=== pipeline_hazard_controller ===
pipeline_hazard_controller/final_congestion.png
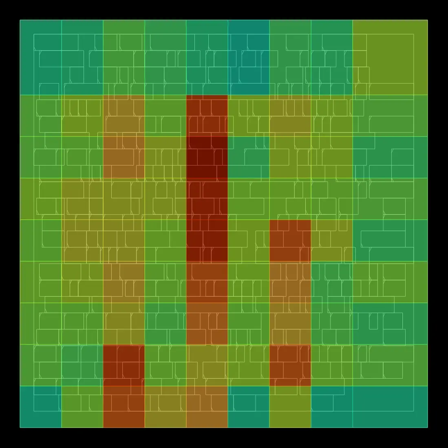

**src/rtl/pipeline_hazard_controller.sv**
```systemverilog
// Stall/flush sequencer for the 5-stage pipeline: load-use, branch/jump
// squash and multi-cycle data-memory freeze, plus stall/flush counters.
module pipeline_hazard_controller #(
    parameter int MEM_LATENCY = 3,
    parameter int CNT_WIDTH   = 16
) (
    input  logic                 Clk,
    input  logic                 Reset,
    input  logic [4:0]           ID_Rs,
    input  logic [4:0]           ID_Rt,
    input  logic                 ID_UsesRt,
    input  logic                 ID_Jump,
    input  logic                 EX_MemRead,
    input  logic [4:0]           EX_DestReg,
    input  logic                 EX_BranchTaken,
    input  logic                 MEM_MemAccess,
    output logic                 PC_Write,
    output logic                 IF_ID_Write,
    output logic                 IF_ID_Flush,
    output logic                 ID_EX_Write,
    output logic                 ID_EX_Flush,
    output logic                 EX_MEM_Write,
    output logic                 MEM_WB_Flush,
    output logic                 Mem_Busy,
    output logic [CNT_WIDTH-1:0] Stall_Count,
    output logic [CNT_WIDTH-1:0] Flush_Count
);

    typedef enum logic {
        RUN      = 1'b0,
        MEM_WAIT = 1'b1
    } state_t;

    localparam bit         MULTI_CYCLE = (MEM_LATENCY > 1);
    localparam int         WAIT_INIT_I = MULTI_CYCLE ? MEM_LATENCY - 2 : 0;
    localparam logic [3:0] WAIT_INIT   = 4'(WAIT_INIT_I);

    state_t     state;
    logic [3:0] wait_cnt;
    logic       freeze;
    logic       load_use;
    logic       rs_hit;
    logic       rt_hit;

    assign freeze = ((state == RUN) && MEM_MemAccess && MULTI_CYCLE)
                  || ((state == MEM_WAIT) && (wait_cnt != 4'd0));

    assign rs_hit   = (EX_DestReg == ID_Rs);
    assign rt_hit   = ID_UsesRt && (EX_DestReg == ID_Rt);
    assign load_use = EX_MemRead && (EX_DestReg != 5'd0)
                    && (rs_hit || rt_hit);

    assign Mem_Busy = (state == MEM_WAIT);

    always_comb begin
        PC_Write     = 1'b1;
        IF_ID_Write  = 1'b1;
        IF_ID_Flush  = 1'b0;
        ID_EX_Write  = 1'b1;
        ID_EX_Flush  = 1'b0;
        EX_MEM_Write = 1'b1;
        MEM_WB_Flush = 1'b0;
        if (Reset) begin
            PC_Write     = 1'b0;
            IF_ID_Write  = 1'b0;
            ID_EX_Write  = 1'b0;
            EX_MEM_Write = 1'b0;
            IF_ID_Flush  = 1'b1;
            ID_EX_Flush  = 1'b1;
            MEM_WB_Flush = 1'b1;
        end else if (freeze) begin
            // Hold everything upstream; WB only ever sees a completed access.
            PC_Write     = 1'b0;
            IF_ID_Write  = 1'b0;
            ID_EX_Write  = 1'b0;
            EX_MEM_Write = 1'b0;
            MEM_WB_Flush = 1'b1;
        end else if (EX_BranchTaken) begin
            IF_ID_Flush = 1'b1;
            ID_EX_Flush = 1'b1;
        end else if (load_use) begin
            PC_Write    = 1'b0;
            IF_ID_Write = 1'b0;
            ID_EX_Flush = 1'b1;
        end else if (ID_Jump) begin
            IF_ID_Flush = 1'b1;
        end
    end

    always_ff @(posedge Clk) begin
        if (Reset) begin
            state       <= RUN;
            wait_cnt    <= 4'd0;
            Stall_Count <= '0;
            Flush_Count <= '0;
        end else begin
            unique case (state)
                RUN: begin
                    if (freeze) begin
                        state    <= MEM_WAIT;
                        wait_cnt <= WAIT_INIT;
                    end
                end
                MEM_WAIT: begin
                    if (wait_cnt != 4'd0) begin
                        wait_cnt <= wait_cnt - 4'd1;
                    end else begin
                        state <= RUN;
                    end
                end
                default: begin
                    state    <= RUN;
                    wait_cnt <= 4'd0;
                end
            endcase
            if (!PC_Write && (Stall_Count != '1)) begin
                Stall_Count <= Stall_Count + 1'b1;
            end
            if (IF_ID_Flush && (Flush_Count != '1)) begin
                Flush_Count <= Flush_Count + 1'b1;
            end
        end
    end

endmodule
```
**config.mk**
```make
export PLATFORM = sky130hd
export DESIGN_NAME = pipeline_hazard_controller
export DESIGN_NICKNAME = d
export VERILOG_FILES = /design/src/rtl/pipeline_hazard_controller.sv
export SDC_FILE = /design/constraint.sdc
export NUM_CORES = 1
export LEC_CHECK = 0
export CORE_MARGIN = 2
export CORE_UTILIZATION = 50
export DETAILED_ROUTE_END_ITERATION = 8
export PLACE_DENSITY_LB_ADDON = 0.1
export RECOVER_POWER = 25
export SYNTH_ARGS = -nofsm -noshare
export SYNTH_HDL_FRONTEND = slang
export SYNTH_SLANG_ARGS = --single-unit
```
**constraint.sdc**
```tcl
create_clock -name Clk -period 3.74 [get_ports Clk]
set_input_delay 0.748 -clock Clk [delete_from_list [all_inputs] [get_ports Clk]]
set_output_delay 0.748 -clock Clk [all_outputs]
set_load 0.02 [all_outputs]
```
=== exe_issue_arbiter ===
**src/rtl/exe_sched_pkg.sv**
```systemverilog
// Shared types and defaults for the execute-slot issue scheduler.
package exe_sched_pkg;

    // Scheduler occupancy state: slot free, or held by a multi-cycle MULT/DIV
    typedef enum logic [0:0] {
        IDLE    = 1'b0,
        MD_BUSY = 1'b1
    } sched_state_e;

    // EXE operand mux select encoding
    localparam logic SEL_ALU = 1'b0;
    localparam logic SEL_LS  = 1'b1;

    // Default tuning values
    localparam int DEF_STARVE_LIMIT = 32'd4;
    localparam int DEF_MD_LATENCY   = 32'd4;

endpackage

```
**src/rtl/rob_age_cmp.sv**
```systemverilog
// Combinational ROB age comparator: is pointer a older than pointer b
// relative to the current ROB head. Wrap is absorbed by modulo subtraction.
module rob_age_cmp #(
    parameter int W = 6
) (
    input  logic [W-1:0] a,
    input  logic [W-1:0] b,
    input  logic [W-1:0] head,
    output logic         a_older
);

    logic [W-1:0] age_a_s;
    logic [W-1:0] age_b_s;

    // Distance from head, truncated to W bits, is each pointer's age
    always_comb begin
        age_a_s = a - head;
        age_b_s = b - head;
        a_older = (age_a_s < age_b_s);
    end

endmodule

```
**src/rtl/exe_issue_arbiter.sv**
```systemverilog
// Execute-slot issue arbiter: picks ALU queue or LSQ each cycle, oldest
// first with a starvation override, and holds the slot for MULT/DIV.
module exe_issue_arbiter
    import exe_sched_pkg::*;
#(
    parameter int ROBWIDTH     = 6,
    parameter int STARVE_LIMIT = DEF_STARVE_LIMIT,
    parameter int MD_LATENCY   = DEF_MD_LATENCY
) (
    input  logic                CLK,
    input  logic                RESET,
    input  logic                FREEZE,
    input  logic                FLUSH,
    input  logic [ROBWIDTH-1:0] ROB_HEAD,
    input  logic                ALU_VALID,
    input  logic [ROBWIDTH-1:0] ALU_ROB,
    input  logic                ALU_MULDIV,
    output logic                ALU_READY,
    input  logic                LS_VALID,
    input  logic [ROBWIDTH-1:0] LS_ROB,
    output logic                LS_READY,
    output logic                ISSUE_VALID,
    output logic                ISSUE_SEL,
    output logic [ROBWIDTH-1:0] ISSUE_ROB,
    output logic                EXE_BUSY
);

    localparam int LW = $clog2(STARVE_LIMIT + 1);
    localparam int MW = $clog2(MD_LATENCY);
    localparam logic [LW-1:0] LIMIT_C   = LW'(STARVE_LIMIT);
    localparam logic [MW-1:0] MD_LOAD_C = MW'(MD_LATENCY - 1);

    sched_state_e        state_r;
    sched_state_e        state_nxt_s;
    logic [MW-1:0]       md_cnt_r;
    logic [MW-1:0]       md_cnt_nxt_s;
    logic [LW-1:0]       alu_loss_r;
    logic [LW-1:0]       alu_loss_nxt_s;
    logic [LW-1:0]       ls_loss_r;
    logic [LW-1:0]       ls_loss_nxt_s;
    logic                slot_free_s;
    logic                alu_older_s;
    logic                alu_grant_s;
    logic                ls_grant_s;
    logic                issue_valid_r;
    logic                issue_sel_r;
    logic [ROBWIDTH-1:0] issue_rob_r;
    logic                exe_busy_r;

    // Loss counter update: clear on win or absence, saturating count on loss
    function automatic logic [LW-1:0] loss_next(input logic [LW-1:0] cur,
                                                input logic          valid,
                                                input logic          won,
                                                input logic          lost);
        logic [LW-1:0] res;
        if (won || !valid) begin
            res = {LW{1'b0}};
        end else if (lost) begin
            res = (cur == LIMIT_C) ? cur : cur + LW'(1);
        end else begin
            res = cur;
        end
        return res;
    endfunction

    rob_age_cmp #(
        .W(ROBWIDTH)
    ) u_age_cmp (
        .a       (ALU_ROB),
        .b       (LS_ROB),
        .head    (ROB_HEAD),
        .a_older (alu_older_s)
    );

    // Grant selection: starved requester first (LS on a double tie), else oldest
    always_comb begin
        alu_grant_s = 1'b0;
        ls_grant_s  = 1'b0;
        // The last MULT/DIV cycle already frees the slot for the next issue
        slot_free_s = (state_r == IDLE) || (md_cnt_r == MW'(1));
        if (RESET && !FREEZE && !FLUSH && slot_free_s) begin
            if (ALU_VALID && LS_VALID) begin
                if (ls_loss_r == LIMIT_C) begin
                    ls_grant_s = 1'b1;
                end else if (alu_loss_r == LIMIT_C) begin
                    alu_grant_s = 1'b1;
                end else if (alu_older_s) begin
                    alu_grant_s = 1'b1;
                end else begin
                    ls_grant_s = 1'b1;
                end
            end else begin
                alu_grant_s = ALU_VALID;
                ls_grant_s  = LS_VALID;
            end
        end else begin
            alu_grant_s = 1'b0;
            ls_grant_s  = 1'b0;
        end
    end

    assign ALU_READY = alu_grant_s;
    assign LS_READY  = ls_grant_s;

    // Next state, MULT/DIV occupancy counter and loss counters
    always_comb begin
        state_nxt_s    = state_r;
        md_cnt_nxt_s   = md_cnt_r;
        alu_loss_nxt_s = alu_loss_r;
        ls_loss_nxt_s  = ls_loss_r;
        if (FLUSH) begin
            state_nxt_s    = IDLE;
            md_cnt_nxt_s   = {MW{1'b0}};
            alu_loss_nxt_s = {LW{1'b0}};
            ls_loss_nxt_s  = {LW{1'b0}};
        end else if (FREEZE) begin
            state_nxt_s    = state_r;
            md_cnt_nxt_s   = md_cnt_r;
        end else begin
            alu_loss_nxt_s = loss_next(alu_loss_r, ALU_VALID, alu_grant_s, ls_grant_s);
            ls_loss_nxt_s  = loss_next(ls_loss_r, LS_VALID, ls_grant_s, alu_grant_s);
            case (state_r)
                IDLE: begin
                    if (alu_grant_s && ALU_MULDIV) begin
                        state_nxt_s  = MD_BUSY;
                        md_cnt_nxt_s = MD_LOAD_C;
                    end else begin
                        state_nxt_s  = IDLE;
                        md_cnt_nxt_s = {MW{1'b0}};
                    end
                end
                MD_BUSY: begin
                    if (alu_grant_s && ALU_MULDIV) begin
                        state_nxt_s  = MD_BUSY;
                        md_cnt_nxt_s = MD_LOAD_C;
                    end else if (md_cnt_r <= MW'(1)) begin
                        state_nxt_s  = IDLE;
                        md_cnt_nxt_s = {MW{1'b0}};
                    end else begin
                        state_nxt_s  = MD_BUSY;
                        md_cnt_nxt_s = md_cnt_r - MW'(1);
                    end
                end
                default: begin
                    state_nxt_s  = IDLE;
                    md_cnt_nxt_s = {MW{1'b0}};
                end
            endcase
        end
    end

    // State, counters and issue registers with synchronous active-low reset
    always_ff @(posedge CLK) begin
        if (!RESET) begin
            state_r       <= IDLE;
            md_cnt_r      <= {MW{1'b0}};
            alu_loss_r    <= {LW{1'b0}};
            ls_loss_r     <= {LW{1'b0}};
            issue_valid_r <= 1'b0;
            issue_sel_r   <= 1'b0;
            issue_rob_r   <= {ROBWIDTH{1'b0}};
            exe_busy_r    <= 1'b0;
        end else begin
            state_r    <= state_nxt_s;
            md_cnt_r   <= md_cnt_nxt_s;
            alu_loss_r <= alu_loss_nxt_s;
            ls_loss_r  <= ls_loss_nxt_s;
            exe_busy_r <= (state_nxt_s == MD_BUSY);
            if (FLUSH) begin
                // Select and pointer stay so EXE's operand mux does not glitch
                issue_valid_r <= 1'b0;
            end else if (FREEZE) begin
                issue_valid_r <= issue_valid_r;
            end else begin
                issue_valid_r <= alu_grant_s | ls_grant_s;
                if (ls_grant_s) begin
                    issue_sel_r <= SEL_LS;
                    issue_rob_r <= LS_ROB;
                end else if (alu_grant_s) begin
                    issue_sel_r <= SEL_ALU;
                    issue_rob_r <= ALU_ROB;
                end else begin
                    issue_sel_r <= issue_sel_r;
                    issue_rob_r <= issue_rob_r;
                end
            end
        end
    end

    assign ISSUE_VALID = issue_valid_r;
    assign ISSUE_SEL   = issue_sel_r;
    assign ISSUE_ROB   = issue_rob_r;
    assign EXE_BUSY    = exe_busy_r;

endmodule

```
**config.mk**
```make
export PLATFORM = sky130hd
export DESIGN_NAME = exe_issue_arbiter
export DESIGN_NICKNAME = d
export VERILOG_FILES = /design/src/rtl/exe_sched_pkg.sv /design/src/rtl/rob_age_cmp.sv /design/src/rtl/exe_issue_arbiter.sv
export SDC_FILE = /design/constraint.sdc
export NUM_CORES = 1
export LEC_CHECK = 0
export ABC_AREA = 0
export CAP_MARGIN = 10
export CORE_UTILIZATION = 45
export DETAILED_ROUTE_END_ITERATION = 7
export PLACE_DENSITY_LB_ADDON = 0.3
export SLEW_MARGIN = 40
export SYNTH_ARGS = -nofsm -noshare
export SYNTH_HDL_FRONTEND = slang
export SYNTH_SLANG_ARGS = --single-unit
```
**constraint.sdc**
```tcl
create_clock -name CLK -period 4 [get_ports CLK]
set_input_delay 0.8 -clock CLK [delete_from_list [all_inputs] [get_ports CLK]]
set_output_delay 0.8 -clock CLK [all_outputs]
set_load 0.01 [all_outputs]
```
=== decode_pipe_flat ===
==> src/rtl/decode_pipe_if.sv <==
// Handshake bundle between fetch buffer, decode stage and execute stage.
// The slave modport is the decode stage's view; master is the surrounding pipeline.
interface decode_pipe_if #(
    parameter int PC_W = 32
);
    logic            in_valid;
    logic            in_ready;
    logic [31:0]     in_inst;
    logic [PC_W-1:0] in_pc;

    logic            out_valid;
    logic            out_ready;
    logic [PC_W-1:0] out_pc;
    logic [3:0]      out_alu_op;
    logic            out_regwrite, out_memread, out_memwrite, out_branch, out_bne;
    logic            out_jump, out_jump_reg, out_link, out_shift, out_alusrc_imm, out_illegal;
    logic [4:0]      out_rs, out_rt, out_dst, out_shamt;
    logic [31:0]     out_imm;

    modport master (
        output in_valid, in_inst, in_pc, out_ready,
        input  in_ready, out_valid, out_pc, out_alu_op,
        input  out_regwrite, out_memread, out_memwrite, out_branch, out_bne,
        input  out_jump, out_jump_reg, out_link, out_shift, out_alusrc_imm, out_illegal,
        input  out_rs, out_rt, out_dst, out_shamt, out_imm
    );

    modport slave (
        input  in_valid, in_inst, in_pc, out_ready,
        output in_ready, out_valid, out_pc, out_alu_op,
        output out_regwrite, out_memread, out_memwrite, out_branch, out_bne,
        output out_jump, out_jump_reg, out_link, out_shift, out_alusrc_imm, out_illegal,
        output out_rs, out_rt, out_dst, out_shamt, out_imm
    );
endinterface

==> src/rtl/decode_pipe.sv <==
// Registered MIPS-subset decode stage with valid/ready handshake,
// load-use bubble insertion, flush and illegal-encoding detection.
module decode_pipe #(
    parameter int PC_W      = 32,
    parameter bit HAZARD_EN = 1'b1,
    parameter int CNT_W     = 16
) (
    input  logic             clk,
    input  logic             rst,
    input  logic             flush,
    decode_pipe_if.slave     bus,
    output logic [CNT_W-1:0] stall_cnt
);
    localparam logic [3:0] ALU_ADD = 4'd0, ALU_SUB = 4'd1, ALU_AND = 4'd2, ALU_OR  = 4'd3,
                           ALU_XOR = 4'd4, ALU_NOR = 4'd5, ALU_SLT = 4'd6, ALU_SLL = 4'd8,
                           ALU_SRL = 4'd9, ALU_SRA = 4'd10, ALU_LUI = 4'd11;

    typedef struct packed {
        logic [3:0]  alu_op;
        logic        regwrite, memread, memwrite, branch, bne;
        logic        jump, jump_reg, link, shift, alusrc_imm, illegal;
        logic [4:0]  rs, rt, dst, shamt;
        logic [31:0] imm;
    } ctrl_t;

    ctrl_t           dec, q;
    logic [PC_W-1:0] pc_q;
    logic            valid_q;
    logic            uses_rs, uses_rt, hz, accept;
    logic [5:0]      op, funct;
    logic [15:0]     imm16;

    assign op    = bus.in_inst[31:26];
    assign funct = bus.in_inst[5:0];
    assign imm16 = bus.in_inst[15:0];

    always_comb begin
        dec       = '0;
        dec.rs    = bus.in_inst[25:21];
        dec.rt    = bus.in_inst[20:16];
        dec.shamt = bus.in_inst[10:6];
        uses_rs   = 1'b1;
        uses_rt   = 1'b0;
        case (op)
            6'h00: begin
                uses_rt      = 1'b1;
                dec.dst      = bus.in_inst[15:11];
                dec.regwrite = 1'b1;
                case (funct)
                    6'h20, 6'h21: dec.alu_op = ALU_ADD;
                    6'h22, 6'h23: dec.alu_op = ALU_SUB;
                    6'h24:        dec.alu_op = ALU_AND;
                    6'h25:        dec.alu_op = ALU_OR;
                    6'h26:        dec.alu_op = ALU_XOR;
                    6'h27:        dec.alu_op = ALU_NOR;
                    6'h2A:        dec.alu_op = ALU_SLT;
                    6'h00: begin dec.alu_op = ALU_SLL; dec.shift = 1'b1; uses_rs = 1'b0; end
                    6'h02: begin dec.alu_op = ALU_SRL; dec.shift = 1'b1; uses_rs = 1'b0; end
                    6'h03: begin dec.alu_op = ALU_SRA; dec.shift = 1'b1; uses_rs = 1'b0; end
                    6'h08: begin dec.jump = 1'b1; dec.jump_reg = 1'b1; dec.regwrite = 1'b0; end
                    default: dec.illegal = 1'b1;
                endcase
            end
            6'h08, 6'h09, 6'h0A, 6'h0C, 6'h0D, 6'h0E, 6'h0F, 6'h23, 6'h2B, 6'h04, 6'h05: begin
                dec.dst        = bus.in_inst[20:16];
                dec.alusrc_imm = 1'b1;
                dec.regwrite   = 1'b1;
                dec.imm        = {{16{imm16[15]}}, imm16};
                case (op)
                    6'h0A: dec.alu_op = ALU_SLT;
                    6'h0C: begin dec.alu_op = ALU_AND; dec.imm = {16'h0, imm16}; end
                    6'h0D: begin dec.alu_op = ALU_OR;  dec.imm = {16'h0, imm16}; end
                    6'h0E: begin dec.alu_op = ALU_XOR; dec.imm = {16'h0, imm16}; end
                    6'h0F: begin dec.alu_op = ALU_LUI; dec.imm = {imm16, 16'h0}; uses_rs = 1'b0; end
                    6'h23: dec.memread = 1'b1;
                    6'h2B: begin dec.memwrite = 1'b1; dec.regwrite = 1'b0; uses_rt = 1'b1; end
                    6'h04, 6'h05: begin
                        dec.branch   = 1'b1;
                        dec.bne      = op[0];
                        dec.alu_op   = ALU_SUB;
                        dec.regwrite = 1'b0;
                        uses_rt      = 1'b1;
                    end
                    default: dec.alu_op = ALU_ADD;
                endcase
            end
            6'h02, 6'h03: begin
                uses_rs  = 1'b0;
                dec.jump = 1'b1;
                dec.imm  = {6'h0, bus.in_inst[25:0]};
                if (op[0]) begin
                    dec.link     = 1'b1;
                    dec.regwrite = 1'b1;
                    dec.dst      = 5'd31;
                end
            end
            default: dec.illegal = 1'b1;
        endcase
        // An illegal word travels down the pipe as a pure marker with no side effects.
        if (dec.illegal) begin
            dec.alu_op     = ALU_ADD;
            dec.regwrite   = 1'b0;
            dec.memread    = 1'b0;
            dec.memwrite   = 1'b0;
            dec.branch     = 1'b0;
            dec.bne        = 1'b0;
            dec.jump       = 1'b0;
            dec.jump_reg   = 1'b0;
            dec.link       = 1'b0;
            dec.shift      = 1'b0;
            dec.alusrc_imm = 1'b0;
            dec.dst        = 5'd0;
            dec.imm        = 32'h0;
        end
        if (dec.dst == 5'd0) dec.regwrite = 1'b0;
    end

    assign hz = HAZARD_EN && valid_q && q.memread && (q.dst != 5'd0) && bus.in_valid &&
                ((uses_rs && dec.rs == q.dst) || (uses_rt && dec.rt == q.dst));

    assign bus.in_ready = !rst && !flush && !hz && (!valid_q || bus.out_ready);
    assign accept       = bus.in_valid && bus.in_ready;

    always_ff @(posedge clk) begin
        if (rst) begin
            valid_q   <= 1'b0;
            q         <= '0;
            pc_q      <= '0;
            stall_cnt <= '0;
        end else begin
            if (flush) begin
                valid_q <= 1'b0;
            end else if (accept) begin
                valid_q <= 1'b1;
                q       <= dec;
                pc_q    <= bus.in_pc;
            end else if (bus.out_ready) begin
                valid_q <= 1'b0;
            end
            // A bubble is only issued when the load actually leaves this cycle.
            if (!flush && hz && bus.out_ready && stall_cnt != '1)
                stall_cnt <= stall_cnt + 1'b1;
        end
    end

    assign bus.out_valid      = valid_q;
    assign bus.out_pc         = pc_q;
    assign bus.out_alu_op     = q.alu_op;
    assign bus.out_regwrite   = q.regwrite;
    assign bus.out_memread    = q.memread;
    assign bus.out_memwrite   = q.memwrite;
    assign bus.out_branch     = q.branch;
    assign bus.out_bne        = q.bne;
    assign bus.out_jump       = q.jump;
    assign bus.out_jump_reg   = q.jump_reg;
    assign bus.out_link       = q.link;
    assign bus.out_shift      = q.shift;
    assign bus.out_alusrc_imm = q.alusrc_imm;
    assign bus.out_illegal    = q.illegal;
    assign bus.out_rs         = q.rs;
    assign bus.out_rt         = q.rt;
    assign bus.out_dst        = q.dst;
    assign bus.out_shamt      = q.shamt;
    assign bus.out_imm        = q.imm;
endmodule
==> src/flat_wrapper.sv <==
// flat-port wrapper written by rule: the top's interface ports become plain ports
module decode_pipe_flat 
#(
    parameter int PC_W      = 32,
    parameter bit HAZARD_EN = 1'b1,
    parameter int CNT_W     = 16
)
  (clk, rst, flush, stall_cnt, bus_in_valid, bus_in_inst, bus_in_pc, bus_out_ready, bus_in_ready, bus_out_valid, bus_out_pc, bus_out_alu_op, bus_out_regwrite, bus_out_memread, bus_out_memwrite, bus_out_branch, bus_out_bne, bus_out_jump, bus_out_jump_reg, bus_out_link, bus_out_shift, bus_out_alusrc_imm, bus_out_illegal, bus_out_rs, bus_out_rt, bus_out_dst, bus_out_shamt, bus_out_imm);
  decode_pipe_if #(.PC_W(PC_W)) bus_i ();
  input  logic clk;
  input  logic rst;
  input  logic flush;
  output logic [CNT_W-1:0] stall_cnt;
  input wire logic [$bits(bus_i.in_valid)-1:0] bus_in_valid;
  input wire logic [$bits(bus_i.in_inst)-1:0] bus_in_inst;
  input wire logic [$bits(bus_i.in_pc)-1:0] bus_in_pc;
  input wire logic [$bits(bus_i.out_ready)-1:0] bus_out_ready;
  output wire logic [$bits(bus_i.in_ready)-1:0] bus_in_ready;
  output wire logic [$bits(bus_i.out_valid)-1:0] bus_out_valid;
  output wire logic [$bits(bus_i.out_pc)-1:0] bus_out_pc;
  output wire logic [$bits(bus_i.out_alu_op)-1:0] bus_out_alu_op;
  output wire logic [$bits(bus_i.out_regwrite)-1:0] bus_out_regwrite;
  output wire logic [$bits(bus_i.out_memread)-1:0] bus_out_memread;
  output wire logic [$bits(bus_i.out_memwrite)-1:0] bus_out_memwrite;
  output wire logic [$bits(bus_i.out_branch)-1:0] bus_out_branch;
  output wire logic [$bits(bus_i.out_bne)-1:0] bus_out_bne;
  output wire logic [$bits(bus_i.out_jump)-1:0] bus_out_jump;
  output wire logic [$bits(bus_i.out_jump_reg)-1:0] bus_out_jump_reg;
  output wire logic [$bits(bus_i.out_link)-1:0] bus_out_link;
  output wire logic [$bits(bus_i.out_shift)-1:0] bus_out_shift;
  output wire logic [$bits(bus_i.out_alusrc_imm)-1:0] bus_out_alusrc_imm;
  output wire logic [$bits(bus_i.out_illegal)-1:0] bus_out_illegal;
  output wire logic [$bits(bus_i.out_rs)-1:0] bus_out_rs;
  output wire logic [$bits(bus_i.out_rt)-1:0] bus_out_rt;
  output wire logic [$bits(bus_i.out_dst)-1:0] bus_out_dst;
  output wire logic [$bits(bus_i.out_shamt)-1:0] bus_out_shamt;
  output wire logic [$bits(bus_i.out_imm)-1:0] bus_out_imm;
  assign bus_i.in_valid = bus_in_valid;
  assign bus_i.in_inst = bus_in_inst;
  assign bus_i.in_pc = bus_in_pc;
  assign bus_i.out_ready = bus_out_ready;
  assign bus_in_ready = bus_i.in_ready;
  assign bus_out_valid = bus_i.out_valid;
  assign bus_out_pc = bus_i.out_pc;
  assign bus_out_alu_op = bus_i.out_alu_op;
  assign bus_out_regwrite = bus_i.out_regwrite;
  assign bus_out_memread = bus_i.out_memread;
  assign bus_out_memwrite = bus_i.out_memwrite;
  assign bus_out_branch = bus_i.out_branch;
  assign bus_out_bne = bus_i.out_bne;
  assign bus_out_jump = bus_i.out_jump;
  assign bus_out_jump_reg = bus_i.out_jump_reg;
  assign bus_out_link = bus_i.out_link;
  assign bus_out_shift = bus_i.out_shift;
  assign bus_out_alusrc_imm = bus_i.out_alusrc_imm;
  assign bus_out_illegal = bus_i.out_illegal;
  assign bus_out_rs = bus_i.out_rs;
  assign bus_out_rt = bus_i.out_rt;
  assign bus_out_dst = bus_i.out_dst;
  assign bus_out_shamt = bus_i.out_shamt;
  assign bus_out_imm = bus_i.out_imm;
  decode_pipe #(.PC_W(PC_W), .HAZARD_EN(HAZARD_EN), .CNT_W(CNT_W)) u_core (.clk(clk), .rst(rst), .flush(flush), .bus(bus_i), .stall_cnt(stall_cnt));
endmodule
==> config.mk <==
export PLATFORM = sky130hd
export DESIGN_NAME = decode_pipe_flat
export DESIGN_NICKNAME = d
export VERILOG_FILES = /design/src/rtl/decode_pipe_if.sv /design/src/rtl/decode_pipe.sv /design/src/flat_wrapper.sv
export SDC_FILE = /design/constraint.sdc
export NUM_CORES = 1
export LEC_CHECK = 0
export ABC_AREA = 0
export CORE_MARGIN = 5
export CORE_UTILIZATION = 26
export DETAILED_ROUTE_END_ITERATION = 16
export PLACE_DENSITY = 0.55
export SYNTH_ARGS = -nofsm -noshare
export SYNTH_HDL_FRONTEND = slang
export SYNTH_SLANG_ARGS = --single-unit
==> constraint.sdc <==
create_clock -name clk -period 4.1 [get_ports clk]
set_input_delay 0.41 -clock clk [delete_from_list [all_inputs] [get_ports clk]]
set_output_delay 0.41 -clock clk [all_outputs]
set_load 0.02 [all_outputs]
exe_issue_arbiter/cell_classes.png
(6 px per micron) Fill, decap, tap and diode cells in grey.
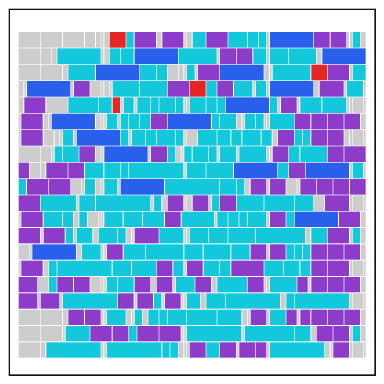
- blue: flip-flops (cells 17; share of their area 13%)
- purple: other buffers and delay cells (cells 102; share of their area 32%)
- red: clock drivers and dummy loads (cells 4; share of their area 1.0%)
- cyan: all other logic (cells 167; share of their area 54%)
core utilization of the finished layout: 85.36%
Finished Cell Area: 2691 sq um
standard cell core area: 3153 sq um
Seq area share: 12.65%
standard-cell rows: 20

==> flow_summary.rst, exe_issue_arbiter <==
Implementation results
======================

.. list-table::
   :header-rows: 1

   * - Metric
     - Value
   * - Run status
     - complete, but fails checks
   * - Violations in the final reports
     - negative setup slack
   * - Count of hold-fix buffers inserted at cts
     - 0
   * - Max H-tree Level
     - 1
   * - Total of warnings raised by yosys
     - 0
   * - Met3 track demand over resource
     - a little under a fifth
   * - Mean Syn Cell Area
     - between 8 and 9 sq um
   * - Cells traversed along the worst timing path
     - buf_8 > inv_8 > ha_4 > nor2b_4 > o21ai_2 > a21boi_2 > buf_4 > buf_4 > nor2_1 > ha_1 > a211oi_2 > nand2_1 > o211ai_1 > and2_4 > and3_4 > buf_6
   * - Endpoint of the most critical setup path
     - ALU_READY
   * - Final worst slack
     - -0.02423 ns
   * - Area-dominant cell class after layout
     - combinational gates
   * - Family with the most delay on the worst path
     - simple AND/OR/NAND/NOR gates
   * - Hold violation total from the final report
     - 0
   * - Area of the mapped netlist
     - about 1600 sq um
   * - Post-synthesis simple-gate area fraction
     - around 20%
   * - Number of antenna violations at the first check in global routing
     - 0
   * - M1 wire length
     - roughly 2.5 mm
   * - Seq. pwr
     - 0.182 mW
   * - Worst-case clock buffer depth
     - 2
   * - Clock Skew
     - 0.004405 ns
   * - Avg Vias per Cell
     - roughly 6
   * - Number of inverters outside the clock class in the layout
     - 25
   * - Tap cell count
     - between 40 and 50
   * - Main power group
     - combinational logic
   * - Final setup violating endpoints
     - 1
   * - Layout sequential cell count
     - 17
   * - Dominant register cell
     - sky130_fd_sc_hd__dfxtp_1
   * - GRT busiest layer
     - met2
   * - Seq cells post-synth
     - 17
   * - Setup crit start kind
     - input port
   * - Routed wire length
     - between 6 and 7 mm
   * - Cell area power density
     - approximately 250 nW/um^2
   * - Number of cells on the critical path
     - 16
   * - Worst min-delay path startpoint
     - ISSUE_VALID
   * - Internal power consumption
     - between 0.4 and 0.5 mW
   * - Commonest non-fill, non-tap cell in the layout
     - sky130_fd_sc_hd__buf_4
   * - Combinational Power
     - 0.396 mW
   * - Gr ovfl total
     - 0
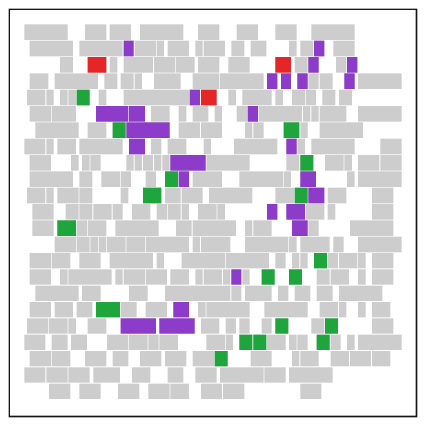
pipeline_hazard_controller/gate_families.png
(6 px per micron)
- red: AND-OR and OR-AND gates (cells 3)
- purple: inverting AOI/OAI gates (cells 26)
- green: AND and OR gates (cells 18)
commonest non-fill, non-tap cell in the layout: sky130_fd_sc_hd__clkdlybuf4s50_1
logic gate fraction of the total cell area: 42.32%

pipeline_hazard_controller/cell_classes.png
(6 px per micron) Fill, decap, tap and diode cells in grey.
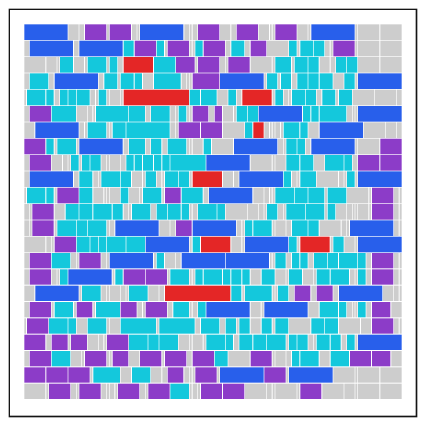
- red: clock drivers and dummy loads (cells 8; share of their area 4.8%)
- purple: other buffers and delay cells (cells 74; share of their area 25%)
- cyan: all other logic (cells 193; share of their area 44%)
- blue: flip-flops (cells 37; share of their area 26%)
standard cell core area: 3943 sq um
core utilization of the finished layout: 72.96%
Finished Cell Area: 2877 sq um
standard-cell rows: 23
Seq area share: 25.75%

About pipeline_hazard_controller/final_congestion.png:
met1 track utilization from global routing: 27.14%
met3 track demand over resource: 5.167%

==> flow_summary.rst, pipeline_hazard_controller <==
Implementation results
======================

.. list-table::
   :header-rows: 1

   * - Metric
     - Value
   * - Run status
     - complete, no violations
   * - Post-layout minimum cycle time
     - roughly 3.6 ns
   * - Final setup violating endpoints
     - 0
   * - Power share of the clock group
     - between 40% and 50%
   * - Worst path arrival time
     - around 2.8 ns
   * - FFs w/ async S/R, synth
     - 0%
   * - Number of antenna violations at the first check in global routing
     - 0
   * - Worst-skew pair later-pin latency
     - 0.29 ns
   * - Reg2reg start
     - wait_cnt[0]
   * - Dominant comb cell
     - simple AND/OR/NAND/NOR gates
   * - Layout buffer count excluding clock buffers
     - 74
   * - Register clock-pin slew on the reported worst setup and hold paths
     - ~0.070 ns
   * - Die X
     - 67.63 microns
   * - Layout cell share with drive strength beyond 1
     - ~9.6%
   * - Clock buffer and inverter area fraction after layout
     - around 4.7%
   * - Distinct lib cells used
     - around 42
   * - Area-dominant cell class after layout
     - combinational gates
   * - Mean Syn Cell Area
     - roughly 8.4 sq um
   * - Detailed-route DRC error count
     - 0
   * - Placement-stage worst setup slack
     - -0.03595 ns
   * - Max H-tree Level
     - 2
   * - Biggest area contributors in the synthesized netlist
     - sky130_fd_sc_hd__dfxtp_1 37%, sky130_fd_sc_hd__xor2_1 10%, sky130_fd_sc_hd__nor2_1 6.9%
   * - WP buf/inv
     - 2
   * - Final net count
     - roughly 340
   * - FF-to-FF setup slack
     - between 1 and 1.5 ns
   * - CTS-repair resized insts
     - 4
   * - Gr ovfl total
     - 0
   * - Total iterations of the first detailed-routing run
     - 4
decode_pipe_flat/gate_families.png
(2 px per micron)
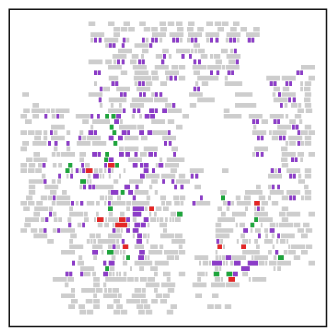
- green: AND and OR gates (cells 23)
- red: AND-OR and OR-AND gates (cells 11)
- purple: inverting AOI/OAI gates (cells 208)
commonest non-fill, non-tap cell in the layout: sky130_fd_sc_hd__clkdlybuf4s50_1
logic gate fraction of the total cell area: 36.20%
post-route insts no fill: 1131

decode_pipe_flat/cell_classes.png
(2 px per micron) Fill, decap, tap and diode cells in grey.
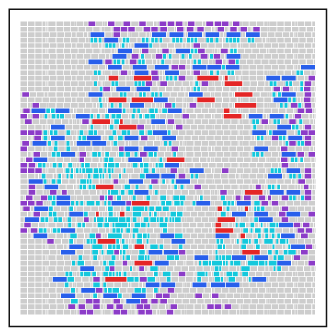
- purple: other buffers and delay cells (cells 200; share of their area 25%)
- cyan: all other logic (cells 503; share of their area 38%)
- red: clock drivers and dummy loads (cells 32; share of their area 8.0%)
- blue: flip-flops (cells 116; share of their area 29%)
core utilization of the finished layout: 38.31%
Finished Cell Area: 8308 sq um

==> flow_summary.rst, decode_pipe_flat <==
Implementation results
======================

.. list-table::
   :header-rows: 1

   * - Metric
     - Value
   * - Main power group
     - the clock network
   * - Area share of fa/ha/maj cells after synthesis
     - less than 1%
   * - Delay of the slowest critical-path stage
     - about 0.73 ns
   * - Switching share of power
     - between 20% and 30%
   * - Layout buffer count excluding clock buffers
     - around 200
   * - Clock tree root buffer cell
     - sky130_fd_sc_hd__clkbuf_16
   * - RePlAce Congestion
     - 0.8295
   * - Transition time at the pin with the least slew margin
     - 0.9630 ns
   * - Endpoint type of the worst setup path
     - output pin
   * - Compound-Gate Fraction of Synth Area
     - between 20% and 30%
   * - Combined area of the multi-input logic cells
     - between 3000 and 4000 sq um
   * - Combinational Power Share
     - between 10% and 20%
   * - Final total negative setup slack
     - 0 ns
   * - Remaining number of nets flagged by the antenna check after routing
     - 0
   * - Area-dominant cell class after layout
     - combinational gates
   * - Cell area power density
     - 377.9 nW/um^2
   * - Hold Path Sink
     - u_core.stall_cnt[2]
   * - Number of fill cells in the layout
     - approximately 2200
   * - Standard-cell rows
     - 54
   * - Seq. pwr
     - between 1 and 1.5 mW
   * - Final critical-path share of the clock period
     - between 80% and 90%
   * - Layout sequential cell count
     - between 100 and 150
   * - Distinct lib cells used
     - around 69
   * - Met3 track demand over resource
     - approximately 4.6%
   * - Gr ovfl total
     - 0
   * - Pin count of the biggest net entering global routing
     - between 80 and 90
   * - Run status
     - complete, no violations
   * - Biggest area contributors in the synthesized netlist
     - sky130_fd_sc_hd__dfxtp_1 41%, sky130_fd_sc_hd__o21ai_0 7.0%, sky130_fd_sc_hd__a21oi_1 6.9%
   * - Final setup violating endpoints
     - 0
   * - Share of total power in sequential cells
     - around 37%
   * - Seq cells post-synth
     - 116
   * - Cts bufs inserted
     - 17
   * - Sequential Area
     - between 2000 and 2500 sq um
   * - Synth-to-layout area growth
     - 46.19%
   * - Final number of max-transition violations
     - 0
   * - M2 GR Usage
     - about 25%
   * - Met2 wire len
     - about 9.4 mm
   * - Total of warnings raised by yosys
     - 0

## Gallery

Sizing map.
panel A
(2 px per micron)
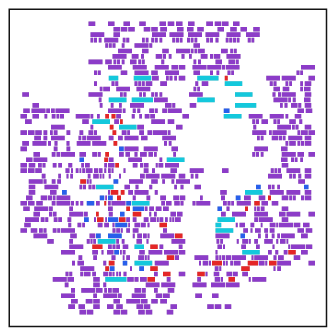
panel B
(6 px per micron)
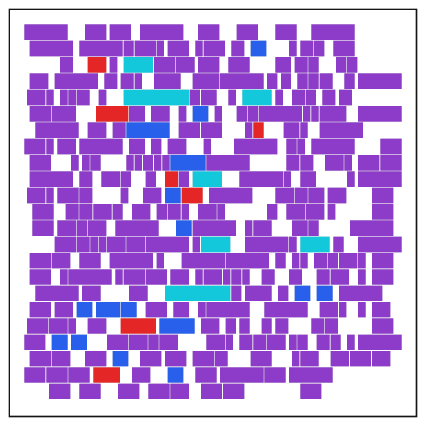
panel C
(6 px per micron)
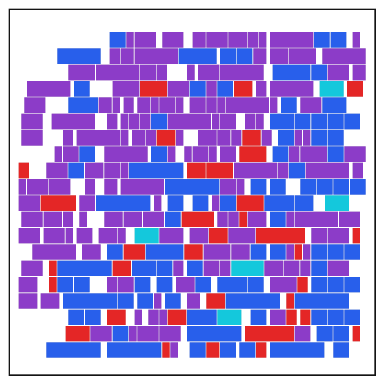
- panel B = pipeline_hazard_controller
- panel A = decode_pipe_flat
- panel C = exe_issue_arbiter


=== aes_fault_sequencer ===
aes_fault_sequencer/cell_classes.png
(3 px per micron) Fill, decap, tap and diode cells in grey.
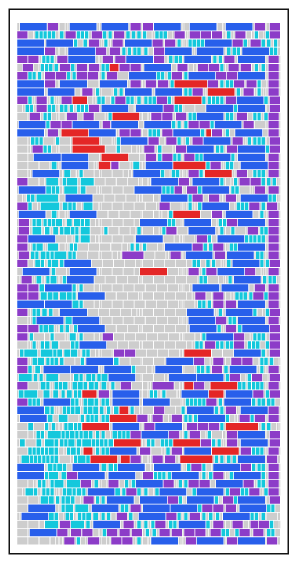

$ cat src/rtl/aes_fault_sequencer.sv
// Drives a DFA campaign on aes_128: an optional golden run, then one faulted
// encryption per bit in [bit_first, bit_last], with results handed out over valid/ready.
module aes_fault_sequencer #(
  parameter int SETTLE = 22,
  parameter int CW     = 5
) (
  input  logic         clk,
  input  logic         rst_n,
  input  logic         start,
  input  logic         golden_en,
  input  logic [6:0]   bit_first,
  input  logic [6:0]   bit_last,
  input  logic [127:0] aes_ct,
  output logic         fault_en,
  output logic [6:0]   fault_bit,
  output logic         res_valid,
  input  logic         res_ready,
  output logic [127:0] res_ct,
  output logic [6:0]   res_bit,
  output logic         res_faulted,
  output logic         busy,
  output logic         done
);

  typedef enum logic [2:0] {IDLE, GOLD, FAULT, OUT, FIN} state_t;

  localparam logic [CW-1:0] CNT_LAST = CW'(SETTLE - 1);

  state_t      state;
  logic [CW-1:0] cnt;
  logic        armed;
  logic        range_ok;
  logic [6:0]  last_q;
  logic [6:0]  cur_bit;

  always_ff @(posedge clk or negedge rst_n) begin
    if (!rst_n) begin
      state       <= IDLE;
      cnt         <= '0;
      armed       <= 1'b0;
      range_ok    <= 1'b0;
      last_q      <= '0;
      cur_bit     <= '0;
      fault_en    <= 1'b0;
      fault_bit   <= '0;
      res_valid   <= 1'b0;
      res_ct      <= '0;
      res_bit     <= '0;
      res_faulted <= 1'b0;
      busy        <= 1'b0;
      done        <= 1'b0;
    end else begin
      done <= 1'b0;
      case (state)
        IDLE: begin
          if (start) begin
            range_ok <= (bit_first <= bit_last);
            last_q   <= bit_last;
            cur_bit  <= bit_first;
            cnt      <= '0;
            armed    <= 1'b0;
            busy     <= 1'b1;
            if (golden_en) begin
              state     <= GOLD;
              fault_en  <= 1'b0;
              fault_bit <= '0;
            end else if (bit_first <= bit_last) begin
              state     <= FAULT;
              fault_en  <= 1'b1;
              fault_bit <= bit_first;
            end else begin
              state <= FIN;
              done  <= 1'b1;
            end
          end
        end
        GOLD, FAULT: begin
          // First cycle lets the freshly registered fault pins reach the core;
          // the settle count runs from the cycle after.
          if (!armed) begin
            armed <= 1'b1;
          end else if (cnt == CNT_LAST) begin
            res_ct      <= aes_ct;
            res_faulted <= (state == FAULT);
            res_bit     <= (state == FAULT) ? cur_bit : 7'd0;
            res_valid   <= 1'b1;
            fault_en    <= 1'b0;
            state       <= OUT;
          end else begin
            cnt <= cnt + 1'b1;
          end
        end
        OUT: begin
          if (res_ready) begin
            res_valid <= 1'b0;
            cnt       <= '0;
            armed     <= 1'b0;
            if (!res_faulted && range_ok) begin
              state     <= FAULT;
              fault_en  <= 1'b1;
              fault_bit <= cur_bit;
            end else if (res_faulted && cur_bit != last_q) begin
              // Equality end test before increment: bit 127 never wraps.
              cur_bit   <= cur_bit + 7'd1;
              fault_bit <= cur_bit + 7'd1;
              fault_en  <= 1'b1;
              state     <= FAULT;
            end else begin
              state <= FIN;
              done  <= 1'b1;
            end
          end
        end
        FIN: begin
          state <= IDLE;
          busy  <= 1'b0;
        end
        default: state <= IDLE;
      endcase
    end
  end

endmodule

$ cat config.mk
export PLATFORM = sky130hd
export DESIGN_NAME = aes_fault_sequencer
export DESIGN_NICKNAME = d
export VERILOG_FILES = /design/src/rtl/aes_fault_sequencer.sv
export SDC_FILE = /design/constraint.sdc
export NUM_CORES = 1
export LEC_CHECK = 0
export ABC_AREA = 1
export CORE_ASPECT_RATIO = 2
export CORE_MARGIN = 2
export CORE_UTILIZATION = 47
export DETAILED_ROUTE_END_ITERATION = 10
export PLACE_DENSITY = 0.86
export SETUP_SLACK_MARGIN = 0.05
export SYNTH_ARGS = -nofsm -noshare
export SYNTH_HDL_FRONTEND = slang
export SYNTH_SLANG_ARGS = --single-unit
$ cat constraint.sdc
create_clock -name clk -period 3.9 [get_ports clk]
set_clock_uncertainty 0.15 [all_clocks]
set_input_delay 0.975 -clock clk [delete_from_list [all_inputs] [get_ports clk]]
set_output_delay 0.975 -clock clk [all_outputs]
set_load 0.05 [all_outputs]
=== jcsbus_seq_flat ===
$ cat src/rtl/jcsbus_seq_if.sv
// Request/response bundle between a controller and the bus-transfer sequencer.
// The requester (switches/controller) owns the request side; the sequencer drives status and display outputs.
interface jcsbus_seq_if #(
  parameter int WIDTH = 8,
  parameter int SELW  = 3
);
  logic                   START;
  logic [SELW-1:0]        SRC;
  logic [SELW-1:0]        DST;
  logic [1:0]             OP;
  logic [WIDTH-1:0]       DATA;
  logic [SELW-1:0]        RDSEL;
  logic [WIDTH-1:0]       RDDATA;
  logic [WIDTH-1:0]       BUS;
  logic [(1<<SELW)-1:0]   ENA;
  logic [(1<<SELW)-1:0]   SET;
  logic                   BUSY;
  logic                   DONE;
  logic                   ERR;
  logic                   CARRY;

  modport master (output START, SRC, DST, OP, DATA, RDSEL,
                  input  RDDATA, BUS, ENA, SET, BUSY, DONE, ERR, CARRY);
  modport slave  (input  START, SRC, DST, OP, DATA, RDSEL,
                  output RDDATA, BUS, ENA, SET, BUSY, DONE, ERR, CARRY);
endinterface

$ cat src/rtl/jcsbus_seq.sv
// Bus-transfer sequencer: NREG general registers plus TMP/ACC on one shared bus.
// Each request runs ENA (drive bus) then SETS (latch destination), then a DONE pulse.
module jcsbus_reg #(
  parameter int WIDTH = 8
) (
  input  logic             CLK,
  input  logic             RESETN,
  input  logic             we,
  input  logic [WIDTH-1:0] d,
  output logic [WIDTH-1:0] q
);
  always_ff @(posedge CLK or negedge RESETN) begin
    if (!RESETN)  q <= '0;
    else if (we)  q <= d;
  end
endmodule

module jcsbus_seq #(
  parameter int WIDTH = 8,
  parameter int NREG  = 4,
  parameter int SELW  = 3
) (
  input  logic         CLK,
  input  logic         RESETN,
  jcsbus_seq_if.slave  bus
);
  localparam int              NSEL       = 1 << SELW;
  localparam logic [SELW-1:0] ACC_SEL    = SELW'(NREG + 1);
  localparam logic [SELW-1:0] TMP_RD     = SELW'(NREG + 2);
  localparam bit              HAS_TMP_RD = (NREG + 2) < NSEL;

  localparam logic [2:0] S_IDLE = 3'd0;
  localparam logic [2:0] S_ENA  = 3'd1;
  localparam logic [2:0] S_SETS = 3'd2;
  localparam logic [2:0] S_DONE = 3'd3;
  localparam logic [2:0] S_ERR  = 3'd4;

  typedef struct packed {
    logic [SELW-1:0] src;
    logic [SELW-1:0] dst;
    logic [1:0]      op;
  } req_t;

  logic [2:0]                 state;
  req_t                       req;
  logic [NREG-1:0][WIDTH-1:0] r;
  logic [NREG-1:0]            r_we;
  logic [WIDTH-1:0]           tmp, acc, src_val, alu;
  logic                       carry, alu_c;
  logic                       active, in_sets, is_move, bad_req;

  assign active  = (state == S_ENA) || (state == S_SETS);
  assign in_sets = (state == S_SETS);
  assign is_move = (req.op == 2'b00);
  // Widened compares keep the check meaningful when ACC_SEL is the all-ones code.
  assign bad_req = ({1'b0, bus.SRC} > {1'b0, ACC_SEL}) ||
                   ((bus.OP == 2'b00) &&
                    ((bus.DST == '0) || ({1'b0, bus.DST} > {1'b0, ACC_SEL})));

  // DONE doubles as an accept slot so back-to-back requests run at one per 3 cycles.
  always_ff @(posedge CLK or negedge RESETN) begin
    if (!RESETN) begin
      state <= S_IDLE;
      req   <= '0;
    end else begin
      case (state)
        S_IDLE, S_DONE: begin
          state <= S_IDLE;
          if (bus.START) begin
            if (bad_req) state <= S_ERR;
            else begin
              state <= S_ENA;
              req   <= '{src: bus.SRC, dst: bus.DST, op: bus.OP};
            end
          end
        end
        S_ENA:   state <= S_SETS;
        S_SETS:  state <= S_DONE;
        default: state <= S_IDLE;
      endcase
    end
  end

  always_comb begin
    src_val = '0;
    if (req.src == '0)     src_val = bus.DATA;
    if (req.src == ACC_SEL) src_val = acc;
    for (int i = 0; i < NREG; i++)
      if (req.src == SELW'(i + 1)) src_val = r[i];
  end

  always_comb begin
    alu   = acc;
    alu_c = carry;
    case (req.op)
      2'b01:   {alu_c, alu} = {1'b0, src_val} + {1'b0, tmp};
      2'b10:   alu = src_val & tmp;
      2'b11:   alu = src_val ^ tmp;
      default: ;
    endcase
  end

  for (genvar i = 0; i < NREG; i++) begin : g_reg
    assign r_we[i] = in_sets && is_move && (req.dst == SELW'(i + 1));
    jcsbus_reg #(.WIDTH(WIDTH)) u_reg (
      .CLK    (CLK),
      .RESETN (RESETN),
      .we     (r_we[i]),
      .d      (src_val),
      .q      (r[i])
    );
  end

  // A move's destination code NREG+1 names TMP; ALU ops always land in ACC.
  always_ff @(posedge CLK or negedge RESETN) begin
    if (!RESETN) begin
      tmp   <= '0;
      acc   <= '0;
      carry <= 1'b0;
    end else if (in_sets) begin
      if (is_move && (req.dst == ACC_SEL)) tmp <= src_val;
      if (!is_move) begin
        acc   <= alu;
        carry <= alu_c;
      end
    end
  end

  always_comb begin
    bus.RDDATA = '0;
    if (bus.RDSEL == '0)                    bus.RDDATA = bus.DATA;
    if (bus.RDSEL == ACC_SEL)               bus.RDDATA = acc;
    if (HAS_TMP_RD && bus.RDSEL == TMP_RD)  bus.RDDATA = tmp;
    for (int i = 0; i < NREG; i++)
      if (bus.RDSEL == SELW'(i + 1)) bus.RDDATA = r[i];
  end

  assign bus.BUS   = active ? src_val : '0;
  assign bus.ENA   = active ? (NSEL'(1) << req.src) : '0;
  assign bus.SET   = !in_sets ? '0 :
                     is_move  ? (NSEL'(1) << req.dst) : (NSEL'(1) << ACC_SEL);
  assign bus.BUSY  = (state != S_IDLE);
  assign bus.DONE  = (state == S_DONE);
  assign bus.ERR   = (state == S_ERR);
  assign bus.CARRY = carry;
endmodule

$ cat src/flat_wrapper.sv
// flat-port wrapper written by rule: the top's interface ports become plain ports
module jcsbus_seq_flat 
#(
  parameter int WIDTH = 8,
  parameter int NREG  = 4,
  parameter int SELW  = 3
)
  (CLK, RESETN, bus_START, bus_SRC, bus_DST, bus_OP, bus_DATA, bus_RDSEL, bus_RDDATA, bus_BUS, bus_ENA, bus_SET, bus_BUSY, bus_DONE, bus_ERR, bus_CARRY);
  jcsbus_seq_if #(.WIDTH(WIDTH), .SELW(SELW)) bus_i ();
  input  logic CLK;
  input  logic RESETN;
  input wire logic [$bits(bus_i.START)-1:0] bus_START;
  input wire logic [$bits(bus_i.SRC)-1:0] bus_SRC;
  input wire logic [$bits(bus_i.DST)-1:0] bus_DST;
  input wire logic [$bits(bus_i.OP)-1:0] bus_OP;
  input wire logic [$bits(bus_i.DATA)-1:0] bus_DATA;
  input wire logic [$bits(bus_i.RDSEL)-1:0] bus_RDSEL;
  output wire logic [$bits(bus_i.RDDATA)-1:0] bus_RDDATA;
  output wire logic [$bits(bus_i.BUS)-1:0] bus_BUS;
  output wire logic [$bits(bus_i.ENA)-1:0] bus_ENA;
  output wire logic [$bits(bus_i.SET)-1:0] bus_SET;
  output wire logic [$bits(bus_i.BUSY)-1:0] bus_BUSY;
  output wire logic [$bits(bus_i.DONE)-1:0] bus_DONE;
  output wire logic [$bits(bus_i.ERR)-1:0] bus_ERR;
  output wire logic [$bits(bus_i.CARRY)-1:0] bus_CARRY;
  assign bus_i.START = bus_START;
  assign bus_i.SRC = bus_SRC;
  assign bus_i.DST = bus_DST;
  assign bus_i.OP = bus_OP;
  assign bus_i.DATA = bus_DATA;
  assign bus_i.RDSEL = bus_RDSEL;
  assign bus_RDDATA = bus_i.RDDATA;
  assign bus_BUS = bus_i.BUS;
  assign bus_ENA = bus_i.ENA;
  assign bus_SET = bus_i.SET;
  assign bus_BUSY = bus_i.BUSY;
  assign bus_DONE = bus_i.DONE;
  assign bus_ERR = bus_i.ERR;
  assign bus_CARRY = bus_i.CARRY;
  jcsbus_seq #(.WIDTH(WIDTH), .NREG(NREG), .SELW(SELW)) u_core (.CLK(CLK), .RESETN(RESETN), .bus(bus_i));
endmodule
$ cat config.mk
export PLATFORM = sky130hd
export DESIGN_NAME = jcsbus_seq_flat
export DESIGN_NICKNAME = d
export VERILOG_FILES = /design/src/rtl/jcsbus_seq_if.sv /design/src/rtl/jcsbus_seq.sv /design/src/flat_wrapper.sv
export SDC_FILE = /design/constraint.sdc
export NUM_CORES = 1
export LEC_CHECK = 0
export ABC_CLOCK_PERIOD_IN_PS = 7600
export CAP_MARGIN = 30
export CORE_MARGIN = 1
export CORE_UTILIZATION = 60
export DETAILED_ROUTE_END_ITERATION = 6
export DONT_BUFFER_PORTS = 1
export PLACE_DENSITY_LB_ADDON = 0.12
export SETUP_SLACK_MARGIN = 0.4
export SYNTH_ARGS = -nofsm -noshare
export SYNTH_HDL_FRONTEND = slang
export SYNTH_HIERARCHICAL = 1
export SYNTH_SLANG_ARGS = --single-unit
$ cat constraint.sdc
create_clock -name CLK -period 7.6 [get_ports CLK]
set_clock_uncertainty 0.05 [all_clocks]
set_input_delay 0.76 -clock CLK [delete_from_list [all_inputs] [get_ports CLK]]
set_output_delay 0.76 -clock CLK [all_outputs]
set_load 0.01 [all_outputs]
=== instr_fetch ===
<file path="config.mk">
export PLATFORM = sky130hd
export DESIGN_NAME = instr_fetch
export DESIGN_NICKNAME = d
export VERILOG_FILES = /design/src/rtl/instr_fetch.sv
export SDC_FILE = /design/constraint.sdc
export NUM_CORES = 1
export LEC_CHECK = 0
export CAP_MARGIN = 40
export CORE_MARGIN = 4
export CORE_UTILIZATION = 41
export DETAILED_ROUTE_END_ITERATION = 10
export PLACE_DENSITY_LB_ADDON = 0.1
export SYNTH_ARGS = -nofsm -noshare
export SYNTH_HDL_FRONTEND = slang
export SYNTH_SLANG_ARGS = --single-unit
</file>
<file path="constraint.sdc">
create_clock -name CLK -period 3.3 [get_ports CLK]
set_clock_uncertainty 0.05 [all_clocks]
set_input_delay 0.825 -clock CLK [delete_from_list [all_inputs] [get_ports CLK]]
set_output_delay 0.825 -clock CLK [all_outputs]
set_load 0.1 [all_outputs]
</file>
<file path="src/rtl/instr_fetch.sv">
// Instruction sequencer: PC, synchronous instruction-memory read, valid/ready delivery.
// Optional delivered-instruction counter enabled by defining INSTR_FETCH_COUNT_EN.
module instr_fetch #(
   parameter int unsigned         ADDR_W    = 8,
   parameter int unsigned         INSTR_W   = 20,
   parameter logic [INSTR_W-1:0]  HALT_WORD = 20'hFFFFF
) (
   input  logic               CLK,
   input  logic               RST,
   input  logic               Start,
   input  logic               Salto,
   input  logic [ADDR_W-1:0]  DirSalto,
   output logic [ADDR_W-1:0]  MemDir,
   output logic               MemRe,
   input  logic [INSTR_W-1:0] MemDato,
   output logic [INSTR_W-1:0] Instruction,
   output logic               Valido,
   input  logic               Listo,
   output logic [ADDR_W-1:0]  PC,
   output logic               Ocupado,
   output logic               Halt,
   output logic [15:0]        Contador
);

   typedef enum logic [2:0] {
      StIdle,
      StReq,
      StWait,
      StHold,
      StDone
   } state_e;

   localparam logic [ADDR_W-1:0] PcOne = {{(ADDR_W-1){1'b0}}, 1'b1};

   state_e               state_q, state_d;
   logic [ADDR_W-1:0]    pc_q, pc_d;
   logic [INSTR_W-1:0]   instr_q, instr_d;
   logic                 valid_q, valid_d;

   always_ff @(posedge CLK) begin
      if (RST) begin
         state_q <= StIdle;
         pc_q    <= '0;
         instr_q <= '0;
         valid_q <= 1'b0;
      end else begin
         state_q <= state_d;
         pc_q    <= pc_d;
         instr_q <= instr_d;
         valid_q <= valid_d;
      end
   end

   always_comb begin
      state_d = state_q;
      pc_d    = pc_q;
      instr_d = instr_q;
      valid_d = valid_q;
      unique case (state_q)
         StIdle: begin
            if (Start) begin
               state_d = StReq;
               pc_d    = '0;
            end
         end
         StReq: begin
            if (Salto) begin
               pc_d    = DirSalto;
               state_d = StReq;
            end else begin
               state_d = StWait;
            end
         end
         StWait: begin
            // A jump discards the in-flight read; the halt word is never delivered.
            if (Salto) begin
               pc_d    = DirSalto;
               state_d = StReq;
            end else if (MemDato == HALT_WORD) begin
               state_d = StDone;
            end else begin
               instr_d = MemDato;
               valid_d = 1'b1;
               state_d = StHold;
            end
         end
         StHold: begin
            if (Listo) begin
               valid_d = 1'b0;
               pc_d    = Salto ? DirSalto : pc_q + PcOne;
               state_d = StReq;
            end else if (Salto) begin
               valid_d = 1'b0;
               pc_d    = DirSalto;
               state_d = StReq;
            end
         end
         StDone: begin
            if (Start) begin
               state_d = StReq;
               pc_d    = '0;
            end
         end
         default: begin
            state_d = StIdle;
            valid_d = 1'b0;
         end
      endcase
   end

   assign MemDir      = pc_q;
   assign MemRe       = (state_q == StReq);
   assign PC          = pc_q;
   assign Instruction = instr_q;
   assign Valido      = valid_q;
   assign Halt        = (state_q == StDone);
   assign Ocupado     = (state_q == StReq) || (state_q == StWait) || (state_q == StHold);

`ifdef INSTR_FETCH_COUNT_EN
   logic        cnt_accept;
   logic        cnt_clr;
   logic [15:0] count_q;

   // Valido is only ever high in HOLD, so this is exactly the handshake.
   assign cnt_accept = valid_q && Listo;
   assign cnt_clr    = Start && ((state_q == StIdle) || (state_q == StDone));

   always_ff @(posedge CLK) begin
      if (RST) begin
         count_q <= '0;
      end else if (cnt_clr) begin
         count_q <= '0;
      end else if (cnt_accept) begin
         count_q <= count_q + 16'd1;
      end
   end

   assign Contador = count_q;
`else
   assign Contador = '0;
`endif

endmodule

</file>
=== parity_frame_tx ===
--- config.mk ---
export PLATFORM = sky130hd
export DESIGN_NAME = parity_frame_tx
export DESIGN_NICKNAME = d
export VERILOG_FILES = /design/src/rtl/parity_frame_tx.sv
export SDC_FILE = /design/constraint.sdc
export NUM_CORES = 1
export LEC_CHECK = 0
export CAP_MARGIN = 20
export CORE_MARGIN = 2
export CORE_UTILIZATION = 50
export CTS_BUF_LIST = sky130_fd_sc_hd__clkbuf_8
export CTS_CLUSTER_SIZE = 16
export DETAILED_ROUTE_END_ITERATION = 8
export GPL_ROUTABILITY_DRIVEN = 1
export PLACE_DENSITY = 0.84
export SLEW_MARGIN = 10
export SYNTH_ARGS = -nofsm -noshare
export SYNTH_HDL_FRONTEND = slang
export SYNTH_SLANG_ARGS = --single-unit
--- constraint.sdc ---
create_clock -name clk -period 1.7 [get_ports clk]
set_input_delay 0.34 -clock clk [delete_from_list [all_inputs] [get_ports clk]]
set_output_delay 0.34 -clock clk [all_outputs]
set_load 0.005 [all_outputs]
--- src/rtl/parity_frame_tx.sv ---
// Serial frame transmitter: start bit, data LSB-first, supplied parity bit, stop bit.
// Also flags accepted words whose supplied parity disagrees with the data.
module parity_frame_tx #(
  parameter int unsigned DATA_WIDTH   = 8,
  parameter int unsigned CLKS_PER_BIT = 4,
  parameter int unsigned PARITY_ODD   = 0
) (
  input  logic                  clk,
  input  logic                  rst,
  input  logic [DATA_WIDTH-1:0] data_in,
  input  logic                  parity_in,
  input  logic                  in_valid,
  output logic                  in_ready,
  output logic                  tx_serial,
  output logic                  busy,
  output logic                  frame_done,
  output logic                  parity_err
);

  localparam int unsigned BAUD_W = (CLKS_PER_BIT > 1) ? $clog2(CLKS_PER_BIT) : 1;
  localparam int unsigned IDX_W  = (DATA_WIDTH > 1) ? $clog2(DATA_WIDTH) : 1;

  typedef enum logic [2:0] {
    IDLE   = 3'd0,
    START  = 3'd1,
    DATA   = 3'd2,
    PARITY = 3'd3,
    STOP   = 3'd4
  } state_e;

  state_e                state_q;
  logic [BAUD_W-1:0]     baud_q;
  logic [IDX_W-1:0]      idx_q;
  logic [DATA_WIDTH-1:0] shift_q;
  logic                  par_q;
  logic                  tx_q;
  logic                  busy_q;
  logic                  done_q;
  logic                  err_q;

  logic [DATA_WIDTH-1:0] shift_d;
  logic                  bit_end_c;
  logic                  last_idx_c;
  logic                  expected_par_c;

  assign shift_d        = shift_q >> 1;
  assign bit_end_c      = (baud_q == BAUD_W'(CLKS_PER_BIT - 1));
  assign last_idx_c     = (idx_q == IDX_W'(DATA_WIDTH - 1));
  assign expected_par_c = (^data_in) ^ 1'(PARITY_ODD);

  assign in_ready   = (state_q == IDLE) && !rst;
  assign tx_serial  = tx_q;
  assign busy       = busy_q;
  assign frame_done = done_q;
  assign parity_err = err_q;

  // tx_q is loaded on each transition with the level of the state being entered.
  always_ff @(posedge clk) begin
    if (rst) begin
      state_q <= IDLE;
      baud_q  <= '0;
      idx_q   <= '0;
      shift_q <= '0;
      par_q   <= 1'b0;
      tx_q    <= 1'b1;
      busy_q  <= 1'b0;
      done_q  <= 1'b0;
      err_q   <= 1'b0;
    end else begin
      done_q <= 1'b0;
      case (state_q)
        IDLE: begin
          if (in_valid) begin
            shift_q <= data_in;
            par_q   <= parity_in;
            err_q   <= (parity_in != expected_par_c);
            baud_q  <= '0;
            idx_q   <= '0;
            tx_q    <= 1'b0;
            busy_q  <= 1'b1;
            state_q <= START;
          end
        end
        START: begin
          if (bit_end_c) begin
            baud_q  <= '0;
            tx_q    <= shift_q[0];
            state_q <= DATA;
          end else begin
            baud_q <= baud_q + BAUD_W'(1);
          end
        end
        DATA: begin
          if (bit_end_c) begin
            baud_q <= '0;
            if (last_idx_c) begin
              tx_q    <= par_q;
              state_q <= PARITY;
            end else begin
              idx_q   <= idx_q + IDX_W'(1);
              shift_q <= shift_d;
              tx_q    <= shift_d[0];
            end
          end else begin
            baud_q <= baud_q + BAUD_W'(1);
          end
        end
        PARITY: begin
          if (bit_end_c) begin
            baud_q  <= '0;
            tx_q    <= 1'b1;
            state_q <= STOP;
          end else begin
            baud_q <= baud_q + BAUD_W'(1);
          end
        end
        STOP: begin
          if (bit_end_c) begin
            baud_q  <= '0;
            tx_q    <= 1'b1;
            busy_q  <= 1'b0;
            done_q  <= 1'b1;
            state_q <= IDLE;
          end else begin
            baud_q <= baud_q + BAUD_W'(1);
          end
        end
        default: begin
          baud_q  <= '0;
          tx_q    <= 1'b1;
          busy_q  <= 1'b0;
          state_q <= IDLE;
        end
      endcase
    end
  end

endmodule

=== wave_analyzer_flat ===
$ cat src/rtl/wave_pkg.sv
// Shared sample-stream definitions for the generator and analyzer blocks.
package wave_pkg;

  localparam int SAMPLE_W = 16;
  localparam int CNT_W = 12;
  localparam logic [SAMPLE_W-1:0] MIDSCALE = 16'd32768;

  typedef logic [0:0] state_t;
  localparam state_t IDLE = 1'b0;
  localparam state_t MEASURE = 1'b1;

endpackage

$ cat src/rtl/wave_analyzer_if.sv
// Offset-binary sample stream from the function generator.
interface wave_analyzer_if;
  import wave_pkg::*;

  logic                sample_valid;
  logic [SAMPLE_W-1:0] sample;

  modport master (
    output sample_valid,
    output sample
  );

  modport slave (
    input sample_valid,
    input sample
  );

endinterface

$ cat src/rtl/crossing_detector.sv
// Rising midscale crossing detector with hysteresis re-arm.
module crossing_detector
  import wave_pkg::*;
#(
  parameter int HYST = 256
) (
  input  logic                clk,
  input  logic                rst,
  input  logic                sample_valid,
  input  logic [SAMPLE_W-1:0] sample,
  output logic                crossing
);

  localparam logic [SAMPLE_W-1:0] ARM_LVL =
    SAMPLE_W'(int'(MIDSCALE) - HYST);

  logic armed;

  assign crossing = armed & sample_valid
                  & (sample >= MIDSCALE);

  always_ff @(posedge clk) begin
    if (rst) begin
      armed <= 1'b0;
    end else if (sample_valid) begin
      if (sample < ARM_LVL)
        armed <= 1'b1;
      else if (crossing)
        armed <= 1'b0;
    end
  end

endmodule

$ cat src/rtl/wave_analyzer.sv
// Period and peak recovery from rising midscale crossings.
// Define WAVE_ANALYZER_AVG_EN for a 4-period moving average.
module wave_analyzer
  import wave_pkg::*;
#(
  parameter int MAX_PERIOD = 4095,
  parameter int HYST = 256
) (
  input  logic                clk,
  input  logic                rst,
  wave_analyzer_if.slave      src,
  output logic [CNT_W-1:0]    period_out,
  output logic [CNT_W-1:0]    period_avg,
  output logic [SAMPLE_W-1:0] max_out,
  output logic [SAMPLE_W-1:0] min_out,
  output logic [SAMPLE_W-1:0] amp_pp,
  output logic                meas_valid,
  output logic                no_signal
);

  localparam logic [CNT_W-1:0] CNT_LAST =
    CNT_W'(MAX_PERIOD - 1);

  state_t              state;
  logic [CNT_W-1:0]    cnt;
  logic [SAMPLE_W-1:0] run_max;
  logic [SAMPLE_W-1:0] run_min;
  logic [SAMPLE_W-1:0] nmax;
  logic [SAMPLE_W-1:0] nmin;
  logic                crossing;
  logic                meas;
  logic                timeout;
  logic                grow;

  crossing_detector #(
    .HYST (HYST)
  ) u_det (
    .clk          (clk),
    .rst          (rst),
    .sample_valid (src.sample_valid),
    .sample       (src.sample),
    .crossing     (crossing)
  );

  assign nmax = (src.sample > run_max) ? src.sample : run_max;
  assign nmin = (src.sample < run_min) ? src.sample : run_min;

  // crossing beats timeout when both land on the same sample
  assign meas    = crossing & (state == MEASURE);
  assign timeout = src.sample_valid & ~crossing
                 & (state == MEASURE) & (cnt == CNT_LAST);
  assign grow    = src.sample_valid & ~crossing
                 & (state == MEASURE) & ~timeout;

  always_ff @(posedge clk) begin
    if (rst) begin
      state      <= IDLE;
      cnt        <= '0;
      run_max    <= '0;
      run_min    <= '0;
      period_out <= '0;
      max_out    <= '0;
      min_out    <= '0;
      amp_pp     <= '0;
      meas_valid <= 1'b0;
      no_signal  <= 1'b1;
    end else begin
      meas_valid <= 1'b0;
      unique case (1'b1)
        crossing: begin
          if (meas) begin
            period_out <= cnt;
            max_out    <= nmax;
            min_out    <= nmin;
            amp_pp     <= nmax - nmin;
            meas_valid <= 1'b1;
            no_signal  <= 1'b0;
          end
          state   <= MEASURE;
          cnt     <= CNT_W'(1);
          run_max <= src.sample;
          run_min <= src.sample;
        end
        timeout: begin
          state      <= IDLE;
          no_signal  <= 1'b1;
          period_out <= '0;
          amp_pp     <= '0;
        end
        grow: begin
          cnt     <= cnt + CNT_W'(1);
          run_max <= nmax;
          run_min <= nmin;
        end
        default: ;
      endcase
    end
  end

`ifdef WAVE_ANALYZER_AVG_EN
  logic [CNT_W-1:0] hist [3];
  logic [1:0]       hcnt;
  logic [CNT_W+1:0] sum;

  assign sum = (CNT_W+2)'(cnt)
             + (CNT_W+2)'(hist[0])
             + (CNT_W+2)'(hist[1])
             + (CNT_W+2)'(hist[2]);

  always_ff @(posedge clk) begin
    if (rst || timeout) begin
      hist[0]    <= '0;
      hist[1]    <= '0;
      hist[2]    <= '0;
      hcnt       <= '0;
      period_avg <= '0;
    end else if (meas) begin
      hist[0] <= cnt;
      hist[1] <= hist[0];
      hist[2] <= hist[1];
      if (hcnt != 2'd3)
        hcnt <= hcnt + 2'd1;
      period_avg <= (hcnt == 2'd3) ? sum[CNT_W+1:2] : cnt;
    end
  end
`else
  assign period_avg = period_out;
`endif

endmodule
$ cat src/flat_wrapper.sv
// flat-port wrapper written by rule: the top's interface ports become plain ports
module wave_analyzer_flat import wave_pkg::*;
#(
  parameter int MAX_PERIOD = 4095,
  parameter int HYST = 256
)
  (clk, rst, period_out, period_avg, max_out, min_out, amp_pp, meas_valid, no_signal, src_sample_valid, src_sample);
  wave_analyzer_if src_i ();
  input  logic clk;
  input  logic rst;
  output logic [CNT_W-1:0] period_out;
  output logic [CNT_W-1:0] period_avg;
  output logic [SAMPLE_W-1:0] max_out;
  output logic [SAMPLE_W-1:0] min_out;
  output logic [SAMPLE_W-1:0] amp_pp;
  output logic meas_valid;
  output logic no_signal;
  input wire logic [$bits(src_i.sample_valid)-1:0] src_sample_valid;
  input wire logic [$bits(src_i.sample)-1:0] src_sample;
  assign src_i.sample_valid = src_sample_valid;
  assign src_i.sample = src_sample;
  wave_analyzer #(.MAX_PERIOD(MAX_PERIOD), .HYST(HYST)) u_core (.clk(clk), .rst(rst), .src(src_i), .period_out(period_out), .period_avg(period_avg), .max_out(max_out), .min_out(min_out), .amp_pp(amp_pp), .meas_valid(meas_valid), .no_signal(no_signal));
endmodule
$ cat config.mk
export PLATFORM = sky130hd
export DESIGN_NAME = wave_analyzer_flat
export DESIGN_NICKNAME = d
export VERILOG_FILES = /design/src/rtl/wave_pkg.sv /design/src/rtl/wave_analyzer_if.sv /design/src/rtl/crossing_detector.sv /design/src/rtl/wave_analyzer.sv /design/src/flat_wrapper.sv
export SDC_FILE = /design/constraint.sdc
export NUM_CORES = 1
export LEC_CHECK = 0
export CORE_MARGIN = 2
export CORE_UTILIZATION = 25
export DETAILED_ROUTE_END_ITERATION = 8
export HOLD_SLACK_MARGIN = 0.15
export PLACE_DENSITY_LB_ADDON = 0.05
export SLEW_MARGIN = 40
export SYNTH_ARGS = -nofsm -noshare
export SYNTH_HDL_FRONTEND = slang
export SYNTH_SLANG_ARGS = --single-unit
$ cat constraint.sdc
create_clock -name clk -period 7.54 [get_ports clk]
set_input_delay 1.508 -clock clk [delete_from_list [all_inputs] [get_ports clk]]
set_output_delay 1.508 -clock clk [all_outputs]
set_load 0.01 [all_outputs]

## Gallery

Sizing map.
Plate I
(2 px per micron)
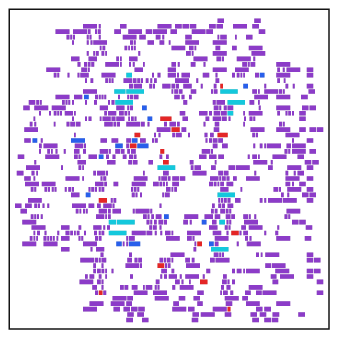
Plate II
(8 px per micron)
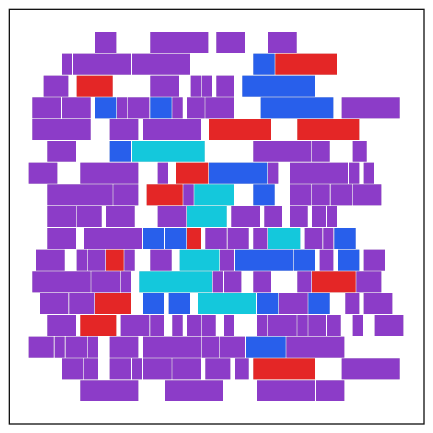
Plate III
(4 px per micron)
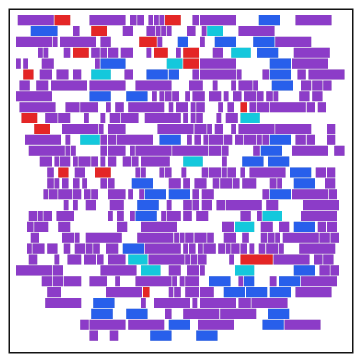
Plate IV
(3 px per micron)
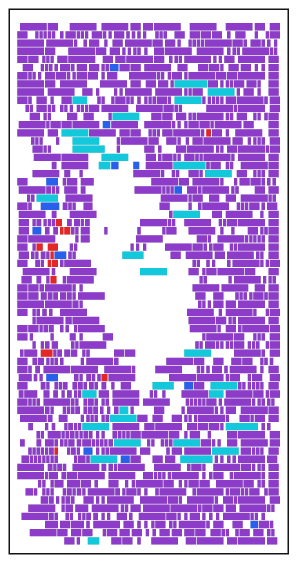
Plate V
(4 px per micron)
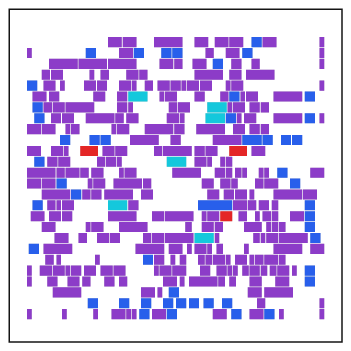
Of these, smallest die: Plate II
Of these, fewest cells: Plate II
jcsbus_seq_flat: Plate III
instr_fetch: Plate V
parity_frame_tx: Plate II
wave_analyzer_flat: Plate I
aes_fault_sequencer: Plate IV

instr_fetch/met3.png
(6 px per micron)
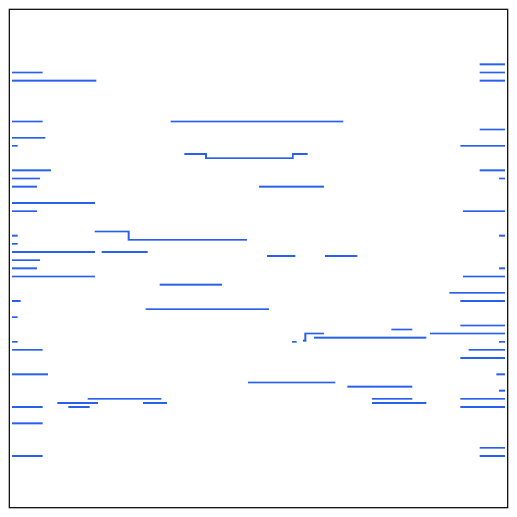
- share of all routed wire: 7.6%
- wire length on this layer: 467 microns
routed wire length: 6.117 mm
overall via count from detail_route: 2289
met3 track demand over resource: 4.851%

instr_fetch/cell_classes.png
(4 px per micron) Fill, decap, tap and diode cells in grey.
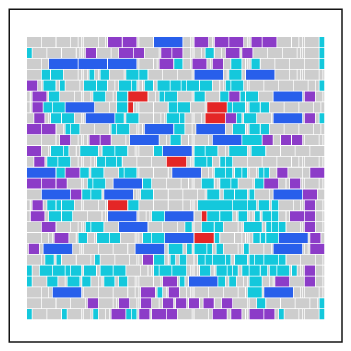
- cyan: all other logic (cells 210; share of their area 50%)
- purple: other buffers and delay cells (cells 79; share of their area 24%)
- blue: flip-flops (cells 32; share of their area 23%)
- red: clock drivers and dummy loads (cells 8; share of their area 3.2%)
standard-cell rows: 26
core utilization of the finished layout: 54.63%

==> flow_summary.rst, instr_fetch <==
Implementation results
======================

.. list-table::
   :header-rows: 1

   * - Metric
     - Value
   * - Run status
     - complete, no violations
   * - Post-CTS Setup Repair Bufs
     - 0
   * - Seq area share
     - between 20 and 25%
   * - Via count of the first global-routing pass
     - ~2100
   * - Aggregate global-route resource usage
     - between 10% and 20%
   * - Wire length of the first global-routing pass
     - roughly 10 mm
   * - Sequential Area
     - about 640 sq um
   * - Biggest area contributors in the synthesized netlist
     - sky130_fd_sc_hd__dfxtp_1 28%, sky130_fd_sc_hd__buf_4 8.8%, sky130_fd_sc_hd__a32oi_1 7.6%
   * - Tightest hold margin
     - ~0.46 ns
   * - Instance count along the most critical hold path
     - 1
   * - Seq cells post-synth
     - 32
   * - Cells after Synth
     - between 200 and 300
   * - Share of total power in sequential cells
     - a little over a quarter
   * - Internal power consumption
     - approximately 0.84 mW
   * - Area fraction of the dominant cell type after synthesis
     - between 20% and 30%
   * - Number of inverters outside the clock class in the layout
     - 4
   * - Commonest cells post-synth
     - 32 x sky130_fd_sc_hd__dfxtp_1, 32 x sky130_fd_sc_hd__nand2_1, 27 x sky130_fd_sc_hd__buf_4
   * - Avg Vias per Cell
     - 5.737
   * - Die y size
     - slightly above 80 microns
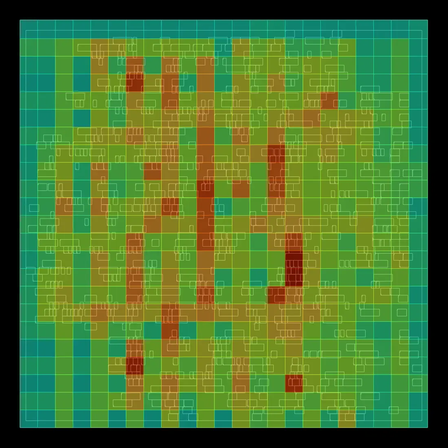
wave_analyzer_flat/final_congestion.png
M2 GR Usage: 22.83%
met1 track utilization from global routing: 23.36%
wire per inst: 16.84 microns
met3 track demand over resource: 2.058%
aggregate global-route resource usage: 15.48%

wave_analyzer_flat/gate_families.png
(2 px per micron)
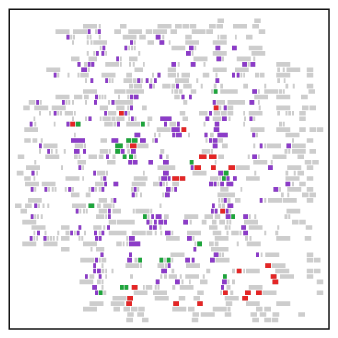
- purple: inverting AOI/OAI gates (cells 191)
- red: AND-OR and OR-AND gates (cells 26)
- green: AND and OR gates (cells 23)
post-route insts no fill: 1154
logic gate fraction of the total cell area: 46.30%
commonest non-fill, non-tap cell in the layout: sky130_fd_sc_hd__nand2_1

==> flow_summary.rst, wave_analyzer_flat <==
Implementation results
======================

.. list-table::
   :header-rows: 1

   * - Metric
     - Value
   * - Run status
     - complete, no violations
   * - Count of library flops with an enable pin
     - 0
   * - Total cells reported by yosys after synthesis
     - 766
   * - Power share of the clock group
     - ~36%
   * - Clock tree root buffer cell
     - sky130_fd_sc_hd__clkbuf_16
   * - Highest signal layer in the routed design
     - met4
   * - Combinational Power
     - approximately 0.28 mW
   * - Distinct lib cells used
     - about 67
   * - Max H-tree Level
     - 3
   * - Area fraction of the dominant cell type after synthesis
     - between 30% and 40%
   * - Tap cell count
     - 319
   * - Cell area power density
     - roughly 180 nW/um^2
   * - Number of maximum-capacitance violations
     - 0
   * - Cells traversed along the worst timing path
     - clkdlybuf4s50_1 > ha_1 > nand4_1 > or4_1 > a221oi_1 > a211oi_4 > o21ai_0 > ha_1 > fa_1 > nor2b_1 > o21ai_0 > nand2b_1 > a211oi_2 > o32ai_1 > a21o_1 > o2111a_1 > or4_1 > a32o_1
   * - Stage-log warning count
     - 28
   * - RePlAce Congestion
     - 0.8103
   * - CTS-repair resized insts
     - 0
   * - Floorplan-stage core utilization
     - between 20% and 30%
   * - P_clk
     - 0.483 mW
   * - Seq share, synth
     - between 30% and 40%
   * - Clock buffer and inverter area fraction after layout
     - around 3.9%
   * - Sequential Area
     - around 2200 sq um
   * - Count of hold-fix buffers inserted at cts
     - 0
   * - Standard cell core area
     - 23540 sq um
   * - Post-synthesis xor/xnor area fraction
     - 1.602%
   * - RSZ-0062 raised after global routing
     - false
   * - Cts bufs inserted
     - 9
   * - Critical path class
     - in2reg
   * - Area share of fa/ha/maj cells after synthesis
     - a little over a tenth
   * - Instance count along the most critical hold path
     - 2
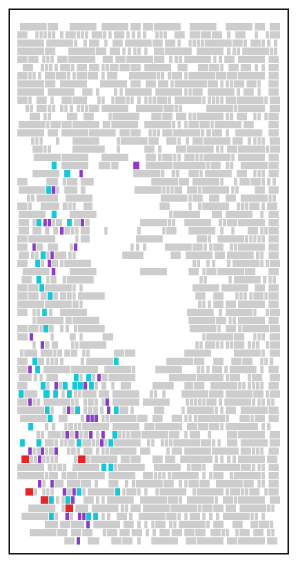
aes_fault_sequencer/gate_families.png
(3 px per micron)
- purple: inverters (cells 44)
- red: AND-OR and OR-AND gates (cells 5; where lower left)
- cyan: inverting AOI/OAI gates (cells 46)
logic gate fraction of the total cell area: 24.49%
commonest non-fill, non-tap cell in the layout: sky130_fd_sc_hd__nand2_1
post-route insts no fill: 1375

## Picture notes: aes_fault_sequencer/cell_classes.png
- purple: other buffers and delay cells (cells 299; share of their area 28%)
- cyan: all other logic (cells 673; share of their area 27%)
- blue: flip-flops (cells 171; share of their area 39%)
- red: clock drivers and dummy loads (cells 32; share of their area 6.2%)
standard-cell rows: 64
Finished Cell Area: 11100 sq um
standard cell core area: 15290 sq um
Seq area share: 38.56%
core utilization of the finished layout: 72.56%

==> flow_summary.rst, aes_fault_sequencer <==
Implementation results
======================

.. list-table::
   :header-rows: 1

   * - Metric
     - Value
   * - Run status
     - complete, no violations
   * - Synthesized chip area reported by yosys
     - around 7400 sq um
   * - Met1 track utilization from global routing
     - 29.15%
   * - Cell area power density
     - slightly below 500 nW/um^2
   * - Die outline area
     - around 17000 sq um
   * - FFs w/ async S/R, synth
     - 100.0%
   * - Main power group
     - sequential cells
   * - Cells traversed along the worst timing path
     - clkdlybuf4s50_1 > inv_1 > ha_1 > nand2_1 > nor2_1 > nand4_1 > nand3_1 > nand3_1 > nand2_1 > nand2_1
   * - Final total negative setup slack
     - 0 ns
   * - M2 GR Usage
     - about half
   * - Die X
     - between 90 and 100 microns
   * - Switching share of power
     - 33.08%
   * - Wire per inst
     - roughly 17 microns
   * - Most frequent logic cells in the routed design
     - 495 x sky130_fd_sc_hd__nand2_1, 292 x sky130_fd_sc_hd__clkdlybuf4s50_1, 171 x sky130_fd_sc_hd__dfrtp_1, 39 x sky130_fd_sc_hd__inv_1, 24 x sky130_fd_sc_hd__o21ai_0
   * - Area fraction of the dominant cell type after synthesis
     - around three fifths
   * - Clock buffer cells
     - 20
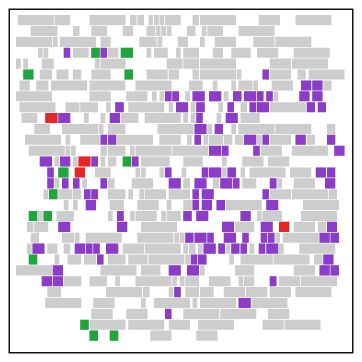
jcsbus_seq_flat/gate_families.png
(4 px per micron)
- purple: inverting AOI/OAI gates (cells 115)
- green: AND and OR gates (cells 13)
- red: AND-OR and OR-AND gates (cells 4)
post-route insts no fill: 496
logic gate fraction of the total cell area: 55.54%
commonest non-fill, non-tap cell in the layout: sky130_fd_sc_hd__dfrtp_1

==> flow_summary.rst, jcsbus_seq_flat <==
Implementation results
======================

.. list-table::
   :header-rows: 1

   * - Metric
     - Value
   * - Die y size
     - 85.50 microns
   * - Cell area power density
     - slightly below 500 nW/um^2
   * - Area-dominant cell class after layout
     - combinational gates
   * - Cells traversed along the worst timing path
     - nand2b_1 > nor2_1 > nand2_1 > o21ai_1 > ha_1 > inv_1 > fa_1 > nor2b_1 > o31a_1 > o21ai_0 > and2_1 > o211ai_1
   * - Cells after Synth
     - approximately 430
   * - Tightest hold margin
     - between 0.06 and 0.07 ns
   * - Cts bufs inserted
     - 9
   * - Area share of fa/ha/maj cells after synthesis
     - 3.171%
   * - Seq area share
     - a little over a third
   * - Run status
     - complete, no violations
   * - Sink count of the clock tree
     - 60
   * - Capture point of the worst reg-to-reg path
     - u_core/bus.CARRY
   * - Setup crit start kind
     - register
   * - Die X
     - approximately 85 microns
   * - Total iterations of the first detailed-routing run
     - 4
   * - Seq share, synth
     - 35.90%
   * - Synth-to-layout area growth
     - 3.141%
   * - Detailed-placement wirelength estimate
     - roughly 7.5 mm
   * - Synthesized chip area reported by yosys
     - 4183 sq um
   * - Total cells reported by yosys after synthesis
     - approximately 430
   * - Placement-stage worst setup slack
     - between 3 and 4 ns
   * - Layout sequential cell count
     - about 60
   * - Largest register FFs
     - 32
   * - M1 wire length
     - ~5 mm
   * - Final number of max-transition violations
     - 0
   * - Standard cell core area
     - 6756 sq um
   * - Layout buffer count excluding clock buffers
     - 5
   * - CTS-repair resized insts
     - 0
   * - Power dissipated by switching net loads
     - between 0.9 and 1 mW
   * - Met3 track demand over resource
     - under 10%
   * - Area fraction of the dominant cell type after synthesis
     - a little over a third
   * - Commonest cells post-synth
     - 60 x sky130_fd_sc_hd__dfrtp_1, 39 x sky130_fd_sc_hd__mux2_4, 32 x sky130_fd_sc_hd__nor2_1
parity_frame_tx/final_congestion.png
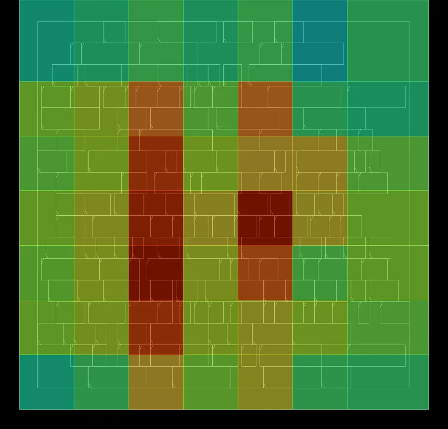
core utilization of the finished layout: 72.15%
met1 track utilization from global routing: 25.00%
aggregate global-route resource usage: 20.22%
M2 GR Usage: 34.83%

==> flow_summary.rst, parity_frame_tx <==
Implementation results
======================

.. list-table::
   :header-rows: 1

   * - Metric
     - Value
   * - Final worst slack
     - -0.03333 ns
   * - Wire length of the first global-routing pass
     - about 4 mm
   * - Reg2reg start
     - idx_q[1]
   * - Run status
     - complete, but fails checks
   * - Register clock-pin slew on the reported worst setup and hold paths
     - around 0.080 ns
   * - WP buf/inv
     - 2
   * - Area-dominant cell class after layout
     - combinational gates
   * - Violations in the final reports
     - negative setup slack
   * - Delay of the slowest critical-path stage
     - 0.34 ns
   * - Nets in the synthesized netlist
     - 137
   * - Capture point of the worst reg-to-reg path
     - shift_q[1]
   * - Dominant register cell
     - sky130_fd_sc_hd__dfxtp_1
   * - Placement-stage worst setup slack
     - -0.2057 ns
   * - Seq. pwr
     - 0.545 mW
   * - Die X
     - 51.67 microns
   * - Final setup violating endpoints
     - 2
   * - Cells traversed along the worst timing path
     - ha_4 > ha_4 > nand3b_4 > a211oi_4 > buf_6 > buf_12 > nor2_1 > a211oi_1
   * - Layout sequential cell count
     - 21
   * - Max H-tree Level
     - 1
   * - Seq share, synth
     - between 30% and 40%
   * - Post-route insts no fill
     - 180

=== uart_rx_fifo ===
uart_rx_fifo/gate_families.png
(4 px per micron)
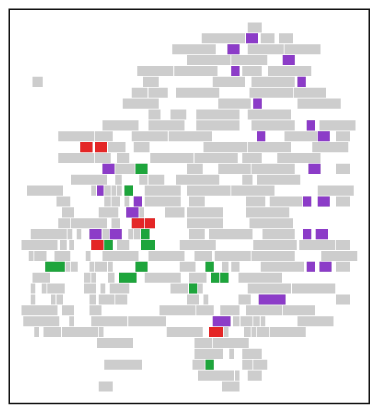

File: config.mk
export PLATFORM = sky130hd
export DESIGN_NAME = uart_rx_fifo
export DESIGN_NICKNAME = d
export VERILOG_FILES = /design/src/rtl/uart_rx_fifo.sv
export SDC_FILE = /design/constraint.sdc
export NUM_CORES = 1
export LEC_CHECK = 0
export CAP_MARGIN = 0
export CORE_ASPECT_RATIO = 1.1
export CORE_MARGIN = 2
export CORE_UTILIZATION = 40
export CTS_CLUSTER_SIZE = 24
export DETAILED_ROUTE_END_ITERATION = 8
export PLACE_DENSITY = 0.64
export SLEW_MARGIN = 25
export SYNTH_ARGS = -nofsm -noshare
export SYNTH_HDL_FRONTEND = slang
export SYNTH_SLANG_ARGS = --single-unit
export TNS_END_PERCENT = 20
File: constraint.sdc
create_clock -name clk -period 7.51 [get_ports clk]
set_input_delay 1.1265 -clock clk [delete_from_list [all_inputs] [get_ports clk]]
set_output_delay 1.1265 -clock clk [all_outputs]
set_load 0.05 [all_outputs]
File: src/rtl/uart_rx_fifo.sv
// uart_rx_fifo: 8N1 UART receiver with a small output FIFO.
//   clk, rst_n : system clock, asynchronous active-low reset
//   rx         : raw serial line (asynchronous, idle high)
//   data/valid : FIFO head byte and non-empty flag
//   ready      : consumer pops the head when valid && ready
//   frame_err  : one-cycle pulse, stop bit sampled low
//   overrun    : one-cycle pulse, good byte dropped because FIFO full
module uart_rx_fifo #(
    parameter int unsigned CLK_FREQ   = 50000000,
    parameter int unsigned BAUD       = 115200,
    parameter int unsigned FIFO_DEPTH = 4
) (
    input  logic       clk,
    input  logic       rst_n,
    input  logic       rx,
    output logic [7:0] data,
    output logic       valid,
    input  logic       ready,
    output logic       frame_err,
    output logic       overrun
);

    localparam int unsigned CLKS_PER_BIT = CLK_FREQ / BAUD;
    localparam int unsigned HALF_BIT     = CLKS_PER_BIT / 2;
    localparam int unsigned CW           = $clog2(CLKS_PER_BIT);
    localparam int unsigned AW           = $clog2(FIFO_DEPTH);
    localparam int unsigned OW           = AW + 1;

    typedef enum logic [2:0] {
        S_IDLE,
        S_START,
        S_DATA,
        S_STOP,
        S_BREAK
    } state_t;

    state_t          state;
    logic            rx_meta;
    logic            rxs;
    logic [CW-1:0]   cnt;
    logic [2:0]      bit_cnt;
    logic [7:0]      shift;

    logic [7:0]      mem [FIFO_DEPTH];
    logic [AW-1:0]   wr_ptr;
    logic [AW-1:0]   rd_ptr;
    logic [OW-1:0]   count;

    logic            cnt_last;
    logic            push_req;
    logic            full;
    logic            do_pop;
    logic            do_push;
    logic            drop;
    logic [OW-1:0]   count_nxt;
    logic [7:0]      data_nxt;

    // Two-flop synchroniser; idles high so reset never looks like a start bit
    always_ff @(posedge clk or negedge rst_n) begin
        if (!rst_n) begin
            rx_meta <= 1'b1;
            rxs     <= 1'b1;
        end else begin
            rx_meta <= rx;
            rxs     <= rx_meta;
        end
    end

    // FIFO control: push/pop arbitration and next head byte
    always_comb begin
        cnt_last  = (cnt == CW'(CLKS_PER_BIT - 1));
        push_req  = (state == S_STOP) && cnt_last && rxs;
        full      = (count == OW'(FIFO_DEPTH));
        do_pop    = valid && ready;
        do_push   = push_req && (!full || do_pop);
        drop      = push_req && full && !do_pop;
        count_nxt = count + OW'(do_push) - OW'(do_pop);

        data_nxt = data;
        if (do_pop) begin
            // Next head is the entry behind the current one, or the byte
            // arriving now if the FIFO held only one entry
            if (count > OW'(1)) begin
                data_nxt = mem[rd_ptr + AW'(1)];
            end else if (do_push) begin
                data_nxt = shift;
            end
        end else if ((count == '0) && do_push) begin
            data_nxt = shift;
        end
    end

    // Receive FSM; baud counter clears whenever the state changes
    always_ff @(posedge clk or negedge rst_n) begin
        if (!rst_n) begin
            state     <= S_IDLE;
            cnt       <= '0;
            bit_cnt   <= '0;
            shift     <= '0;
            frame_err <= 1'b0;
        end else begin
            frame_err <= 1'b0;
            cnt       <= cnt_last ? '0 : cnt + CW'(1);
            case (state)
                S_IDLE: begin
                    if (!rxs) begin
                        state <= S_START;
                        cnt   <= '0;
                    end
                end
                S_START: begin
                    if (cnt == CW'(HALF_BIT - 1)) begin
                        state   <= rxs ? S_IDLE : S_DATA;
                        cnt     <= '0;
                        bit_cnt <= '0;
                    end
                end
                S_DATA: begin
                    if (cnt_last) begin
                        shift   <= {rxs, shift[7:1]};
                        bit_cnt <= bit_cnt + 3'd1;
                        if (bit_cnt == 3'd7) begin
                            state <= S_STOP;
                        end
                    end
                end
                S_STOP: begin
                    if (cnt_last) begin
                        if (rxs) begin
                            state <= S_IDLE;
                        end else begin
                            frame_err <= 1'b1;
                            state     <= S_BREAK;
                        end
                    end
                end
                S_BREAK: begin
                    if (rxs) begin
                        state <= S_IDLE;
                        cnt   <= '0;
                    end
                end
                default: begin
                    state <= S_IDLE;
                    cnt   <= '0;
                end
            endcase
        end
    end

    // FIFO storage; contents need no reset since count gates validity
    always_ff @(posedge clk) begin
        if (do_push) begin
            mem[wr_ptr] <= shift;
        end
    end

    // FIFO pointers, occupancy and registered outputs
    always_ff @(posedge clk or negedge rst_n) begin
        if (!rst_n) begin
            wr_ptr  <= '0;
            rd_ptr  <= '0;
            count   <= '0;
            data    <= '0;
            valid   <= 1'b0;
            overrun <= 1'b0;
        end else begin
            if (do_push) begin
                wr_ptr <= wr_ptr + AW'(1);
            end
            if (do_pop) begin
                rd_ptr <= rd_ptr + AW'(1);
            end
            count   <= count_nxt;
            data    <= data_nxt;
            valid   <= (count_nxt != '0);
            overrun <= drop;
        end
    end

endmodule

=== control_sequencer ===
===== config.mk =====
export PLATFORM = sky130hd
export DESIGN_NAME = control_sequencer
export DESIGN_NICKNAME = d
export VERILOG_FILES = /design/src/rtl/cpu_defs_pkg.sv /design/src/rtl/reg_decoder_4_to_16.sv /design/src/rtl/control_sequencer.sv
export SDC_FILE = /design/constraint.sdc
export NUM_CORES = 1
export LEC_CHECK = 0
export CORE_ASPECT_RATIO = 1.4
export CORE_MARGIN = 2
export CORE_UTILIZATION = 30
export DETAILED_ROUTE_END_ITERATION = 7
export GPL_TIMING_DRIVEN = 0
export PLACE_DENSITY = 0.69
export SLEW_MARGIN = 25
export SYNTH_ARGS = -nofsm -noshare
export SYNTH_HDL_FRONTEND = slang
export SYNTH_SLANG_ARGS = --single-unit

===== constraint.sdc =====
create_clock -name clk -period 3.6 [get_ports clk]
set_clock_uncertainty 0.05 [all_clocks]
set_input_delay 1.08 -clock clk [delete_from_list [all_inputs] [get_ports clk]]
set_output_delay 1.08 -clock clk [all_outputs]
set_load 0.05 [all_outputs]

===== src/rtl/cpu_defs_pkg.sv =====
// Shared definitions for the single-bus CPU control path: opcodes, IR field
// positions, sequencer states and opcode classification helpers.
package cpu_defs_pkg;

    localparam logic [4:0] OP_ADD  = 5'b00011;
    localparam logic [4:0] OP_SUB  = 5'b00100;
    localparam logic [4:0] OP_AND  = 5'b00101;
    localparam logic [4:0] OP_OR   = 5'b00110;
    localparam logic [4:0] OP_SHR  = 5'b00111;
    localparam logic [4:0] OP_SHRA = 5'b01000;
    localparam logic [4:0] OP_SHL  = 5'b01001;
    localparam logic [4:0] OP_ROR  = 5'b01010;
    localparam logic [4:0] OP_ROL  = 5'b01011;
    localparam logic [4:0] OP_MUL  = 5'b01111;
    localparam logic [4:0] OP_DIV  = 5'b10000;
    localparam logic [4:0] OP_NEG  = 5'b10001;
    localparam logic [4:0] OP_NOT  = 5'b10010;
    localparam logic [4:0] OP_NOP  = 5'b11010;
    localparam logic [4:0] OP_HALT = 5'b11011;

    localparam int OPC_MSB = 31;
    localparam int OPC_LSB = 27;
    localparam int RA_MSB  = 26;
    localparam int RA_LSB  = 23;
    localparam int RB_MSB  = 22;
    localparam int RB_LSB  = 19;
    localparam int RC_MSB  = 18;
    localparam int RC_LSB  = 15;

    typedef enum logic [3:0] {
        IDLE = 4'd0,
        T0   = 4'd1,
        T1   = 4'd2,
        T2   = 4'd3,
        T3   = 4'd4,
        T4   = 4'd5,
        T5   = 4'd6,
        T6   = 4'd7,
        HALT = 4'd8
    } state_t;

    // Two-operand instructions that take the Y/T4 path (includes MUL/DIV).
    function automatic logic is_binary(input logic [4:0] op);
        case (op)
            OP_ADD, OP_SUB, OP_AND, OP_OR, OP_SHR, OP_SHRA,
            OP_SHL, OP_ROR, OP_ROL, OP_MUL, OP_DIV: return 1'b1;
            default:                                return 1'b0;
        endcase
    endfunction

    function automatic logic is_unary(input logic [4:0] op);
        case (op)
            OP_NEG, OP_NOT: return 1'b1;
            default:        return 1'b0;
        endcase
    endfunction

    function automatic logic is_muldiv(input logic [4:0] op);
        case (op)
            OP_MUL, OP_DIV: return 1'b1;
            default:        return 1'b0;
        endcase
    endfunction

endpackage


===== src/rtl/reg_decoder_4_to_16.sv =====
// One-hot register select decoder; all-zero output when disabled.
module reg_decoder_4_to_16 #(
    parameter int NUM_REGS = 16
) (
    input  logic [3:0]          field,
    input  logic                en,
    output logic [NUM_REGS-1:0] onehot
);

    // Decode the register field into a single select bit.
    always_comb begin
        onehot = '0;
        if (en && (int'(field) < NUM_REGS)) begin
            onehot[field] = 1'b1;
        end else begin
            onehot = '0;
        end
    end

endmodule


===== src/rtl/control_sequencer.sv =====
// Hardwired control unit for the single-bus datapath: fetch with memory wait
// handshake, then execute steps for ALU, unary, mul/div, nop and halt.
module control_sequencer
    import cpu_defs_pkg::*;
#(
    parameter int NUM_REGS    = 16,
    parameter int MEM_TIMEOUT = 15
) (
    input  logic                clk,
    input  logic                clr,
    input  logic [31:0]         ir,
    input  logic                mem_ready,
    output logic                PCout,
    output logic                MDRout,
    output logic                ZHighout,
    output logic                ZLowout,
    output logic                HIout,
    output logic                LOout,
    output logic                PCin,
    output logic                IncPC,
    output logic                MARin,
    output logic                MDRin,
    output logic                IRin,
    output logic                Yin,
    output logic                ZHighIn,
    output logic                ZLowIn,
    output logic                HIin,
    output logic                LOin,
    output logic                Read,
    output logic [NUM_REGS-1:0] Rin,
    output logic [NUM_REGS-1:0] Rout,
    output logic [4:0]          operation,
    output logic                run,
    output logic                instr_done,
    output logic                err
);

    localparam int CNT_W = $clog2(MEM_TIMEOUT + 1);

    state_t             state_r, state_s;
    logic [CNT_W-1:0]   wait_cnt_r, wait_cnt_s;
    logic               err_r, err_s;
    logic [4:0]         opcode_s;
    logic [3:0]         ra_s, rb_s, rc_s;
    logic               rin_en_s, rb_en_s, rc_en_s;
    logic [NUM_REGS-1:0] rout_b_s, rout_c_s;
    logic               unused_ir_s;

    assign opcode_s    = ir[OPC_MSB:OPC_LSB];
    assign ra_s        = ir[RA_MSB:RA_LSB];
    assign rb_s        = ir[RB_MSB:RB_LSB];
    assign rc_s        = ir[RC_MSB:RC_LSB];
    assign unused_ir_s = ^ir[RC_LSB-1:0];
    assign err         = err_r;

    // State, wait counter and sticky error registers.
    always_ff @(posedge clk or negedge clr) begin
        if (!clr) begin
            state_r    <= IDLE;
            wait_cnt_r <= '0;
            err_r      <= 1'b0;
        end else begin
            state_r    <= state_s;
            wait_cnt_r <= wait_cnt_s;
            err_r      <= err_s;
        end
    end

    // Next-state, wait counting and error detection.
    always_comb begin
        state_s    = state_r;
        wait_cnt_s = wait_cnt_r;
        err_s      = err_r;
        case (state_r)
            IDLE: state_s = T0;
            T0: begin
                state_s    = T1;
                wait_cnt_s = '0;
            end
            T1: begin
                // mem_ready takes priority over a coincident timeout
                if (mem_ready) begin
                    state_s    = T2;
                    wait_cnt_s = '0;
                end else if (wait_cnt_r == CNT_W'(MEM_TIMEOUT - 1)) begin
                    state_s    = HALT;
                    wait_cnt_s = '0;
                    err_s      = 1'b1;
                end else begin
                    wait_cnt_s = wait_cnt_r + CNT_W'(1);
                end
            end
            T2: state_s = T3;
            T3: begin
                if (is_binary(opcode_s)) begin
                    state_s = T4;
                end else if (is_unary(opcode_s)) begin
                    state_s = T5;
                end else if (opcode_s == OP_NOP) begin
                    state_s = T0;
                end else if (opcode_s == OP_HALT) begin
                    state_s = HALT;
                end else begin
                    state_s = T0;
                    err_s   = 1'b1;
                end
            end
            T4: state_s = T5;
            T5: begin
                if (is_muldiv(opcode_s)) begin
                    state_s = T6;
                end else begin
                    state_s = T0;
                end
            end
            T6:      state_s = T0;
            HALT:    state_s = HALT;
            default: state_s = IDLE;
        endcase
    end

    // Moore control decode of the state register and IR fields.
    always_comb begin
        {PCout, MDRout, ZHighout, ZLowout, HIout, LOout} = 6'b000000;
        {PCin, IncPC, MARin, MDRin, IRin, Yin}           = 6'b000000;
        {ZHighIn, ZLowIn, HIin, LOin, Read}              = 5'b00000;
        operation  = 5'b00000;
        run        = 1'b1;
        instr_done = 1'b0;
        rin_en_s   = 1'b0;
        rb_en_s    = 1'b0;
        rc_en_s    = 1'b0;
        case (state_r)
            T0: {PCout, MARin, IncPC} = 3'b111;
            T1: {Read, MDRin}         = 2'b11;
            T2: {MDRout, IRin}        = 2'b11;
            T3: begin
                if (is_binary(opcode_s)) begin
                    rb_en_s = 1'b1;
                    Yin     = 1'b1;
                end else if (is_unary(opcode_s)) begin
                    rb_en_s   = 1'b1;
                    operation = opcode_s;
                    ZLowIn    = 1'b1;
                end else begin
                    instr_done = 1'b1;
                end
            end
            T4: begin
                rc_en_s   = 1'b1;
                operation = opcode_s;
                ZLowIn    = 1'b1;
                ZHighIn   = 1'b1;
            end
            T5: begin
                ZLowout = 1'b1;
                if (is_muldiv(opcode_s)) begin
                    LOin = 1'b1;
                end else begin
                    // R0 is write-protected
                    rin_en_s   = (ra_s != 4'd0);
                    instr_done = 1'b1;
                end
            end
            T6: begin
                ZHighout   = 1'b1;
                HIin       = 1'b1;
                instr_done = 1'b1;
            end
            IDLE:    run = 1'b0;
            HALT:    run = 1'b0;
            default: run = 1'b0;
        endcase
    end

    reg_decoder_4_to_16 #(.NUM_REGS(NUM_REGS)) u_dec_rin (
        .field (ra_s),
        .en    (rin_en_s),
        .onehot(Rin)
    );

    reg_decoder_4_to_16 #(.NUM_REGS(NUM_REGS)) u_dec_rb (
        .field (rb_s),
        .en    (rb_en_s),
        .onehot(rout_b_s)
    );

    reg_decoder_4_to_16 #(.NUM_REGS(NUM_REGS)) u_dec_rc (
        .field (rc_s),
        .en    (rc_en_s),
        .onehot(rout_c_s)
    );

    assign Rout = rout_b_s | rout_c_s;

endmodule


=== alu_mc ===
--- config.mk ---
export PLATFORM = sky130hd
export DESIGN_NAME = alu_mc
export DESIGN_NICKNAME = d
export VERILOG_FILES = /design/src/rtl/alu_pkg.sv /design/src/rtl/alu_mul_iter.sv /design/src/rtl/alu_mc.sv
export SDC_FILE = /design/constraint.sdc
export NUM_CORES = 1
export LEC_CHECK = 0
export CORE_MARGIN = 3
export CORE_UTILIZATION = 61
export CTS_CLUSTER_DIAMETER = 150
export CTS_CLUSTER_SIZE = 25
export DETAILED_ROUTE_END_ITERATION = 10
export PLACE_DENSITY = 0.82
export SLEW_MARGIN = 40
export SYNTH_ARGS = -nofsm -noshare
export SYNTH_HDL_FRONTEND = slang
export SYNTH_SLANG_ARGS = --single-unit
--- constraint.sdc ---
create_clock -name clk -period 4.65 [get_ports clk]
set_input_delay 0.465 -clock clk [delete_from_list [all_inputs] [get_ports clk]]
set_output_delay 0.465 -clock clk [all_outputs]
set_load 0.01 [all_outputs]
--- src/rtl/alu_pkg.sv ---
// Shared opcode, status-bit and FSM-state definitions for the multi-cycle ALU.
package alu_pkg;

  localparam logic [2:0] OP_ADD = 3'b000;
  localparam logic [2:0] OP_SUB = 3'b001;
  localparam logic [2:0] OP_AND = 3'b010;
  localparam logic [2:0] OP_NOT = 3'b011;
  localparam logic [2:0] OP_OR  = 3'b100;
  localparam logic [2:0] OP_XOR = 3'b101;
  localparam logic [2:0] OP_SHL = 3'b110;
  localparam logic [2:0] OP_MUL = 3'b111;

  localparam int ST_Z = 0;
  localparam int ST_N = 1;
  localparam int ST_V = 2;

  typedef enum logic {
    S_IDLE = 1'b0,
    S_MUL  = 1'b1
  } state_t;

endpackage

--- src/rtl/alu_mul_iter.sv ---
// Iterative shift-add multiplier: one partial product per step, WIDTH steps per product.
module alu_mul_iter #(
  parameter int WIDTH = 16
) (
  input  logic                 clk,
  input  logic                 reset,
  input  logic                 load,
  input  logic                 step,
  input  logic [WIDTH-1:0]     a,
  input  logic [WIDTH-1:0]     b,
  output logic                 last,
  output logic [2*WIDTH-1:0]   prod_next
);

  localparam int CW = $clog2(WIDTH + 1);

  logic [CW-1:0]        cnt_p0;
  logic [2*WIDTH-1:0]   acc_p0;
  logic [2*WIDTH-1:0]   mcand_p0;
  logic [WIDTH-1:0]     mplier_p0;

  always_ff @(posedge clk) begin
    if (reset) begin
      cnt_p0 <= '0;
    end else if (load) begin
      cnt_p0 <= '0;
    end else if (step) begin
      cnt_p0 <= cnt_p0 + 1'b1;
    end
  end

  // Datapath registers: cleared/loaded on load, never needed across a reset.
  always_ff @(posedge clk) begin
    if (load) begin
      acc_p0    <= '0;
      mcand_p0  <= {{WIDTH{1'b0}}, a};
      mplier_p0 <= b;
    end else if (step) begin
      acc_p0    <= prod_next;
      mcand_p0  <= mcand_p0 << 1;
      mplier_p0 <= mplier_p0 >> 1;
    end
  end

  // prod_next already includes the current step, so the top can latch it on the final edge.
  assign prod_next = acc_p0 + (mplier_p0[0] ? mcand_p0 : '0);
  assign last      = step && (cnt_p0 == CW'(WIDTH - 1));

endmodule

--- src/rtl/alu_mc.sv ---
// Registered ALU with status flags and a start/busy/done multi-cycle multiply.
module alu_mc #(
  parameter int WIDTH  = 16,
  parameter bit MUL_EN = 1'b1
) (
  input  logic             clk,
  input  logic             reset,
  input  logic             start,
  input  logic [WIDTH-1:0] ain,
  input  logic [WIDTH-1:0] bin,
  input  logic [2:0]       ALUop,
  output logic [WIDTH-1:0] loadc,
  output logic [2:0]       status,
  output logic             busy,
  output logic             done
);

  import alu_pkg::*;

  localparam int SHW = $clog2(WIDTH);

  state_t               state, state_n;
  logic                 load_res;
  logic [WIDTH-1:0]     res_n;
  logic [2:0]           stat_n;
  logic                 mul_load, mul_step, mul_last;
  logic [2*WIDTH-1:0]   prod_next;
  logic [WIDTH-1:0]     loadc_p1;
  logic [2:0]           status_p1;
  logic                 vld_p1;

  function automatic logic [2:0] mk_flags(input logic [WIDTH-1:0] r, input logic v);
    logic [2:0] f;
    f       = '0;
    f[ST_Z] = (r == '0);
    f[ST_N] = r[WIDTH-1];
    f[ST_V] = v;
    return f;
  endfunction

  // Single-cycle operations; an unsupported opcode yields zero with V set.
  function automatic logic [WIDTH+2:0] exec_op(input logic [2:0] op,
                                               input logic [WIDTH-1:0] a,
                                               input logic [WIDTH-1:0] b);
    logic signed [WIDTH:0] ea, eb, w;
    logic [WIDTH-1:0]      r;
    logic                  v;
    ea = $signed({a[WIDTH-1], a});
    eb = $signed({b[WIDTH-1], b});
    w  = '0;
    r  = '0;
    v  = 1'b0;
    case (op)
      OP_ADD: begin w = ea + eb; r = w[WIDTH-1:0]; v = w[WIDTH] ^ w[WIDTH-1]; end
      OP_SUB: begin w = ea - eb; r = w[WIDTH-1:0]; v = w[WIDTH] ^ w[WIDTH-1]; end
      OP_AND: r = a & b;
      OP_NOT: r = ~b;
      OP_OR:  r = a | b;
      OP_XOR: r = a ^ b;
      OP_SHL: r = a << b[SHW-1:0];
      default: begin r = '0; v = 1'b1; end
    endcase
    return {mk_flags(r, v), r};
  endfunction

  alu_mul_iter #(.WIDTH(WIDTH)) u_mul (
    .clk       (clk),
    .reset     (reset),
    .load      (mul_load),
    .step      (mul_step),
    .a         (ain),
    .b         (bin),
    .last      (mul_last),
    .prod_next (prod_next)
  );

  always_comb begin
    state_n  = state;
    load_res = 1'b0;
    res_n    = '0;
    stat_n   = '0;
    mul_load = 1'b0;
    mul_step = 1'b0;
    case (state)
      S_IDLE: begin
        if (start) begin
          if (ALUop == OP_MUL && MUL_EN) begin
            mul_load = 1'b1;
            state_n  = S_MUL;
          end else begin
            load_res        = 1'b1;
            {stat_n, res_n} = exec_op(ALUop, ain, bin);
          end
        end
      end
      S_MUL: begin
        mul_step = 1'b1;
        if (mul_last) begin
          load_res = 1'b1;
          res_n    = prod_next[WIDTH-1:0];
          stat_n   = mk_flags(prod_next[WIDTH-1:0], |prod_next[2*WIDTH-1:WIDTH]);
          state_n  = S_IDLE;
        end
      end
      default: state_n = S_IDLE;
    endcase
  end

  // Stage p1: registered result, flags and done strobe.
  always_ff @(posedge clk) begin
    if (reset) begin
      state     <= S_IDLE;
      vld_p1    <= 1'b0;
      loadc_p1  <= '0;
      status_p1 <= '0;
    end else begin
      state  <= state_n;
      vld_p1 <= load_res;
      if (load_res) begin
        loadc_p1  <= res_n;
        status_p1 <= stat_n;
      end
    end
  end

  assign loadc  = loadc_p1;
  assign status = status_p1;
  assign done   = vld_p1;
  assign busy   = (state == S_MUL);

endmodule

control_sequencer/final_congestion.png
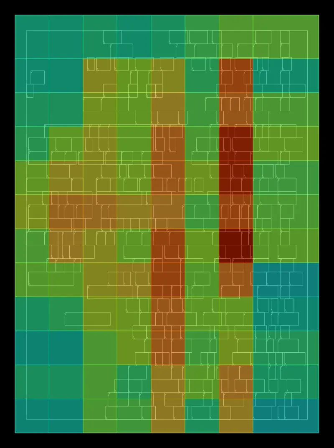
GRT busiest layer: met2
met3 track demand over resource: 1.695%

==> flow_summary.rst, control_sequencer <==
Implementation results
======================

.. list-table::
   :header-rows: 1

   * - Metric
     - Value
   * - Capture point of the worst reg-to-reg path
     - wait_cnt_r[3]
   * - Run status
     - complete, no violations
   * - Distinct lib cells used
     - 54
   * - Die outline area
     - around 5200 sq um
   * - Number of buffer cells added on primary ports
     - ~70
   * - Finished Cell Area
     - 2379 sq um
   * - Final net count
     - between 300 and 400
   * - RSZ-0062 raised after global routing
     - true
   * - Gr ovfl total
     - 0
   * - Reg2reg start
     - state_r[0]
   * - Data-path buffer share of cell area in the final layout
     - between 30% and 40%
   * - Worst slew margin
     - ~66%
   * - Combinational Power Share
     - about 77%
   * - Met3 wire length
     - about 280 microns
   * - TritonCTS clock tree
     - done
   * - Highest signal layer in the routed design
     - met4
   * - CTS-repair resized insts
     - 234
   * - Register clock-pin slew on the reported worst setup and hold paths
     - approximately 0.050 ns
   * - Detailed-placement wirelength estimate
     - 3.650 mm
   * - Wire length of the first global-routing pass
     - roughly 7.7 mm
   * - Critical-path maximum fanout
     - 5
   * - Number of cells after detailed placement
     - between 300 and 400
   * - Switching share of power
     - a little over half
   * - Post-CTS Setup Repair Bufs
     - 2
   * - Detailed router's first-iteration violation count
     - 85
   * - Number of maximum-capacitance violations
     - 0
   * - Sequential Area
     - around 230 sq um
   * - Total of warnings raised by yosys
     - 0
   * - Seq share, synth
     - approximately 16%
   * - Cells traversed along the worst timing path
     - buf_12 > or4b_4 > o221a_4 > nand3b_1 > nor2_1 > buf_6
   * - Post-synthesis simple-gate area fraction
     - between 40% and 50%
   * - Power dissipated by switching net loads
     - 0.6203 mW
   * - Logic gate fraction of the total cell area
     - a little under 50%
   * - Maximum clock rate
     - between 200 and 300 MHz
   * - Synthesized chip area reported by yosys
     - approximately 1400 sq um
   * - Multiplexer share of the synthesized area
     - under 10%
   * - Layout buffer count excluding clock buffers
     - about 95
   * - Endpoint of the most critical setup path
     - Rin[14]
   * - Total iterations of the first detailed-routing run
     - 7
   * - Wire per inst
     - between 10 and 15 microns
   * - Number of fill cells in the layout
     - 474
   * - Area share of fa/ha/maj cells after synthesis
     - approximately 1.8%
   * - Commonest cells post-synth
     - 25 x sky130_fd_sc_hd__nor2_1, 23 x sky130_fd_sc_hd__nand2_1, 14 x sky130_fd_sc_hd__nand3_1
   * - Detailed-route DRC error count
     - 0
   * - Floorplan-stage core utilization
     - a little under a third
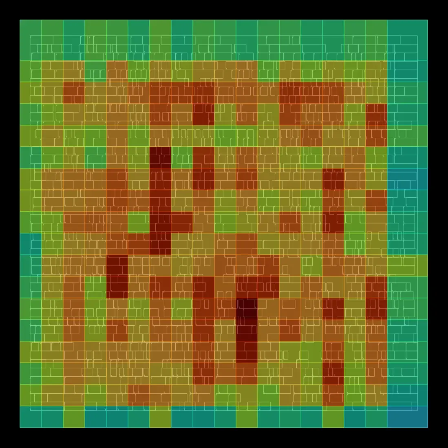
alu_mc/final_congestion.png
GRT busiest layer: met1
core utilization of the finished layout: 70.57%
met1 track utilization from global routing: 50.94%
aggregate global-route resource usage: 33.47%

==> flow_summary.rst, alu_mc <==
Implementation results
======================

.. list-table::
   :header-rows: 1

   * - Metric
     - Value
   * - Run status
     - complete, no violations
   * - Logic gate fraction of the total cell area
     - between 60 and 70%
   * - Layout sequential cell count
     - approximately 110
   * - FF-to-FF setup slack
     - roughly 0.48 ns
   * - Wire per inst
     - ~22 microns
   * - Met3 track demand over resource
     - between 6 and 7%
   * - Worst slew margin
     - about two fifths
   * - Clock buffer and inverter area fraction after layout
     - about 3%
   * - Tap cell count
     - between 150 and 200
   * - Max H-tree Level
     - 3
   * - Tightest hold margin
     - 0.4628 ns
   * - Met3 wire length
     - approximately 2.9 mm
   * - Area of the mapped netlist
     - approximately 9400 sq um
   * - Synthesized chip area reported by yosys
     - ~9400 sq um
   * - Detailed-route DRC error count
     - 0
uart_rx_fifo/cell_classes.png
(4 px per micron) Fill, decap, tap and diode cells in grey.
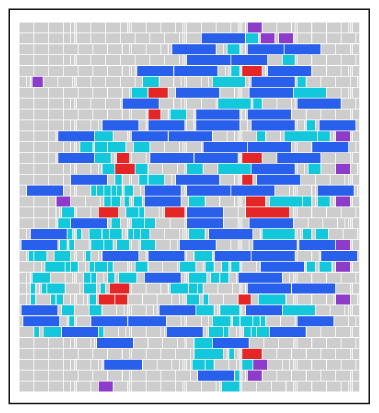
- purple: other buffers and delay cells (cells 14; share of their area 3.9%)
- red: clock drivers and dummy loads (cells 16; share of their area 5.9%)
- cyan: all other logic (cells 137; share of their area 33%)
- blue: flip-flops (cells 75; share of their area 58%)
Finished Cell Area: 3675 sq um
core utilization of the finished layout: 46.69%
standard cell core area: 7870 sq um

Notes on uart_rx_fifo/gate_families.png above:
- red: AND-OR and OR-AND gates (cells 6)
- green: AND and OR gates (cells 13)
- purple: inverting AOI/OAI gates (cells 24)
post-route insts no fill: 350
commonest non-fill, non-tap cell in the layout: sky130_fd_sc_hd__dfrtp_1
logic gate fraction of the total cell area: 30.10%

==> flow_summary.rst, uart_rx_fifo <==
Implementation results
======================

.. list-table::
   :header-rows: 1

   * - Metric
     - Value
   * - Run status
     - complete, no violations
   * - Worst-skew pair later-pin latency
     - 0.36 ns
   * - CTS-repair resized insts
     - 0
   * - Floorplan-stage core utilization
     - between 40% and 50%
   * - Data-path buffer share of cell area in the final layout
     - under 10%
   * - Internal power consumption
     - 0.7358 mW
   * - Register clock-pin slew on the reported worst setup and hold paths
     - 0.09 ns
   * - Reg2reg start
     - cnt[1]
   * - Highest signal layer in the routed design
     - met4
   * - Seq cells post-synth
     - about 75
   * - Die X
     - ~90 microns
   * - Tap cell count
     - about 110
   * - Worst-case clock buffer depth
     - 2
   * - Hold violation total from the final report
     - 0
   * - Power share of the clock group
     - 29.8%
   * - Met3 wire length
     - 199 microns
   * - Wire length of the first global-routing pass
     - 9.287 mm
   * - Stage-log warning count
     - 31
   * - Worst path slowest cell
     - sky130_fd_sc_hd__clkdlybuf4s50_1
   * - Pin count of the biggest net entering global routing
     - between 40 and 50
   * - Post-synthesis xor/xnor area fraction
     - approximately 3%

==> layout pictures side by side <==
Sizing map.
(a)
(4 px per micron)
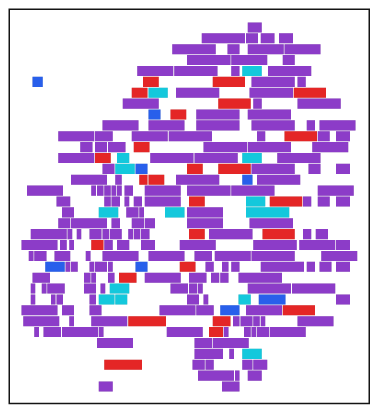
(b)
(3 px per micron)
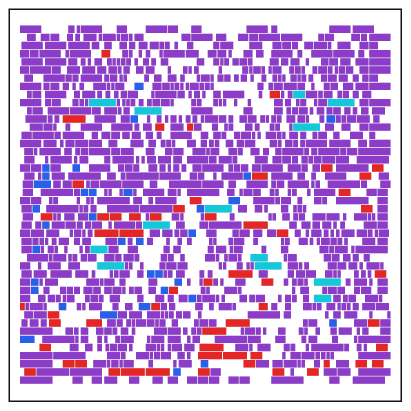
(c)
(4 px per micron)
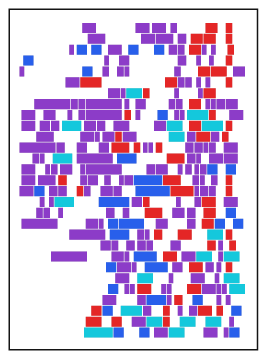
For control_sequencer, see (c).
For alu_mc, see (b).
For uart_rx_fifo, see (a).

Key to (a):
- purple: drive 1 or less (cells 195; share 81%; most used dfrtp_1)
- cyan: drive 6 and up (cells 14; share 5.8%; most used clkbuf_8)
- blue: drive 3 to 4 (cells 8; share 3.3%; most used and2_4)
- red: drive 2 (cells 25; share 10%; most used mux2_2)



## Gallery

Met3 routing.
shot_01.png
(4 px per micron)
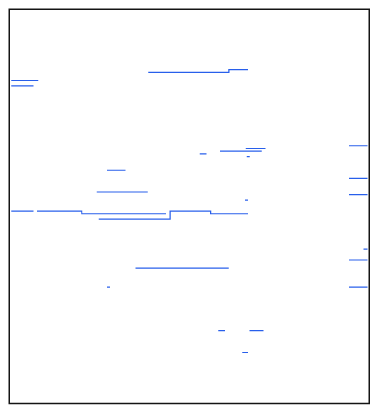
shot_02.png
(3 px per micron)
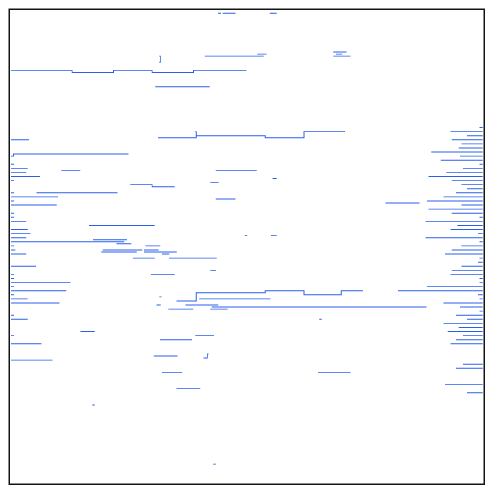
shot_03.png
(6 px per micron)
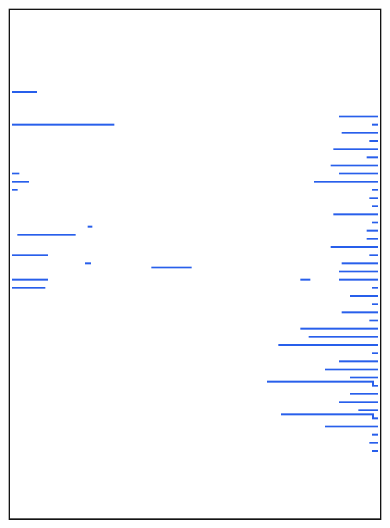
shot_04.png
(3 px per micron)
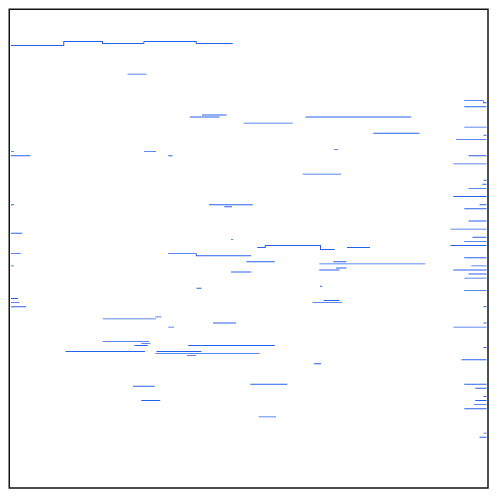
shot_05.png
(6 px per micron)
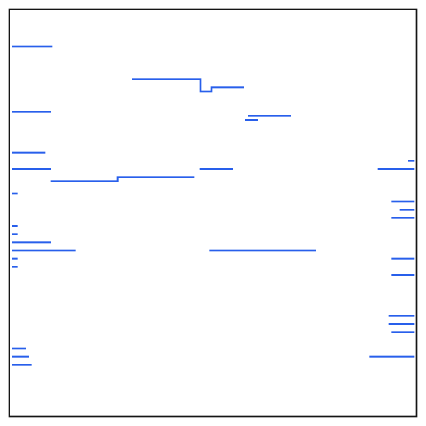
shot_06.png
(8 px per micron)
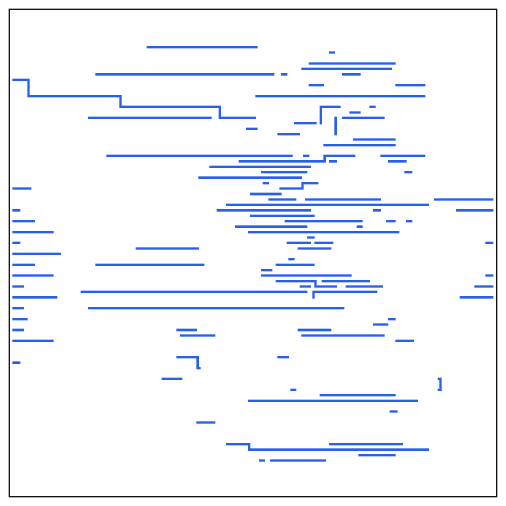
- shot_03.png = control_sequencer
- shot_01.png = uart_rx_fifo
- shot_02.png = decode_pipe_flat
- shot_06.png = exe_issue_arbiter
- shot_04.png = wave_analyzer_flat
- shot_05.png = pipeline_hazard_controller

Key to shot_06.png:
- nets with wire on the layer: 76
- longest straight run: 31.7 microns
- main direction: horizontal


==> screenshots <==
Gate families picked out.
picture 1
(6 px per micron)
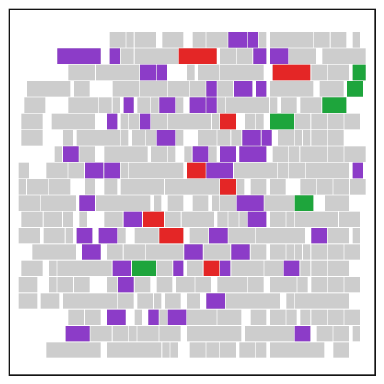
picture 2
(8 px per micron)
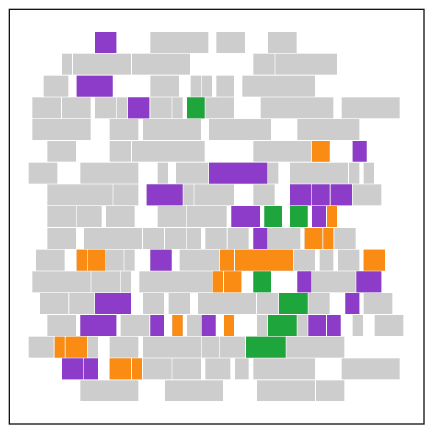
picture 3
(4 px per micron)
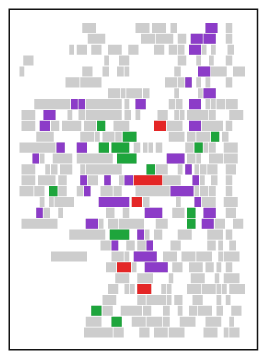
picture 4
(3 px per micron)
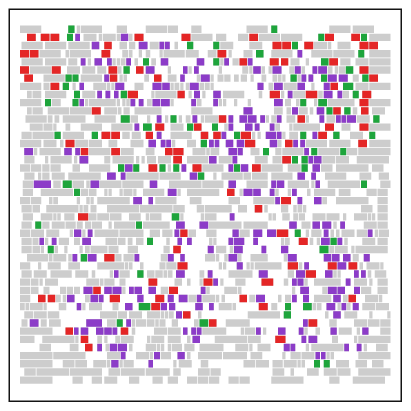
picture 5
(4 px per micron)
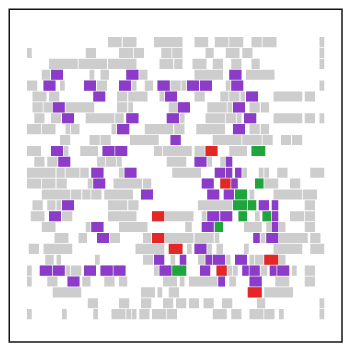
picture 4: alu_mc
picture 2: parity_frame_tx
picture 3: control_sequencer
picture 5: instr_fetch
picture 1: exe_issue_arbiter
The one with the smallest die is picture 2.

No activity file was given, so power comes from the tool's default toggle rates.
